# ---- control_unit_flat ----
control_unit_flat, track usage over the die:
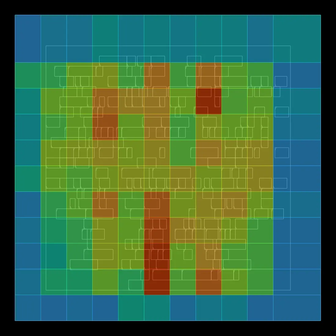

**src/rtl/cu_pkg.sv**
```systemverilog
// Shared definitions for control_unit: opcodes, FSM state codes, bus-mux codes, control bundle.
// Build option: CU_BRANCH_EN makes opcode 7 (JN) a legal conditional jump.
package cu_pkg;

  localparam logic [3:0] OP_NOP = 4'h0;
  localparam logic [3:0] OP_MOV = 4'h1;
  localparam logic [3:0] OP_ADD = 4'h2;
  localparam logic [3:0] OP_SUB = 4'h3;
  localparam logic [3:0] OP_LDI = 4'h4;
  localparam logic [3:0] OP_OUT = 4'h5;
  localparam logic [3:0] OP_JMP = 4'h6;
  localparam logic [3:0] OP_JN  = 4'h7;
  localparam logic [3:0] OP_HLT = 4'hF;

  typedef logic [2:0] cu_state_t;

  localparam cu_state_t ST_FETCH   = 3'd0;
  localparam cu_state_t ST_DECODE  = 3'd1;
  localparam cu_state_t ST_EX1     = 3'd2;
  localparam cu_state_t ST_EX2     = 3'd3;
  localparam cu_state_t ST_EX3     = 3'd4;
  localparam cu_state_t ST_OPERAND = 3'd5;
  localparam cu_state_t ST_HALT    = 3'd6;

  localparam logic [4:0] MUX_RA   = 5'b10000;
  localparam logic [4:0] MUX_RB   = 5'b01000;
  localparam logic [4:0] MUX_RC   = 5'b00100;
  localparam logic [4:0] MUX_RD   = 5'b00010;
  localparam logic [4:0] MUX_BUF0 = 5'b00001;

  typedef struct packed {
    logic       mem_req;
    logic [3:0] ger_en;
    logic [1:0] buf_en;
    logic [4:0] mux;
    logic       alu_add;
    logic       alu_sub;
    logic       r_en;
    logic       w_en;
    logic       out_valid;
    logic       illegal;
    logic       halted;
  } cu_ctrl_t;

  // Register index 0 is RA, which sits in the MSB of both the enable and mux vectors.
  function automatic logic [3:0] reg_en(input logic [1:0] idx);
    return 4'b1000 >> idx;
  endfunction

  function automatic logic [4:0] reg_mux(input logic [1:0] idx);
    return MUX_RA >> idx;
  endfunction

  function automatic logic op_legal(input logic [3:0] op);
    logic legal;
    case (op)
      OP_NOP, OP_MOV, OP_ADD, OP_SUB, OP_LDI, OP_OUT, OP_JMP, OP_HLT: legal = 1'b1;
`ifdef CU_BRANCH_EN
      OP_JN:   legal = 1'b1;
`endif
      default: legal = 1'b0;
    endcase
    return legal;
  endfunction

endpackage

```
**src/rtl/control_unit_if.sv**
```systemverilog
// Program-memory read port between control_unit (master) and instruction memory (slave).
// Build option CU_BRANCH_EN does not affect this interface.
interface control_unit_if;
  logic       mem_req_o;
  logic       mem_ack_i;
  logic [7:0] mem_addr_o;
  logic [7:0] mem_rdata_i;

  modport master (
    output mem_req_o,
    output mem_addr_o,
    input  mem_ack_i,
    input  mem_rdata_i
  );

  modport slave (
    input  mem_req_o,
    input  mem_addr_o,
    output mem_ack_i,
    output mem_rdata_i
  );
endinterface

```
**src/rtl/cu_decode.sv**
```systemverilog
// Combinational control decode: maps FSM state + instruction register to datapath controls.
// Build option CU_BRANCH_EN only changes which opcodes count as legal.
module cu_decode
  import cu_pkg::*;
(
  input  logic [7:0] i_ir,
  input  cu_state_t  i_state,
  input  logic       i_ack,
  output cu_ctrl_t   o_ctrl
);

  logic [3:0] w_op;
  logic [1:0] w_rd;
  logic [1:0] w_rs;

  assign w_op = i_ir[7:4];
  assign w_rd = i_ir[3:2];
  assign w_rs = i_ir[1:0];

  always_comb begin
    o_ctrl = '0;
    case (i_state)
      ST_FETCH: begin
        o_ctrl.mem_req = 1'b1;
      end
      ST_DECODE: begin
        o_ctrl.illegal = ~op_legal(w_op);
      end
      ST_EX1: begin
        case (w_op)
          OP_MOV: begin
            o_ctrl.mux    = reg_mux(w_rs);
            o_ctrl.ger_en = reg_en(w_rd);
          end
          OP_ADD, OP_SUB: begin
            o_ctrl.mux    = reg_mux(w_rd);
            o_ctrl.buf_en = 2'b10;
          end
          OP_OUT: begin
            o_ctrl.mux       = reg_mux(w_rs);
            o_ctrl.w_en      = 1'b1;
            o_ctrl.out_valid = 1'b1;
          end
          default: ;
        endcase
      end
      ST_EX2: begin
        o_ctrl.mux     = reg_mux(w_rs);
        o_ctrl.alu_add = (w_op == OP_ADD);
        o_ctrl.alu_sub = (w_op == OP_SUB);
        o_ctrl.buf_en  = 2'b01;
      end
      ST_EX3: begin
        o_ctrl.mux    = MUX_BUF0;
        o_ctrl.ger_en = reg_en(w_rd);
      end
      ST_OPERAND: begin
        // Memory owns the bus for the whole state; LDI captures it only when the byte is valid.
        o_ctrl.mem_req = 1'b1;
        o_ctrl.r_en    = 1'b1;
        if (i_ack && (w_op == OP_LDI)) begin
          o_ctrl.ger_en = reg_en(w_rd);
        end
      end
      ST_HALT: begin
        o_ctrl.halted = 1'b1;
      end
      default: ;
    endcase
  end

endmodule

```
**src/rtl/control_unit.sv**
```systemverilog
// Micro-sequencer for the 8-bit datapath: owns FSM, PC, IR and the latched ALU sign flag.
// Build option CU_BRANCH_EN enables JN (jump to operand when sign_o is set).
module control_unit
  import cu_pkg::*;
#(
  parameter logic [7:0] PC_RESET = 8'h00
) (
  input  logic                  clk_i,
  input  logic                  rst_i,
  control_unit_if.master        mem_if,
  input  logic                  alu_sign_i,
  output logic [3:0]            ger_register_en_o,
  output logic [1:0]            alu_buffer_en_o,
  output logic [4:0]            mux1_ctl_o,
  output logic                  alu_add_o,
  output logic                  alu_sub_o,
  output logic                  r_en_o,
  output logic                  w_en_o,
  output logic                  out_valid_o,
  output logic                  sign_o,
  output logic                  illegal_o,
  output logic                  halted_o
);

  cu_state_t  r_state;
  cu_state_t  w_state_nxt;
  logic [7:0] r_pc;
  logic [7:0] w_pc_nxt;
  logic [7:0] r_ir;
  logic [7:0] w_ir_nxt;
  logic       r_sign;
  logic       w_sign_nxt;
  // Low for the first cycle after reset so no request is issued while reset is releasing.
  logic       r_active;

  logic       w_ack;
  logic [3:0] w_op;
  cu_ctrl_t   w_ctrl;
  cu_ctrl_t   w_ctrl_out;

  assign w_ack = r_active & mem_if.mem_ack_i;
  assign w_op  = r_ir[7:4];

  always_comb begin
    w_state_nxt = r_state;
    w_pc_nxt    = r_pc;
    w_ir_nxt    = r_ir;
    w_sign_nxt  = r_sign;
    case (r_state)
      ST_FETCH: begin
        if (w_ack) begin
          w_ir_nxt    = mem_if.mem_rdata_i;
          w_pc_nxt    = r_pc + 8'd1;
          w_state_nxt = ST_DECODE;
        end
      end
      ST_DECODE: begin
        case (w_op)
          OP_MOV, OP_ADD, OP_SUB, OP_OUT: w_state_nxt = ST_EX1;
          OP_LDI, OP_JMP:                 w_state_nxt = ST_OPERAND;
`ifdef CU_BRANCH_EN
          OP_JN:                          w_state_nxt = ST_OPERAND;
`endif
          OP_HLT:                         w_state_nxt = ST_HALT;
          default:                        w_state_nxt = ST_FETCH;
        endcase
      end
      ST_EX1: begin
        w_state_nxt = ((w_op == OP_ADD) || (w_op == OP_SUB)) ? ST_EX2 : ST_FETCH;
      end
      ST_EX2: begin
        w_sign_nxt  = alu_sign_i;
        w_state_nxt = ST_EX3;
      end
      ST_EX3: begin
        w_state_nxt = ST_FETCH;
      end
      ST_OPERAND: begin
        if (w_ack) begin
          w_pc_nxt = r_pc + 8'd1;
          if (w_op == OP_JMP) begin
            w_pc_nxt = mem_if.mem_rdata_i;
          end
`ifdef CU_BRANCH_EN
          if ((w_op == OP_JN) && r_sign) begin
            w_pc_nxt = mem_if.mem_rdata_i;
          end
`endif
          w_state_nxt = ST_FETCH;
        end
      end
      ST_HALT: begin
        w_state_nxt = ST_HALT;
      end
      default: begin
        w_state_nxt = ST_FETCH;
      end
    endcase
  end

  always_ff @(posedge clk_i) begin
    if (!rst_i) begin
      r_state  <= ST_FETCH;
      r_pc     <= PC_RESET;
      r_ir     <= 8'h00;
      r_sign   <= 1'b0;
      r_active <= 1'b0;
    end else begin
      r_state  <= w_state_nxt;
      r_pc     <= w_pc_nxt;
      r_ir     <= w_ir_nxt;
      r_sign   <= w_sign_nxt;
      r_active <= 1'b1;
    end
  end

  cu_decode u_decode (
    .i_ir    (r_ir),
    .i_state (r_state),
    .i_ack   (w_ack),
    .o_ctrl  (w_ctrl)
  );

  assign w_ctrl_out = r_active ? w_ctrl : '0;

  assign mem_if.mem_req_o  = w_ctrl_out.mem_req;
  assign mem_if.mem_addr_o = r_pc;
  assign ger_register_en_o = w_ctrl_out.ger_en;
  assign alu_buffer_en_o   = w_ctrl_out.buf_en;
  assign mux1_ctl_o        = w_ctrl_out.mux;
  assign alu_add_o         = w_ctrl_out.alu_add;
  assign alu_sub_o         = w_ctrl_out.alu_sub;
  assign r_en_o            = w_ctrl_out.r_en;
  assign w_en_o            = w_ctrl_out.w_en;
  assign out_valid_o       = w_ctrl_out.out_valid;
  assign illegal_o         = w_ctrl_out.illegal;
  assign halted_o          = w_ctrl_out.halted;
  assign sign_o            = r_sign;

  // Datapath safety invariants.
  a_ger_onehot0: assert property (@(posedge clk_i) $onehot0(ger_register_en_o));
  a_mux_onehot0: assert property (@(posedge clk_i) $onehot0(mux1_ctl_o));
  a_bus_excl:    assert property (@(posedge clk_i) !(r_en_o && w_en_o));

endmodule

```
**src/flat_wrapper.sv**
```systemverilog
// flat-port wrapper written by rule: the top's interface ports become plain ports
module control_unit_flat import cu_pkg::*;
#(
  parameter logic [7:0] PC_RESET = 8'h00
)
  (clk_i, rst_i, alu_sign_i, ger_register_en_o, alu_buffer_en_o, mux1_ctl_o, alu_add_o, alu_sub_o, r_en_o, w_en_o, out_valid_o, sign_o, illegal_o, halted_o, mem_if_mem_req_o, mem_if_mem_addr_o, mem_if_mem_ack_i, mem_if_mem_rdata_i);
  control_unit_if mem_if_i ();
  input  logic clk_i;
  input  logic rst_i;
  input  logic alu_sign_i;
  output logic [3:0] ger_register_en_o;
  output logic [1:0] alu_buffer_en_o;
  output logic [4:0] mux1_ctl_o;
  output logic alu_add_o;
  output logic alu_sub_o;
  output logic r_en_o;
  output logic w_en_o;
  output logic out_valid_o;
  output logic sign_o;
  output logic illegal_o;
  output logic halted_o;
  output wire logic [$bits(mem_if_i.mem_req_o)-1:0] mem_if_mem_req_o;
  output wire logic [$bits(mem_if_i.mem_addr_o)-1:0] mem_if_mem_addr_o;
  input wire logic [$bits(mem_if_i.mem_ack_i)-1:0] mem_if_mem_ack_i;
  input wire logic [$bits(mem_if_i.mem_rdata_i)-1:0] mem_if_mem_rdata_i;
  assign mem_if_mem_req_o = mem_if_i.mem_req_o;
  assign mem_if_mem_addr_o = mem_if_i.mem_addr_o;
  assign mem_if_i.mem_ack_i = mem_if_mem_ack_i;
  assign mem_if_i.mem_rdata_i = mem_if_mem_rdata_i;
  control_unit #(.PC_RESET(PC_RESET)) u_core (.clk_i(clk_i), .rst_i(rst_i), .mem_if(mem_if_i), .alu_sign_i(alu_sign_i), .ger_register_en_o(ger_register_en_o), .alu_buffer_en_o(alu_buffer_en_o), .mux1_ctl_o(mux1_ctl_o), .alu_add_o(alu_add_o), .alu_sub_o(alu_sub_o), .r_en_o(r_en_o), .w_en_o(w_en_o), .out_valid_o(out_valid_o), .sign_o(sign_o), .illegal_o(illegal_o), .halted_o(halted_o));
endmodule
```
**config.mk**
```make
export PLATFORM = sky130hd
export DESIGN_NAME = control_unit_flat
export DESIGN_NICKNAME = d
export VERILOG_FILES = /design/src/rtl/cu_pkg.sv /design/src/rtl/control_unit_if.sv /design/src/rtl/cu_decode.sv /design/src/rtl/control_unit.sv /design/src/flat_wrapper.sv
export SDC_FILE = /design/constraint.sdc
export NUM_CORES = 1
export LEC_CHECK = 0
export CAP_MARGIN = 20
export CORE_MARGIN = 8
export CORE_UTILIZATION = 35
export DETAILED_ROUTE_END_ITERATION = 16
export GPL_ROUTABILITY_DRIVEN = 0
export GPL_TIMING_DRIVEN = 0
export PLACE_DENSITY_LB_ADDON = 0.08
export REMOVE_ABC_BUFFERS = 1
export SYNTH_ARGS = -nofsm -noshare
export SYNTH_HDL_FRONTEND = slang
export SYNTH_SLANG_ARGS = --single-unit
```
**constraint.sdc**
```tcl
create_clock -name clk_i -period 2.75 [get_ports clk_i]
set_input_delay 0.55 -clock clk_i [delete_from_list [all_inputs] [get_ports clk_i]]
set_output_delay 0.55 -clock clk_i [all_outputs]
set_load 0.03 [all_outputs]
```
# ---- shift_reg ----
<file path="src/rtl/shift_reg.sv">
`default_nettype none
// +--------------------------------------------------------------------+
// | shift_reg: serial-in, parallel-out bidirectional shift register    |
// | Revision: 1.0                                                      |
// +--------------------------------------------------------------------+
module shift_reg #(
    parameter int MSB = 8
) (
    input  logic           clk_i,
    input  logic           rstn_i,
    input  logic           en_i,
    input  logic           dir_i,
    input  logic           data_i,
    output logic [MSB-1:0] data_o
);

    logic [MSB-1:0] data_q;
    logic [MSB-1:0] data_d;

    // A one-bit register has no neighbours to shift, so both directions load.
    generate
        if (MSB == 1) begin : g_single
            always_comb begin
                data_d = data_q;
                if (en_i) begin
                    data_d = data_i;
                end
            end
        end else begin : g_multi
            always_comb begin
                data_d = data_q;
                if (en_i) begin
                    if (dir_i) begin
                        data_d = {data_i, data_q[MSB-1:1]};
                    end else begin
                        data_d = {data_q[MSB-2:0], data_i};
                    end
                end
            end
        end
    endgenerate

    always_ff @(posedge clk_i or negedge rstn_i) begin
        if (!rstn_i) begin
            data_q <= '0;
        end else begin
            data_q <= data_d;
        end
    end

    assign data_o = data_q;

endmodule
`default_nettype wire

</file>
<file path="config.mk">
export PLATFORM = sky130hd
export DESIGN_NAME = shift_reg
export DESIGN_NICKNAME = d
export VERILOG_FILES = /design/src/rtl/shift_reg.sv
export SDC_FILE = /design/constraint.sdc
export NUM_CORES = 1
export LEC_CHECK = 0
export ABC_AREA = 1
export CORE_AREA = 2 2 39 41
export DETAILED_ROUTE_END_ITERATION = 7
export DIE_AREA = 0 0 41 43
export PLACE_DENSITY = 0.69
export SLEW_MARGIN = 20
export SYNTH_ARGS = -nofsm -noshare
export SYNTH_HDL_FRONTEND = slang
export SYNTH_SLANG_ARGS = --single-unit
</file>
<file path="constraint.sdc">
create_clock -name clk_i -period 0.9 [get_ports clk_i]
set_input_delay 0.09 -clock clk_i [delete_from_list [all_inputs] [get_ports clk_i]]
set_output_delay 0.09 -clock clk_i [all_outputs]
set_load 0.02 [all_outputs]
</file>
# ---- hamming_serial_rx ----
==> config.mk <==
export PLATFORM = sky130hd
export DESIGN_NAME = hamming_serial_rx
export DESIGN_NICKNAME = d
export VERILOG_FILES = /design/src/rtl/hamming_serial_rx.sv
export SDC_FILE = /design/constraint.sdc
export NUM_CORES = 1
export LEC_CHECK = 0
export CORE_ASPECT_RATIO = 1.4
export CORE_MARGIN = 3
export CORE_UTILIZATION = 23
export DETAILED_ROUTE_END_ITERATION = 8
export DONT_BUFFER_PORTS = 1
export GPL_TIMING_DRIVEN = 0
export PLACE_DENSITY = 0.36
export RECOVER_POWER = 25
export SLEW_MARGIN = 20
export SYNTH_ARGS = -nofsm -noshare
export SYNTH_HDL_FRONTEND = slang
export SYNTH_SLANG_ARGS = --single-unit
export TNS_END_PERCENT = 5
==> constraint.sdc <==
create_clock -name clk -period 2.95 [get_ports clk]
set_input_delay 0.59 -clock clk [delete_from_list [all_inputs] [get_ports clk]]
set_output_delay 0.59 -clock clk [all_outputs]
set_load 0.05 [all_outputs]
==> src/rtl/hamming_serial_rx.sv <==
// Serial Hamming(7,4) receiver: gathers 7-bit codewords, corrects single
// errors and assembles WIDTH/4 nibbles into a word handed out by valid/ready.
// Ports: clk, rst (async, active-low), clear (sync abort), sin_valid/sin_data/
// sin_ready (serial in), word_out/word_valid/word_ready (word out), corr_flag,
// err_count (only with HAMMING_RX_ERRCNT_EN defined).
module hamming_serial_rx #(
  parameter int WIDTH = 128
) (
  input  logic             clk,
  input  logic             rst,
  input  logic             clear,
  input  logic             sin_valid,
  input  logic             sin_data,
  output logic             sin_ready,
  output logic [WIDTH-1:0] word_out,
  output logic             word_valid,
  input  logic             word_ready,
  output logic             corr_flag
`ifdef HAMMING_RX_ERRCNT_EN
  ,
  output logic [15:0]      err_count
`endif
);

  localparam int NIB = WIDTH / 4;
  localparam int NW  = (NIB > 1) ? $clog2(NIB) : 1;

  typedef enum logic {
    COLLECT,
    HOLD
  } state_t;

  state_t           state_q, state_d;
  logic [2:0]       bit_q, bit_d;
  logic [NW-1:0]    nib_q, nib_d;
  logic [5:0]       cw_q, cw_d;
  logic [WIDTH-1:0] word_q, word_d;
  logic             corr_q, corr_d;

  logic       accept;
  logic [6:0] code;
  logic [3:0] dat;
  logic [2:0] par;
  logic [2:0] syn;
  logic [3:0] fix;

`ifdef HAMMING_RX_ERRCNT_EN
  logic [15:0] errc_q, errc_d;
  assign err_count = errc_q;
`endif

  assign sin_ready  = (state_q == COLLECT);
  assign word_valid = (state_q == HOLD);
  assign word_out   = word_q;
  assign corr_flag  = corr_q;

  // Last bit comes straight from the pin so the nibble lands this edge.
  assign accept = sin_valid && (state_q == COLLECT);
  assign code   = {sin_data, cw_q};
  assign dat    = code[3:0];
  assign par    = code[6:4];
  assign syn[0] = par[0] ^ dat[3] ^ dat[2] ^ dat[0];
  assign syn[1] = par[1] ^ dat[3] ^ dat[1] ^ dat[0];
  assign syn[2] = par[2] ^ dat[2] ^ dat[1] ^ dat[0];

  // Single-weight syndromes are parity-bit errors: data untouched.
  always_comb begin
    fix = 4'b0000;
    case (syn)
      3'b111:  fix = 4'b0001;
      3'b110:  fix = 4'b0010;
      3'b101:  fix = 4'b0100;
      3'b011:  fix = 4'b1000;
      default: fix = 4'b0000;
    endcase
  end

  always_comb begin
    state_d = state_q;
    bit_d   = bit_q;
    nib_d   = nib_q;
    cw_d    = cw_q;
    word_d  = word_q;
    corr_d  = corr_q;
`ifdef HAMMING_RX_ERRCNT_EN
    errc_d  = errc_q;
`endif
    if (clear) begin
      state_d = COLLECT;
      bit_d   = '0;
      nib_d   = '0;
      cw_d    = '0;
      word_d  = '0;
      corr_d  = 1'b0;
    end else begin
      case (state_q)
        COLLECT: begin
          if (accept) begin
            if (bit_q != 3'd6) begin
              cw_d[bit_q] = sin_data;
              bit_d       = bit_q + 3'd1;
            end else begin
              bit_d = '0;
              word_d[4*nib_q +: 4] = dat ^ fix;
              if (syn != 3'b000) begin
                corr_d = 1'b1;
`ifdef HAMMING_RX_ERRCNT_EN
                if (errc_q != 16'hFFFF)
                  errc_d = errc_q + 16'd1;
`endif
              end
              if (nib_q == NW'(NIB - 1)) begin
                nib_d   = '0;
                state_d = HOLD;
              end else begin
                nib_d = nib_q + NW'(1);
              end
            end
          end
        end
        HOLD: begin
          if (word_ready) begin
            state_d = COLLECT;
            bit_d   = '0;
            nib_d   = '0;
            word_d  = '0;
            corr_d  = 1'b0;
          end
        end
        default: state_d = COLLECT;
      endcase
    end
  end

  always_ff @(posedge clk or negedge rst) begin
    if (!rst) begin
      state_q <= COLLECT;
      bit_q   <= '0;
      nib_q   <= '0;
      cw_q    <= '0;
      word_q  <= '0;
      corr_q  <= 1'b0;
`ifdef HAMMING_RX_ERRCNT_EN
      errc_q  <= '0;
`endif
    end else begin
      state_q <= state_d;
      bit_q   <= bit_d;
      nib_q   <= nib_d;
      cw_q    <= cw_d;
      word_q  <= word_d;
      corr_q  <= corr_d;
`ifdef HAMMING_RX_ERRCNT_EN
      errc_q  <= errc_d;
`endif
    end
  end

endmodule


==> notes/layouts.md <==
Pictures saved along the way, in no particular order.

Local utilization.
(a)
The bar under the picture is 10 um long. 8 x 9 tiles, from black (low) to pale yellow (high), 0 to 100% covered.
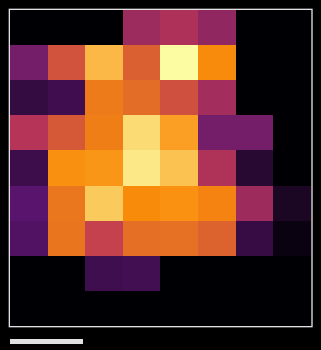
(b)
The bar under the picture is 20 um long. 8 x 8 tiles, from black (low) to pale yellow (high), 0 to 100% covered.
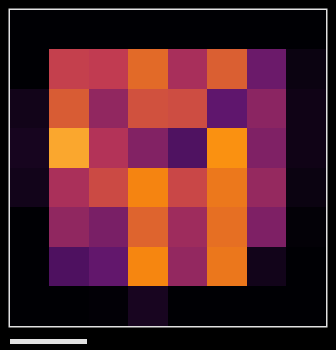
(c)
The bar under the picture is 50 um long. 15 x 20 tiles, from black (low) to pale yellow (high), 0 to 100% covered.
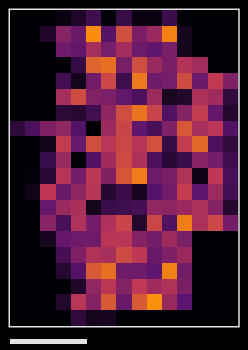
- (a) = shift_reg
- (b) = control_unit_flat
- (c) = hamming_serial_rx
- lowest utilization: (c)

shift_reg, supply network:
The bar under the picture is 10 um long. Pins as bars on the die edge.
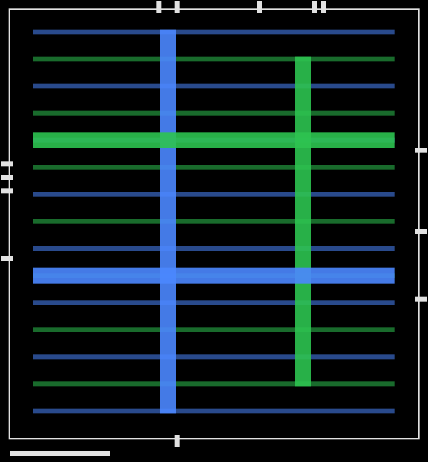
legend:
  blue:
    net: VSS
  green:
    net: VDD
met5 straps: 2
met4 straps: 2
signal pins: 13
rows: 14

==> notes.md, shift_reg <==
Entry: Yosys synthesis followed by OpenROAD place and route.

Routing:
- The run gives the post-detailed-route DRC marker count as 0.
- Summed over all nets, wire length on met2 after detailed routing comes to just over 400 um.

Clock tree:
- The run puts the number of post-CTS setup repair buffers at 0.
- In this run, CTS created clock tree buffers numbering 3.
- The run gives the quantity of gates resized following cts as 33.
- CTS placed an instance of sky130_fd_sc_hd__clkbuf_4 at the clock tree root.

Worst setup path:
- In this run the number of cells on the critical path is 1.
- STA classifies the critical path startpoint as a flip-flop.

Placement:
- The run gives the number of placed cells counting well taps as 97.
- The run puts the instance area after placement at 617 sq um.

Floorplanning:
- Per the OpenROAD floorplan log, the area of the core is 0.00138 sq mm.

Yosys:
- The run gives the post-synth design cell area as ~420 sq um.
- The synthesis stat section lists a flop and latch total of 8.
- The run puts the post-synthesis share of cell area spent on and-or and or-and gates at 0%.
- The run puts the post-synthesis cell count from yosys at 61.

Final layout:
- In the final layout, excluding clock inverters the inverter count is 11.
- The post-route utilization of the core is recorded as 45.2%.
- The run gives the combinational fraction of the cell area as 26.0%.
- The run puts the multi-input logic area at 163 sq um.

GRT:
- The run gives the remaining global-route overflow as 0.
- The run gives the most crowded layer after global routing as met1.

Outcome:
- The flow ran to the end, and the final reports show no timing, DRC or antenna violations.

Timing:
- Setup violations remaining at the end of the flow were counted as 0.
- At the pin with the least slew margin, the transition time is about 0.38 ns.
- Final hold analysis gives a worst-case slack of 0.120 ns.

Power:
- The run puts the maximum ir drop on the vdd rail at around 0.00075 V.
[shift_reg: power groups by stage]
stage | logic [mW] | clock network, mW | registers, mW
global route | 0.451 | 0.307 | 0.448
detailed placement | 0.421 | 0 | 0.444
floorplan | 0.122 | 0 | 0.517
global placement | 0.417 | 0 | 0.442
finish | 0.408 | 0.275 | 0.441
CTS | 0.372 | 0.278 | 0.436
[shift_reg: cells by family (layout without fill, tap and decap cells)]
logic type             Yosys count  after routing
AND/OR/NAND/NOR                 40             40
flip-flops                       8              8
buffers and inverters           13             36
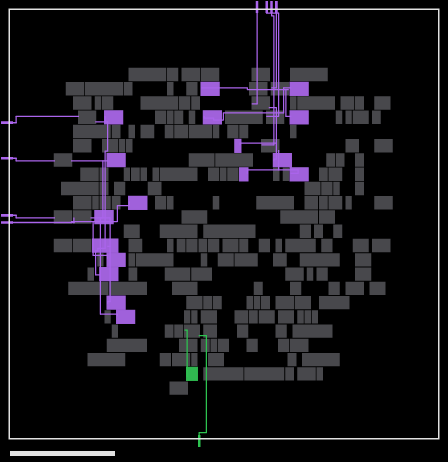
control_unit_flat: wires at chosen ports, followed through buffers
The bar under the picture is 20 um long.
legend:
  green:
    port: `alu_add_o`
    bits: 1
    direction: output
    end_cells: 1
    wire: 31.3 um
  purple:
    port: `mem_if_mem_rdata_i`
    bits: 8
    direction: input
    end_cells: 18
    wire: 333 um

## Picture notes: 'track usage over the die' of control_unit_flat
share of the core filled with cells: 44.7%
Wirelength per Cell: 15.5 um
global routing met1 resource utilization: 16.9%
global-route usage over all layers: 12.8%
global-route met2 utilization: 19.8%

==> notes.md, control_unit_flat <==
Entry: Yosys synthesis followed by OpenROAD place and route.

Worst setup path:
- Per the STA report, the cell with the highest stage delay on the worst path is sky130_fd_sc_hd__or3b_1.
- In the setup report, the worst path falls into the class reg -> out.
- The run gives the timing endpoint of the critical path as mux1_ctl_o[4].

Routing:
- The routed design shows a via density per instance of ~5.3.
- The run gives the overall via count from detail_route as 1,432.

Final layout:
- The layout stage reports a final design area of 0.00191 sq mm.
- The run gives the antenna diode count as 0.
- Fill cells in the final layout number around 430.

Yosys:
- Among all cell types in the netlist, the one instantiated most often is sky130_fd_sc_hd__nor2_1.
- The run puts the post-synthesis cell count from yosys at 189.

Floorplanning:
- The run gives the total die area as between 0.006 and 0.007 sq mm.
- The floorplan step records an initial core utilization of 35.4%.

Timing:
- The worst path needs between 2 and 3 ns of the cycle, external delays included.
- The run gives the remaining max-slew budget at the tightest pin as between 50% and 60%.
- The run puts the least setup slack across all paths after layout at 0.121 ns.
- Of the available clock period, the critical path in the final layout requires between 90 and 100%.

Clock tree:
- The run puts the number of buffers inserted by hold repair at cts at 0.

Outcome:
- The flow ran to the end, and the final reports show no timing, DRC or antenna violations.
[control_unit_flat: layout make-up]
class,instances,area share (%)
well taps,52,3.41
clock buffers,4,2.89
repair buffers,39,19.0
multi-input cells,149,50.9
flip-flops and latches,22,23.4
inverters,2,0.394
[control_unit_flat: through the flow]
step | hold slack (ns) | cells
floorplan | 0.524 | 173
global placement | 0.442 | 264
detailed placement | 0.458 | 264
CTS | 0.473 | 268
global route | 0.509 | 268
finish | 0.471 | 268
[control_unit_flat: report_power, final]
part | internal, mW | switching [mW]
Combinational | 0.0616 | 0.0698
Clock | 0.128 | 0.109
Sequential | 0.334 | 0.0335
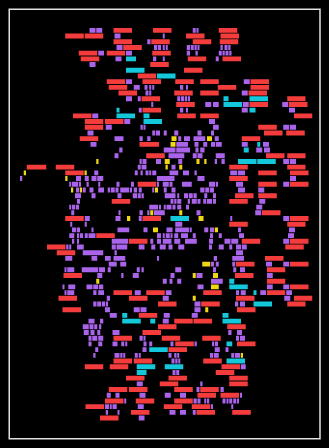
hamming_serial_rx: cells colored by class
legend:
  yellow:
    class: other buffers and delay cells
    cells: 29
  cyan:
    class: clock drivers and dummy loads
    cells: 31
  purple:
    class: all other logic
    cells: 430
  red:
    class: flops
    cells: 144

==> notes.md, hamming_serial_rx <==
Entry: Yosys synthesis followed by OpenROAD place and route.

Power:
- In this run the VDD rail shows a maximum IR drop of 0.000326 V.
- The run puts the relative contribution of combinational cells to total power at 13.6%.
- The dominant power group in this design is sequential cells.

Yosys:
- After Yosys synthesis, full adders, half adders and majority gates account for 0.776% of the synthesized area.
- The run gives the total of flip-flops plus latches after synthesis as 144.
- Dividing the synthesized area by the synthesized cell count gives 10.7 sq um.
- For this run, the leading register cell type out of synthesis is sky130_fd_sc_hd__dfrtp_1.

Floorplanning:
- The die is 148 um wide.

Worst setup path:
- OpenSTA lists the critical path startpoint as nib_q[0].
- The run puts the cell depth of the worst flop-to-flop path at 10.
- The most numerous cell type found on the critical path is sky130_fd_sc_hd__ha_2.
- STA classifies the critical path startpoint as a flip-flop.
- For reference, the most critical setup path is categorized as reg -> reg.

Outcome:
- The run finished, with violations left.
- The final reports fail on negative hold slack.

Placement:
- The run gives the count of buffers inserted at the top-level ports as 0.
- The run gives the detailed-placement wirelength estimate as 17,600 um.

Final layout:
- The run gives the post-route non-filler standard cell count as 999.
- The run puts the number of nets in the layout at between 600 and 700.

Timing:
- The run puts the remaining max-slew budget at the tightest pin at roughly 37%.
- The run puts the final hold slack at -0.138 ns.
- The run puts the number of hold violations in the final report at 144.

Routing:
- Per the detail_route report, DRC violations left total 0.
- The run gives the average wire per cell in the routed design as 23.9 um.
- The run puts the initial DRC count at 356.
- The run gives the overall via count from detail_route as just over 5,000.

Hold path:
- The most critical min-delay path falls under in -> async.

Clock tree:
- The run puts the post-CTS clock slew at the launch and capture registers of the worst setup and hold paths at 0.06 ns.

Run:
- The run gives the number of maximum-capacitance violations as 0.
## hamming_serial_rx: cell type report
cell class,instances,area (sq um),area share [%]
flip-flops and latches,144,3610,46.8
multi-input cells,421,2900,37.7
well taps,365,457,5.93
clock buffers,19,453,5.88
plain buffers,25,134,1.74
clock inverters,12,87.6,1.14
inverters,9,33.8,0.439
repair buffers,4,30.0,0.390
## hamming_serial_rx: layer usage
metal	up-vias	global-route usage, %	part of all wire [%]
met3	18	4.79	5.9
met1	2620	17.5	38
met2	119	28.9	54
met5	-	0	0
li1	2311	-	-
met4	0	5.73	1.7

# ---- mem_access_ctrl ----
mem_access_ctrl, local utilization:
The bar under the picture is 20 um long. 10 x 8 tiles, from black (low) to pale yellow (high), 0 to 100% covered.
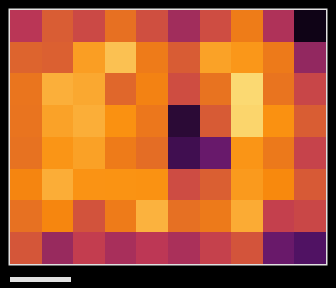

**src/rtl/mem_access_ctrl.sv**
```systemverilog
// Access sequencer for the unified 64x16 instruction/data memory.
// Arbitrates fetch vs. load/store requests, latches IR/MDR and parks in HALT on the END word.
module mem_access_ctrl #(
    parameter int          DEPTH     = 64,
    parameter logic [15:0] HALT_WORD = 16'hFFFF
) (
    input  logic        clk,
    input  logic        reset,
    input  logic        fetch_req,
    input  logic [15:0] pc,
    input  logic        data_req,
    input  logic        data_we,
    input  logic [15:0] data_addr,
    input  logic [15:0] data_wdata,
    input  logic [15:0] mem_rd,
    output logic [15:0] mem_a,
    output logic [15:0] mem_wd,
    output logic        mem_we,
    output logic        req_ack,
    output logic [15:0] ir,
    output logic        instr_valid,
    output logic [15:0] mdr,
    output logic        data_done,
    output logic        addr_err,
    output logic        busy,
    output logic        halted,
    output logic [15:0] fetch_cnt
);

    // Handshake: a requester holds its req (and operands) high until it sees
    // req_ack in the same cycle; the operands are captured on that clock edge.

    typedef enum logic [2:0] {
        IDLE    = 3'd0,
        FETCH   = 3'd1,
        DATA_RD = 3'd2,
        DATA_WR = 3'd3,
        DONE    = 3'd4,
        HALT    = 3'd5
    } state_t;

    localparam logic [15:0] DEPTH_W = 16'(DEPTH);

    state_t      state;
    state_t      state_next;
    logic [15:0] addr_reg;
    logic [15:0] wdata_reg;
    logic        in_range;

    assign in_range = (addr_reg < DEPTH_W);
    assign mem_a    = addr_reg;
    assign mem_wd   = wdata_reg;

    always_ff @(posedge clk) begin
        if (reset) begin
            state <= IDLE;
        end else begin
            state <= state_next;
        end
    end

    always_comb begin
        state_next = state;
        case (state)
            IDLE: begin
                if (data_req) begin
                    state_next = data_we ? DATA_WR : DATA_RD;
                end else if (fetch_req) begin
                    state_next = FETCH;
                end
            end
            FETCH:   state_next = (mem_rd == HALT_WORD) ? HALT : DONE;
            DATA_RD: state_next = DONE;
            DATA_WR: state_next = DONE;
            DONE:    state_next = IDLE;
            HALT:    state_next = HALT;
            default: state_next = IDLE;
        endcase
    end

    always_comb begin
        req_ack = 1'b0;
        mem_we  = 1'b0;
        busy    = 1'b1;
        case (state)
            IDLE: begin
                busy    = 1'b0;
                req_ack = data_req || fetch_req;
            end
            DATA_WR: mem_we = !reset && in_range;
            default: ;
        endcase
    end

    // Pulses are registered off the access state so they line up with the DONE/HALT cycle.
    always_ff @(posedge clk) begin
        if (reset) begin
            addr_reg    <= 16'h0000;
            wdata_reg   <= 16'h0000;
            ir          <= 16'h0000;
            mdr         <= 16'h0000;
            fetch_cnt   <= 16'h0000;
            instr_valid <= 1'b0;
            data_done   <= 1'b0;
            addr_err    <= 1'b0;
            halted      <= 1'b0;
        end else begin
            instr_valid <= 1'b0;
            data_done   <= 1'b0;
            addr_err    <= 1'b0;
            case (state)
                IDLE: begin
                    if (data_req) begin
                        addr_reg  <= data_addr;
                        wdata_reg <= data_wdata;
                    end else if (fetch_req) begin
                        addr_reg <= pc;
                    end
                end
                FETCH: begin
                    instr_valid <= 1'b1;
                    addr_err    <= !in_range;
                    if (in_range) begin
                        ir <= mem_rd;
                        if (fetch_cnt != 16'hFFFF) begin
                            fetch_cnt <= fetch_cnt + 16'd1;
                        end
                    end
                    if (mem_rd == HALT_WORD) begin
                        halted <= 1'b1;
                    end
                end
                DATA_RD: begin
                    data_done <= 1'b1;
                    addr_err  <= !in_range;
                    if (in_range) begin
                        mdr <= mem_rd;
                    end
                end
                DATA_WR: begin
                    data_done <= 1'b1;
                    addr_err  <= !in_range;
                end
                default: ;
            endcase
        end
    end

endmodule
```
**config.mk**
```make
export PLATFORM = sky130hd
export DESIGN_NAME = mem_access_ctrl
export DESIGN_NICKNAME = d
export VERILOG_FILES = /design/src/rtl/mem_access_ctrl.sv
export SDC_FILE = /design/constraint.sdc
export NUM_CORES = 1
export LEC_CHECK = 0
export ABC_AREA = 1
export CORE_ASPECT_RATIO = 0.8
export CORE_UTILIZATION = 46
export CTS_CLUSTER_SIZE = 14
export DETAILED_ROUTE_END_ITERATION = 10
export GPL_ROUTABILITY_DRIVEN = 0
export PLACE_DENSITY = 0.83
export SYNTH_ARGS = -nofsm -noshare
export SYNTH_HDL_FRONTEND = slang
export SYNTH_SLANG_ARGS = --single-unit
```
**constraint.sdc**
```tcl
create_clock -name clk -period 4.2 [get_ports clk]
set_clock_uncertainty 0.2 [all_clocks]
set_input_delay 0.42 -clock clk [delete_from_list [all_inputs] [get_ports clk]]
set_output_delay 0.42 -clock clk [all_outputs]
set_load 0.005 [all_outputs]
```
# ---- ntwrk_topk_prod ----
**config.mk**
```make
export PLATFORM = sky130hd
export DESIGN_NAME = ntwrk_topk_prod
export DESIGN_NICKNAME = d
export VERILOG_FILES = /design/src/rtl/ntwrk_topk_prod.sv
export SDC_FILE = /design/constraint.sdc
export NUM_CORES = 1
export LEC_CHECK = 0
export CORE_ASPECT_RATIO = 0.5
export CORE_UTILIZATION = 50
export DETAILED_ROUTE_END_ITERATION = 8
export MAX_ROUTING_LAYER = met4
export PLACE_DENSITY = 0.65
export SYNTH_ARGS = -nofsm -noshare
export SYNTH_HDL_FRONTEND = slang
export SYNTH_SLANG_ARGS = --single-unit
export TNS_END_PERCENT = 1
```
**constraint.sdc**
```tcl
create_clock -name clk -period 10.9 [get_ports clk]
set_input_delay 1.09 -clock clk [delete_from_list [all_inputs] [get_ports clk]]
set_output_delay 1.09 -clock clk [all_outputs]
set_load 0.01 [all_outputs]
```
**src/rtl/ntwrk_topk_prod.sv**
```systemverilog
// ntwrk_topk_prod: streaming top-K network-size product unit.
// Collects a stream of network sizes, keeps the K largest in a descending
// sorted register array, then multiplies them one per cycle and presents the
// product on a valid/ready handshake.
// Ports:
//   clk, rst_n          clock, synchronous active-low reset
//   sz_in/sz_vld/sz_rdy  size stream (sz_last marks the final beat of a run)
//   answer/answer_vld    product of the top-K sizes, handshaked by answer_rdy
//   ovf                  product exceeded PROD_W bits (valid with answer_vld)
module ntwrk_topk_prod #(
  parameter int unsigned K      = 3,
  parameter int unsigned SZ_W   = 11,
  parameter int unsigned PROD_W = 33
) (
  input  logic              clk,
  input  logic              rst_n,
  input  logic [SZ_W-1:0]   sz_in,
  input  logic              sz_vld,
  input  logic              sz_last,
  output logic              sz_rdy,
  output logic [PROD_W-1:0] answer,
  output logic              answer_vld,
  input  logic              answer_rdy,
  output logic              ovf
);

  localparam int unsigned FW       = SZ_W + PROD_W;
  localparam int unsigned IDX_W    = (K < 2) ? 1 : $clog2(K + 1);
  localparam int unsigned LAST_IDX = (K < 2) ? 1 : K - 1;

  typedef enum logic [1:0] {COLLECT, MULT, DONE} state_t;

  state_t              state;
  logic [SZ_W-1:0]     slot [K];
  logic [K-1:0]        slot_vld;
  logic [PROD_W-1:0]   acc;
  logic [IDX_W-1:0]    idx;
  logic                ovf_run;

  logic [K-1:0]        ge;
  logic [SZ_W-1:0]     ins_slot [K];
  logic [K-1:0]        ins_vld;
  logic [FW-1:0]       mul_a;
  logic [FW-1:0]       mul_b;
  logic [FW-1:0]       prod;
  logic [PROD_W-1:0]   prod_lo;
  logic                prod_hi_nz;

  // Sorted insertion. Valid slots form a descending prefix, so the slots that
  // are >= the new value are themselves a prefix; the new value lands just
  // after it and the remainder shifts down one place. When every slot is
  // valid and >= the value, nothing changes (value discarded).
  always_comb begin
    for (int i = 0; i < int'(K); i++) begin
      ge[i] = slot_vld[i] && (slot[i] >= sz_in);
    end
    ins_slot[0] = ge[0] ? slot[0] : sz_in;
    ins_vld[0]  = 1'b1;
    for (int i = 1; i < int'(K); i++) begin
      if (ge[i]) begin
        ins_slot[i] = slot[i];
        ins_vld[i]  = 1'b1;
      end else if (ge[i-1]) begin
        ins_slot[i] = sz_in;
        ins_vld[i]  = 1'b1;
      end else begin
        ins_slot[i] = slot[i-1];
        ins_vld[i]  = slot_vld[i-1];
      end
    end
  end

  // Multiply step: first step starts from slot0 (0 if empty), later steps
  // from acc. The multiplicand slot[idx] counts as 1 when empty.
  always_comb begin
    mul_b = FW'(1);
    for (int i = 1; i < int'(K); i++) begin
      if (idx == IDX_W'(i)) begin
        mul_b = slot_vld[i] ? FW'(slot[i]) : FW'(1);
      end
    end
    if (idx == IDX_W'(1)) begin
      mul_a = slot_vld[0] ? FW'(slot[0]) : FW'(0);
    end else begin
      mul_a = FW'(acc);
    end
    prod       = mul_a * mul_b;
    prod_lo    = prod[PROD_W-1:0];
    prod_hi_nz = |prod[FW-1:PROD_W];
  end

  // Control, slot array and result registers.
  always_ff @(posedge clk) begin
    if (!rst_n) begin
      state      <= COLLECT;
      sz_rdy     <= 1'b1;
      answer     <= '0;
      answer_vld <= 1'b0;
      ovf        <= 1'b0;
      ovf_run    <= 1'b0;
      acc        <= '0;
      idx        <= '0;
      slot_vld   <= '0;
      for (int i = 0; i < int'(K); i++) slot[i] <= '0;
    end else begin
      case (state)
        COLLECT: begin
          if (sz_vld && sz_rdy) begin
            slot_vld <= ins_vld;
            for (int i = 0; i < int'(K); i++) slot[i] <= ins_slot[i];
            if (sz_last) begin
              state  <= MULT;
              sz_rdy <= 1'b0;
              idx    <= IDX_W'(1);
            end
          end
        end
        MULT: begin
          acc     <= prod_lo;
          ovf_run <= ovf_run | prod_hi_nz;
          idx     <= idx + IDX_W'(1);
          if (idx >= IDX_W'(LAST_IDX)) begin
            state      <= DONE;
            answer     <= prod_lo;
            ovf        <= ovf_run | prod_hi_nz;
            answer_vld <= 1'b1;
          end
        end
        DONE: begin
          if (answer_rdy) begin
            state      <= COLLECT;
            sz_rdy     <= 1'b1;
            answer_vld <= 1'b0;
            ovf        <= 1'b0;
            ovf_run    <= 1'b0;
            acc        <= '0;
            idx        <= '0;
            slot_vld   <= '0;
            for (int i = 0; i < int'(K); i++) slot[i] <= '0;
          end
        end
        default: begin
          state  <= COLLECT;
          sz_rdy <= 1'b1;
        end
      endcase
    end
  end

endmodule

```
# ---- instruction_sequencer ----
**src/rtl/seq_pkg.sv**
```systemverilog
// Shared types and constants for the instruction sequencer.
// Word layout: {opcode[11:8], rs1[7:6], rs2[5:4], rd[3:2], ctrl[1:0]}.
package seq_pkg;

    localparam int PROG_DEPTH = 16;
    localparam int WORD_W     = 12;
    localparam int ADDR_W     = 4;
    localparam int OP_W       = 4;
    localparam int SEL_W      = 2;
    localparam int WDOG_W     = 8;

    localparam int OP_LSB   = 8;
    localparam int RS1_LSB  = 6;
    localparam int RS2_LSB  = 4;
    localparam int RD_LSB   = 2;
    localparam int CTRL_LSB = 0;
    localparam int TGT_LSB  = 4;

    // Last count seen before the watchdog fires on the 255th busy cycle.
    localparam logic [WDOG_W-1:0] WDOG_LAST = 8'd254;

    typedef enum logic [1:0] {
        S_IDLE    = 2'd0,
        S_RUN     = 2'd1,
        S_BR_WAIT = 2'd2,
        S_HALT    = 2'd3
    } seq_state_e;

    typedef enum logic [1:0] {
        CTRL_NORMAL = 2'b00,
        CTRL_BZ     = 2'b01,
        CTRL_BC     = 2'b10,
        CTRL_HALT   = 2'b11
    } seq_ctrl_e;

    typedef struct packed {
        logic [OP_W-1:0]  op;
        logic [SEL_W-1:0] rs1;
        logic [SEL_W-1:0] rs2;
        logic [SEL_W-1:0] rd;
        seq_ctrl_e        ctrl;
    } seq_word_t;

    // Branch target occupies word[7:4], i.e. the rs1/rs2 fields.
    function automatic logic [ADDR_W-1:0] br_target(input seq_word_t w);
        return {w.rs1, w.rs2};
    endfunction

endpackage

```
**src/rtl/seq_prog_mem.sv**
```systemverilog
// 16x12 program store: synchronous write, asynchronous read.
module seq_prog_mem
    import seq_pkg::*;
(
    input  logic              clk,
    input  logic              we,
    input  logic [ADDR_W-1:0] waddr,
    input  logic [WORD_W-1:0] wdata,
    input  logic [ADDR_W-1:0] raddr,
    output logic [WORD_W-1:0] rdata
);

    logic [WORD_W-1:0] mem [PROG_DEPTH];

    always_ff @(posedge clk) begin
        if (we) begin
            mem[waddr] <= wdata;
        end
    end

    assign rdata = mem[raddr];

endmodule

```
**src/rtl/instruction_sequencer.sv**
```systemverilog
// Fetch/branch/halt sequencer feeding a small microprocessor.
// Define SEQ_WATCHDOG_EN to build the 8-bit run-time watchdog.
module instruction_sequencer
    import seq_pkg::*;
(
    input  logic              clk,
    input  logic              reset,
    input  logic              start,
    input  logic              prog_we,
    input  logic [ADDR_W-1:0] prog_addr,
    input  logic [WORD_W-1:0] prog_wdata,
    input  logic              zero_flag,
    input  logic              carry_flag,
    output logic [OP_W-1:0]   instruction,
    output logic [SEL_W-1:0]  read_sel1,
    output logic [SEL_W-1:0]  read_sel2,
    output logic [SEL_W-1:0]  write_sel,
    output logic              instr_valid,
    output logic [ADDR_W-1:0] pc,
    output logic              halted,
    output logic              timeout
);

    seq_state_e        state_q, state_d;
    logic [ADDR_W-1:0] pc_q, pc_d;
    logic [OP_W-1:0]   instr_q, instr_d;
    logic [SEL_W-1:0]  rs1_q, rs1_d;
    logic [SEL_W-1:0]  rs2_q, rs2_d;
    logic [SEL_W-1:0]  rd_q, rd_d;
    logic              valid_q, valid_d;
    logic              halted_q, halted_d;
    seq_ctrl_e         br_ctrl_q, br_ctrl_d;
    logic [ADDR_W-1:0] br_tgt_q, br_tgt_d;

    logic [WORD_W-1:0] rdata;
    seq_word_t         fetch;
    logic              mem_we;
    logic              take;
    logic              stopped;

`ifdef SEQ_WATCHDOG_EN
    logic [WDOG_W-1:0] wdog_q, wdog_d;
    logic              timeout_q, timeout_d;
    logic              wdog_hit;
`endif

    assign stopped = (state_q == S_IDLE) || (state_q == S_HALT);
    assign mem_we  = prog_we && stopped;
    assign fetch   = seq_word_t'(rdata);
    assign take    = (br_ctrl_q == CTRL_BZ) ? zero_flag : carry_flag;

    seq_prog_mem u_mem (
        .clk   (clk),
        .we    (mem_we),
        .waddr (prog_addr),
        .wdata (prog_wdata),
        .raddr (pc_q),
        .rdata (rdata)
    );

`ifdef SEQ_WATCHDOG_EN
    assign wdog_hit = !stopped && (wdog_q == WDOG_LAST);
`endif

    always_comb begin
        state_d   = state_q;
        pc_d      = pc_q;
        instr_d   = '0;
        rs1_d     = '0;
        rs2_d     = '0;
        rd_d      = '0;
        valid_d   = 1'b0;
        halted_d  = halted_q;
        br_ctrl_d = br_ctrl_q;
        br_tgt_d  = br_tgt_q;
`ifdef SEQ_WATCHDOG_EN
        wdog_d    = wdog_q;
        timeout_d = timeout_q;
`endif

        unique case (state_q)
            S_IDLE, S_HALT: begin
                if (start) begin
                    state_d  = S_RUN;
                    pc_d     = '0;
                    halted_d = 1'b0;
`ifdef SEQ_WATCHDOG_EN
                    wdog_d    = '0;
                    timeout_d = 1'b0;
`endif
                end
            end
            S_RUN: begin
                unique case (1'b1)
                    (fetch.ctrl == CTRL_NORMAL): begin
                        instr_d = fetch.op;
                        rs1_d   = fetch.rs1;
                        rs2_d   = fetch.rs2;
                        rd_d    = fetch.rd;
                        valid_d = 1'b1;
                        pc_d    = pc_q + 4'd1;
                    end
                    (fetch.ctrl == CTRL_BZ),
                    (fetch.ctrl == CTRL_BC): begin
                        br_ctrl_d = fetch.ctrl;
                        br_tgt_d  = br_target(fetch);
                        state_d   = S_BR_WAIT;
                    end
                    (fetch.ctrl == CTRL_HALT): begin
                        halted_d = 1'b1;
                        state_d  = S_HALT;
                    end
                    default: state_d = S_RUN;
                endcase
            end
            S_BR_WAIT: begin
                pc_d    = take ? br_tgt_q : pc_q + 4'd1;
                state_d = S_RUN;
            end
            default: state_d = S_IDLE;
        endcase

`ifdef SEQ_WATCHDOG_EN
        // Expiry overrides whatever the busy state would have done.
        if (wdog_hit) begin
            state_d   = S_HALT;
            pc_d      = pc_q;
            instr_d   = '0;
            rs1_d     = '0;
            rs2_d     = '0;
            rd_d      = '0;
            valid_d   = 1'b0;
            halted_d  = 1'b1;
            timeout_d = 1'b1;
        end else if (!stopped) begin
            wdog_d = wdog_q + 8'd1;
        end
`endif
    end

    always_ff @(posedge clk) begin
        if (!reset) begin
            state_q   <= S_IDLE;
            pc_q      <= '0;
            instr_q   <= '0;
            rs1_q     <= '0;
            rs2_q     <= '0;
            rd_q      <= '0;
            valid_q   <= 1'b0;
            halted_q  <= 1'b0;
            br_ctrl_q <= CTRL_NORMAL;
            br_tgt_q  <= '0;
        end else begin
            state_q   <= state_d;
            pc_q      <= pc_d;
            instr_q   <= instr_d;
            rs1_q     <= rs1_d;
            rs2_q     <= rs2_d;
            rd_q      <= rd_d;
            valid_q   <= valid_d;
            halted_q  <= halted_d;
            br_ctrl_q <= br_ctrl_d;
            br_tgt_q  <= br_tgt_d;
        end
    end

`ifdef SEQ_WATCHDOG_EN
    always_ff @(posedge clk) begin
        if (!reset) begin
            wdog_q    <= '0;
            timeout_q <= 1'b0;
        end else begin
            wdog_q    <= wdog_d;
            timeout_q <= timeout_d;
        end
    end

    assign timeout = timeout_q;
`else
    assign timeout = 1'b0;
`endif

    assign instruction = instr_q;
    assign read_sel1   = rs1_q;
    assign read_sel2   = rs2_q;
    assign write_sel   = rd_q;
    assign instr_valid = valid_q;
    assign pc          = pc_q;
    assign halted      = halted_q;

endmodule

```
**config.mk**
```make
export PLATFORM = sky130hd
export DESIGN_NAME = instruction_sequencer
export DESIGN_NICKNAME = d
export VERILOG_FILES = /design/src/rtl/seq_pkg.sv /design/src/rtl/seq_prog_mem.sv /design/src/rtl/instruction_sequencer.sv
export SDC_FILE = /design/constraint.sdc
export NUM_CORES = 1
export LEC_CHECK = 0
export ABC_AREA = 0
export CORE_ASPECT_RATIO = 1.2
export CORE_MARGIN = 2
export CORE_UTILIZATION = 60
export DETAILED_ROUTE_END_ITERATION = 10
export PLACE_DENSITY = 0.86
export SLEW_MARGIN = 20
export SYNTH_ARGS = -nofsm -noshare
export SYNTH_HDL_FRONTEND = slang
export SYNTH_SLANG_ARGS = --single-unit
```
**constraint.sdc**
```tcl
create_clock -name clk -period 4.5 [get_ports clk]
set_input_delay 0.9 -clock clk [delete_from_list [all_inputs] [get_ports clk]]
set_output_delay 0.9 -clock clk [all_outputs]
set_load 0.01 [all_outputs]
```
# ---- addsub_accumulator ----
**src/rtl/addsub_pkg.sv**
```systemverilog
// -----------------------------------------------------------------------------
// addsub_pkg
// Shared definitions for the add/sub accumulator front end:
//   - opcode encodings carried on in_op
//   - FSM state encoding used by addsub_accumulator
//   - sat_limit(): signed max/min of a WIDTH-bit two's complement value,
//     used as the clamp values when saturation is built in
// -----------------------------------------------------------------------------
package addsub_pkg;

    localparam logic [1:0] OP_LOAD = 2'b00;
    localparam logic [1:0] OP_ADD  = 2'b01;
    localparam logic [1:0] OP_SUB  = 2'b10;
    localparam logic [1:0] OP_CLR  = 2'b11;

    typedef enum logic [1:0] {
        ST_IDLE = 2'b00,
        ST_EXEC = 2'b01,
        ST_DONE = 2'b10
    } state_t;

    // Returns the signed minimum (neg = 1) or maximum (neg = 0) of a w-bit
    // two's complement number, zero-extended into 16 bits (w <= 16).
    function automatic logic [15:0] sat_limit(input int unsigned w, input logic neg);
        logic [31:0] msb_only;
        msb_only = 32'd1 << (w - 1);
        if (neg) begin
            sat_limit = msb_only[15:0];
        end else begin
            sat_limit = 16'(msb_only - 32'd1);
        end
    endfunction

endpackage

```
**src/rtl/acc_addsub_core.sv**
```systemverilog
// -----------------------------------------------------------------------------
// acc_addsub_core
// Combinational ripple adder/subtractor: sum = a + (b ^ {sub}) + sub.
// Ports:
//   a     in  WIDTH  first operand (accumulator)
//   b     in  WIDTH  second operand
//   sub   in  1      1 = subtract (invert b, carry-in 1)
//   sum   out WIDTH  result modulo 2^WIDTH
//   carry out 1      carry out of the MSB
//   ovf   out 1      signed overflow = carry out XOR carry into the MSB
// -----------------------------------------------------------------------------
module acc_addsub_core #(
    parameter int WIDTH = 4
) (
    input  logic [WIDTH-1:0] a,
    input  logic [WIDTH-1:0] b,
    input  logic             sub,
    output logic [WIDTH-1:0] sum,
    output logic             carry,
    output logic             ovf
);

    logic [WIDTH-1:0] b_eff;
    logic [WIDTH:0]   c;

    generate
        for (genvar gi = 0; gi < WIDTH; gi++) begin : g_inv
            assign b_eff[gi] = b[gi] ^ sub;
        end
    endgenerate

    // The carry chain is kept in one process so each stage reads the
    // carry produced by the previous iteration.
    always_comb begin
        c   = '0;
        sum = '0;
        c[0] = sub;
        for (int i = 0; i < WIDTH; i++) begin
            sum[i]   = a[i] ^ b_eff[i] ^ c[i];
            c[i + 1] = (a[i] & b_eff[i]) | (a[i] & c[i]) | (b_eff[i] & c[i]);
        end
    end

    assign carry = c[WIDTH];
    assign ovf   = c[WIDTH] ^ c[WIDTH-1];

endmodule

```
**src/rtl/addsub_accumulator.sv**
```systemverilog
// -----------------------------------------------------------------------------
// addsub_accumulator
// Command sequencer in front of the signed add/sub core. A command
// (opcode + operand) is accepted in IDLE, executed against the accumulator
// in EXEC, and the result is held in DONE until downstream takes it.
// One command per three cycles at best; result valid two cycles after accept.
//
// Ports:
//   clk         in   rising-edge clock
//   rst         in   synchronous active-high reset
//   in_valid    in   command valid
//   in_ready    out  stage can accept a command (IDLE only)
//   in_op       in   00 LOAD, 01 ADD, 10 SUB, 11 CLR
//   in_data     in   operand B (WIDTH bits, two's complement)
//   out_valid   out  result valid (DONE only)
//   out_ready   in   downstream accepts result
//   out_acc     out  accumulator after the command
//   out_ovf     out  signed overflow of this command (ADD/SUB only)
//   ovf_sticky  out  OR of out_ovf since reset or the last CLR
//
// Build option:
//   ACC_SATURATE_EN  when defined, ADD/SUB overflow clamps the accumulator to
//                    the signed max/min instead of wrapping; flags unchanged.
// -----------------------------------------------------------------------------
module addsub_accumulator
    import addsub_pkg::*;
#(
    parameter int WIDTH = 4
) (
    input  logic             clk,
    input  logic             rst,
    input  logic             in_valid,
    output logic             in_ready,
    input  logic [1:0]       in_op,
    input  logic [WIDTH-1:0] in_data,
    output logic             out_valid,
    input  logic             out_ready,
    output logic [WIDTH-1:0] out_acc,
    output logic             out_ovf,
    output logic             ovf_sticky
);

`ifdef ACC_SATURATE_EN
    localparam bit SAT_EN = 1'b1;
`else
    localparam bit SAT_EN = 1'b0;
`endif

    localparam logic [WIDTH-1:0] SAT_MAX = WIDTH'(sat_limit(WIDTH, 1'b0));
    localparam logic [WIDTH-1:0] SAT_MIN = WIDTH'(sat_limit(WIDTH, 1'b1));

    state_t           state_q, state_d;
    logic [1:0]       op_q, op_d;
    logic [WIDTH-1:0] data_q, data_d;
    logic [WIDTH-1:0] acc_q, acc_d;
    logic             ovf_q, ovf_d;
    logic             sticky_q, sticky_d;

    logic [WIDTH-1:0] core_sum;
    logic             core_carry;
    logic             core_ovf;
    logic [WIDTH-1:0] sat_value;
    logic [WIDTH-1:0] arith_result;

    acc_addsub_core #(
        .WIDTH(WIDTH)
    ) u_core (
        .a     (acc_q),
        .b     (data_q),
        .sub   (op_q == OP_SUB),
        .sum   (core_sum),
        .carry (core_carry),
        .ovf   (core_ovf)
    );

    // On signed overflow the operands' sign bits agree, so the carry out of
    // the MSB equals that shared sign: carry 0 means both non-negative
    // (overflowed upward), carry 1 means both negative (overflowed downward).
    assign sat_value    = core_carry ? SAT_MIN : SAT_MAX;
    assign arith_result = (SAT_EN && core_ovf) ? sat_value : core_sum;

    always_comb begin
        state_d  = state_q;
        op_d     = op_q;
        data_d   = data_q;
        acc_d    = acc_q;
        ovf_d    = ovf_q;
        sticky_d = sticky_q;
        case (state_q)
            ST_IDLE: begin
                if (in_valid) begin
                    op_d    = in_op;
                    data_d  = in_data;
                    state_d = ST_EXEC;
                end
            end
            ST_EXEC: begin
                case (op_q)
                    OP_LOAD: begin
                        acc_d = data_q;
                        ovf_d = 1'b0;
                    end
                    OP_ADD, OP_SUB: begin
                        acc_d    = arith_result;
                        ovf_d    = core_ovf;
                        sticky_d = sticky_q | core_ovf;
                    end
                    default: begin
                        acc_d    = '0;
                        ovf_d    = 1'b0;
                        sticky_d = 1'b0;
                    end
                endcase
                state_d = ST_DONE;
            end
            ST_DONE: begin
                if (out_ready) begin
                    state_d = ST_IDLE;
                end
            end
            default: state_d = ST_IDLE;
        endcase
    end

    always_ff @(posedge clk) begin
        if (rst) begin
            state_q  <= ST_IDLE;
            op_q     <= OP_LOAD;
            data_q   <= '0;
            acc_q    <= '0;
            ovf_q    <= 1'b0;
            sticky_q <= 1'b0;
        end else begin
            state_q  <= state_d;
            op_q     <= op_d;
            data_q   <= data_d;
            acc_q    <= acc_d;
            ovf_q    <= ovf_d;
            sticky_q <= sticky_d;
        end
    end

    assign in_ready   = (state_q == ST_IDLE);
    assign out_valid  = (state_q == ST_DONE);
    assign out_acc    = acc_q;
    assign out_ovf    = ovf_q;
    assign ovf_sticky = sticky_q;

endmodule

```
**config.mk**
```make
export PLATFORM = sky130hd
export DESIGN_NAME = addsub_accumulator
export DESIGN_NICKNAME = d
export VERILOG_FILES = /design/src/rtl/addsub_pkg.sv /design/src/rtl/acc_addsub_core.sv /design/src/rtl/addsub_accumulator.sv
export SDC_FILE = /design/constraint.sdc
export NUM_CORES = 1
export LEC_CHECK = 0
export ABC_AREA = 1
export CORE_AREA = 2 2 47 60
export DETAILED_ROUTE_END_ITERATION = 10
export DIE_AREA = 0 0 49 62
export GPL_TIMING_DRIVEN = 0
export PLACE_DENSITY = 0.54
export SETUP_SLACK_MARGIN = 0.5
export SLEW_MARGIN = 10
export SYNTH_ARGS = -nofsm -noshare
export SYNTH_HDL_FRONTEND = slang
export SYNTH_SLANG_ARGS = --single-unit
```
**constraint.sdc**
```tcl
create_clock -name clk -period 2.8 [get_ports clk]
set_input_delay 0.84 -clock clk [delete_from_list [all_inputs] [get_ports clk]]
set_output_delay 0.84 -clock clk [all_outputs]
set_load 0.03 [all_outputs]
```
mem_access_ctrl, cells colored by class:
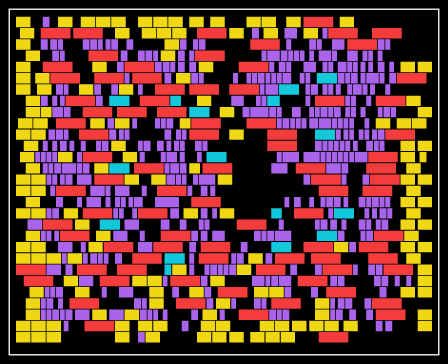
legend:
  purple:
    class: all other logic
    cells: 394
  cyan:
    class: clock drivers and dummy loads
    cells: 16
  yellow:
    class: other buffers and delay cells
    cells: 158
  red:
    class: flops
    cells: 87

Notes on 'local utilization' of mem_access_ctrl above:
densest ninth of the die: west
mean over tiles: 63%
tiles over 75% full: 28%
fullest tile: 92%
share of the core filled with cells: 69.8%
fp util: 47.7%
Core Region: 0.00795 sq mm

==> notes.md, mem_access_ctrl <==
Entry: Yosys synthesis followed by OpenROAD place and route.

GRT:
- The run gives the routing usage on met3 as 8.50%.

Timing:
- The run puts the time the final worst path needs with I/O delays and setup at 3.29 ns.
- The run gives the final critical-path share of the clock period as 78.4%.
- The run gives the final max-slew violation count as 0.

Final layout:
- According to the cell report, flip-flops and latches in the layout number roughly 87.
- The run gives the antenna diode count as 0.
- Of the cells placed in the final design, the portion with a size suffix greater than 1 is 6.26%.
- The run puts the clock tree buffer count of the final layout at 12.

Worst setup path:
- The run gives the kind of cell with the highest combined delay on the critical path as buffers and inverters.
- The critical path is of the reg -> out type.

Outcome:
- The flow ran to the end, and the final reports show no timing, DRC or antenna violations.

Yosys:
- The run puts the post-synth design cell area at 0.00379 sq mm.

Floorplanning:
- The run puts the number of well taps at 108.

Clock tree:
- In the CTS report, the clock slew at the register clock pins of the worst setup and hold paths is listed as 0.09 ns.

Routing:
- The run puts the post-detailed-route DRC marker count at 0.
- After detailed routing, the wire length on met1 is 4300 um.

Hold path:
- The run gives the type of the most critical hold path as reg -> reg.
## mem_access_ctrl: sequential cells by signal (all words and copies together) (netlist names), 3 cells and up
register   flops
mem_a         16
mem_wd        16
state          3
mdr           16
ir            16
fetch_cnt     16
## mem_access_ctrl: worst paths after layout
| path | depth (start not counted) | startpoint | slack [ns] | endpoint |
|---|---|---|---|---|
| hold / removal | 2 | halted | 0.25 | halted |
| setup / recovery | 7 | state[0] | 0.91 | req_ack |
| setup reg to reg | 6 | mem_a[7] | 1.77 | fetch_cnt[1] |
| hold reg to reg | 2 | halted | 0.25 | halted |
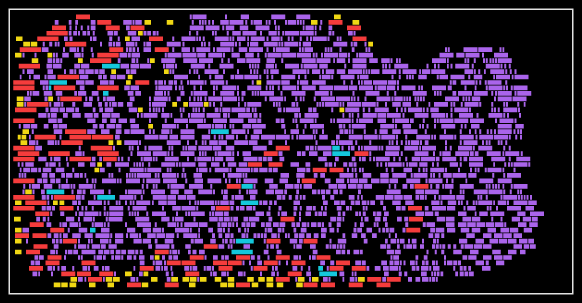
ntwrk_topk_prod: cells colored by class
legend:
  cyan:
    class: clock drivers and dummy loads
    cells: 16
  red:
    class: flops
    cells: 110
  yellow:
    class: other buffers and delay cells
    cells: 78
  purple:
    class: all other logic
    cells: 2,021

==> notes.md, ntwrk_topk_prod <==
Entry: Yosys synthesis followed by OpenROAD place and route.

Final layout:
- Once layout is done, the placed cells without fillers occupy 0.0205 sq mm.
- The run puts the non-clock buffer area fraction after layout at under 10%.
- Cells with a size suffix above 1 make up 3.10% of the layout.
- Leaving out fill and tap cells, the most frequent cells in the layout are 383 x sky130_fd_sc_hd__inv_1, 314 x sky130_fd_sc_hd__nor2_1, 283 x sky130_fd_sc_hd__ha_1.

Timing:
- The run gives the least setup slack across all paths after layout as 1.60 ns.
- Setup repair after global routing left no endpoint under its margin.

Yosys:
- The synthesized instance count is about 2,200.
- The run puts the number of enable-type register cells in the synthesized netlist at 33.
- The main area contributors are sky130_fd_sc_hd__fa_1 29%, sky130_fd_sc_hd__ha_1 18%, sky130_fd_sc_hd__dfxtp_1 8.0%.
- The run gives the post-synthesis chip area from yosys as 0.0193 sq mm.
- The run puts the basic-gate share of the synthesized area counting and, or, nand and nor cells at about 16%.
- The run puts the post-synthesis cell count from yosys at about 2,200.
- Sorting the synthesized cells by how often they occur yields 383 x sky130_fd_sc_hd__inv_1, 316 x sky130_fd_sc_hd__nor2_1, 283 x sky130_fd_sc_hd__ha_1, 276 x sky130_fd_sc_hd__fa_1, 229 x sky130_fd_sc_hd__nand2_1.

Run:
- The run gives the number of maximum-capacitance violations as 0.

GRT:
- The run gives the wire length of the first global-routing pass as roughly 84,000 um.

Hold path:
- The min-delay analysis places its worst path in the category reg -> reg.

Placement:
- Summing all placed instances gives a cell area of slightly above 0.02 sq mm.
- The run puts the count of buffers inserted at the top-level ports at roughly 50.
- The run puts the final weighted congestion in routability-driven placement at between 0.9 and 1.

Clock tree:
- The run gives the clock tree from TritonCTS as done.

Worst setup path:
- The run gives the capturing element type of the critical path as a flip-flop.
- In this run the worst path has a maximum fanout of 22.

Outcome:
- The run finished with clean final reports.
==> ntwrk_topk_prod: where the power goes <==
| group | switching, mW | leakage (nW) | internal [mW] | total, mW |
|---|---|---|---|---|
| logic | 0.182 | 8.91 | 0.0932 | 0.276 |
| clock network | 0.183 | 0.148 | 0.184 | 0.367 |
| registers | 0.0343 | 0.977 | 0.458 | 0.492 |
==> ntwrk_topk_prod: worst paths after layout <==
kind	to	start	cells after the start	slack (ns)
worst min-delay path	answer[9]	answer[9]	2	0.47
worst min register to register	answer[9]	answer[9]	2	0.47
worst max-delay path	ovf	idx[0]	28	1.60
worst max register to register	ovf	idx[0]	28	1.60
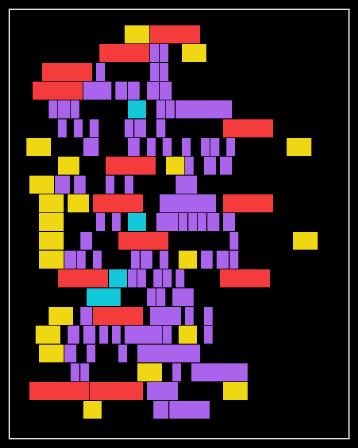
addsub_accumulator: cells colored by class
legend:
  purple:
    class: all other logic
    cells: 88
  red:
    class: flops
    cells: 14
  cyan:
    class: clock drivers and dummy loads
    cells: 4
  yellow:
    class: other buffers and delay cells
    cells: 21
total non-filler cell area in the finished layout: 0.00107 sq mm
Core Region: 0.00255 sq mm
number of placement rows: 21
share of the core filled with cells: 41.9%

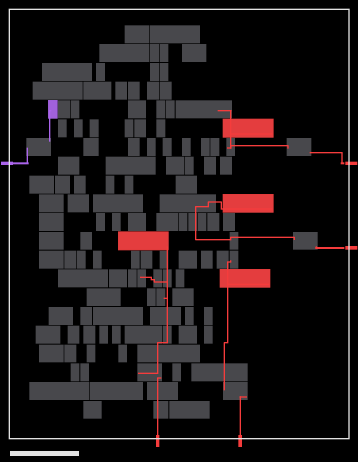
addsub_accumulator: wires at chosen ports, followed through buffers
The bar under the picture is 10 um long.
legend:
  purple:
    port: `out_ready`
    bits: 1
    direction: input
    end_cells: 1
    wire: 8.90 um
  red:
    port: `out_acc`
    bits: 4
    direction: output
    end_cells: 4
    wire: 134 um
PortBufs: 17
top-level port count: 18

==> notes.md, addsub_accumulator <==
Entry: Yosys synthesis followed by OpenROAD place and route.

Outcome:
- The run finished with clean final reports.

Yosys:
- The run puts the post-synth design cell area at approximately 750 sq um.
- The number of cells reported by Yosys stat comes to 102.
- The run gives the total of flip-flops plus latches after synthesis as 14.
- The run gives the share of async-settable or async-resettable flops after synthesis as 0%.
- The run gives the post-synthesis chip area from yosys as between 700 and 800 sq um.

Worst setup path:
- The run puts the buffering stage count on the worst path with inverters included at 1.
- The timing report lists the critical path depth as 10 cells.
- The critical path is of the reg -> reg type.

Clock tree:
- The run gives the clock root buffer as sky130_fd_sc_hd__clkbuf_4.
- The run puts the number of post-CTS setup repair buffers at 2.
- The run puts the post-CTS clock slew at the launch and capture registers of the worst setup and hold paths at 0.09 ns.

Timing:
- Timing would allow up to 0.415 GHz.
- In the finished design, the share of the clock period the worst path needs comes to 86.2%.

Final layout:
- The run puts the antenna diode count at 0.

Run:
- The run puts the number of maximum-capacitance violations at 0.

GRT:
- The run puts the total track usage at 11.1%.

Routing:
- For this run, design rule violations remaining after detail routing come to 0.
- After detailed routing, the number of vias per cell comes to approximately 4.3.
addsub_accumulator: sequential cells by signal (all words and copies together), names as in the netlist:
name	count
ovf_sticky	1
out_acc	4
data_q	4
state_q	2
out_ovf	1
op_q	2
addsub_accumulator: stage by stage:
stage / util [%] / std cells
floorplan: - / 102
global placement: 37.9 / 153
detailed placement: 37.9 / 153
CTS: 40.0 / 159
global route: 41.9 / 161
finish: 41.9 / 161
addsub_accumulator: area by class of cell:
type	count	area [sq um]
clock buffer	4	36.3
fill	290	1480
inverter	14	56.3
multi-input combinational	74	449
sequential	14	285
tap	34	42.5
timing repair buffer	21	198
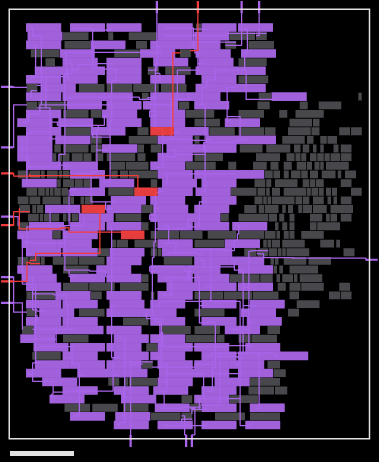
instruction_sequencer: wires at chosen ports, followed through buffers
The bar under the picture is 20 um long.
legend:
  red:
    port: `instruction`
    bits: 4
    direction: output
    end_cells: 4
    wire: 209 um
  purple:
    port: `prog_wdata`
    bits: 12
    direction: input
    end_cells: 192
    wire: 2,090 um

==> notes.md, instruction_sequencer <==
Entry: Yosys synthesis followed by OpenROAD place and route.

Outcome:
- The run finished, with violations left.
- The checks that failed: design-rule violations.

Yosys:
- The run puts the post-synthesis chip area from yosys at 0.00854 sq mm.
- The run puts the total of flip-flops plus latches after synthesis at ~220.
- The run gives the number of warnings reported in the yosys synthesis log as 0.

Worst setup path:
- Counting stages on the worst path, the most repeated cell is sky130_fd_sc_hd__nand2_1.
- The run gives the worst-path maximum fanout as 26.
- OpenSTA lists the critical path endpoint as br_ctrl_q[0].

Clock tree:
- The run gives the number of post-CTS setup repair buffers as 0.
- The run gives the count of H-tree levels built during CTS as 1.
- Clock tree synthesis selected as its root buffer the cell sky130_fd_sc_hd__clkbuf_16.
- TritonCTS built the clock tree.

Final layout:
- The run puts the share of the core filled with cells in the final layout at 70.3%.
- The library cells used most frequently in the layout, excluding fill and tap cells, are 192 x sky130_fd_sc_hd__edfxtp_1, 37 x sky130_fd_sc_hd__clkdlybuf4s50_1, 36 x sky130_fd_sc_hd__mux4_2.
- The run gives the area overhead of the layout relative to synthesis as 14.2%.
- Counting only logic cells after layout, the most numerous master is sky130_fd_sc_hd__edfxtp_1.
- The run puts the clock tree buffer count of the final layout at 26.
- The run gives the total number of multi-input combinational cells as 191.
- The run puts the number of non-clock buffers in the layout at 50.
- The run puts the layout filler cell count at 819.

Placement:
- The run puts the number of placed cells counting well taps at 637.

Routing:
- The run puts the post-detailed-route DRC marker count at 4.

Timing:
- The run gives the final max-slew violation count as 0.
instruction_sequencer: kinds of logic after synthesis:
| kind of cell | Yosys count | synth area share [%] |
|---|---|---|
| flops | 220 | 74.0 |
| mux | 76 | 16.6 |
| simple gates | 70 | 3.75 |
| compound gates | 37 | 2.96 |
| buf+inv | 24 | 1.65 |
| fa+ha+maj | 5 | 0.732 |
| xor+xnor | 2 | 0.205 |
| other cells | 1 | 0.0439 |


## Gallery

Local utilization.
picture 1
The bar under the picture is 100 um long. 28 x 14 tiles, from black (low) to pale yellow (high), 0 to 100% covered.
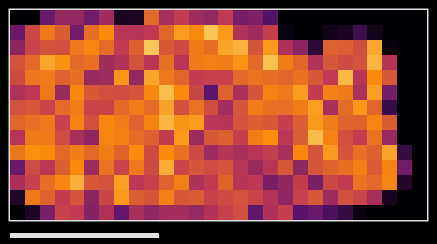
picture 2
The bar under the picture is 10 um long. 5 x 6 tiles, from black (low) to pale yellow (high), 0 to 100% covered.
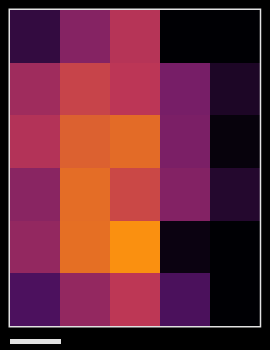
picture 3
The bar under the picture is 20 um long. 11 x 13 tiles, from black (low) to pale yellow (high), 0 to 100% covered.
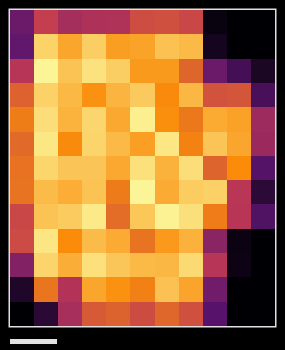
Of these, highest utilization: picture 3
Of these, largest die: picture 1
picture 1 -> ntwrk_topk_prod
picture 2 -> addsub_accumulator
picture 3 -> instruction_sequencer

Key to picture 2:
emptiest ninth of the die: south-east
tiles over 75% full: 3.3%
mean over tiles: 34%
densest ninth of the die: center
fullest tile: 76%


## Gallery

Track usage over the die.
Plate I
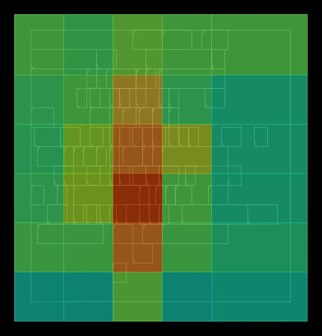
Plate II
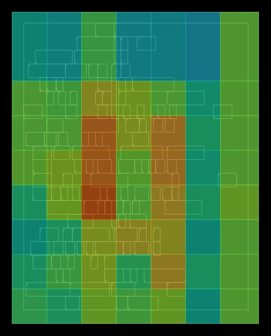
Plate III
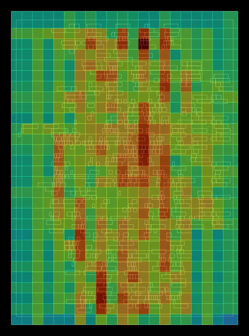
Plate IV
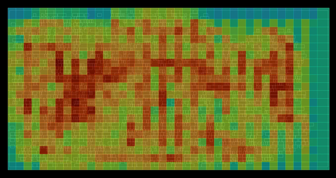
Plate V
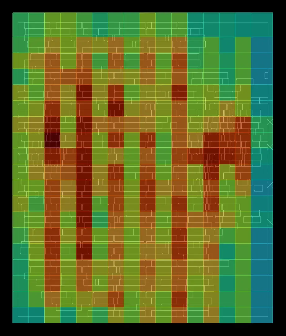
Plate VI
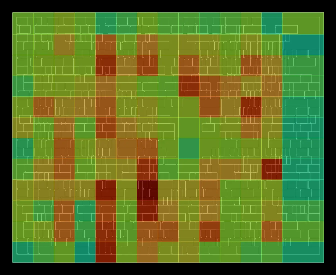
| picture | from |
|---|---|
| Plate VI | mem_access_ctrl |
| Plate III | hamming_serial_rx |
| Plate IV | ntwrk_topk_prod |
| Plate V | instruction_sequencer |
| Plate II | addsub_accumulator |
| Plate I | shift_reg |
- lowest utilization: Plate III
- lowest track usage: Plate II

Power figures rest on the tool's default switching activity, not on a simulated workload.
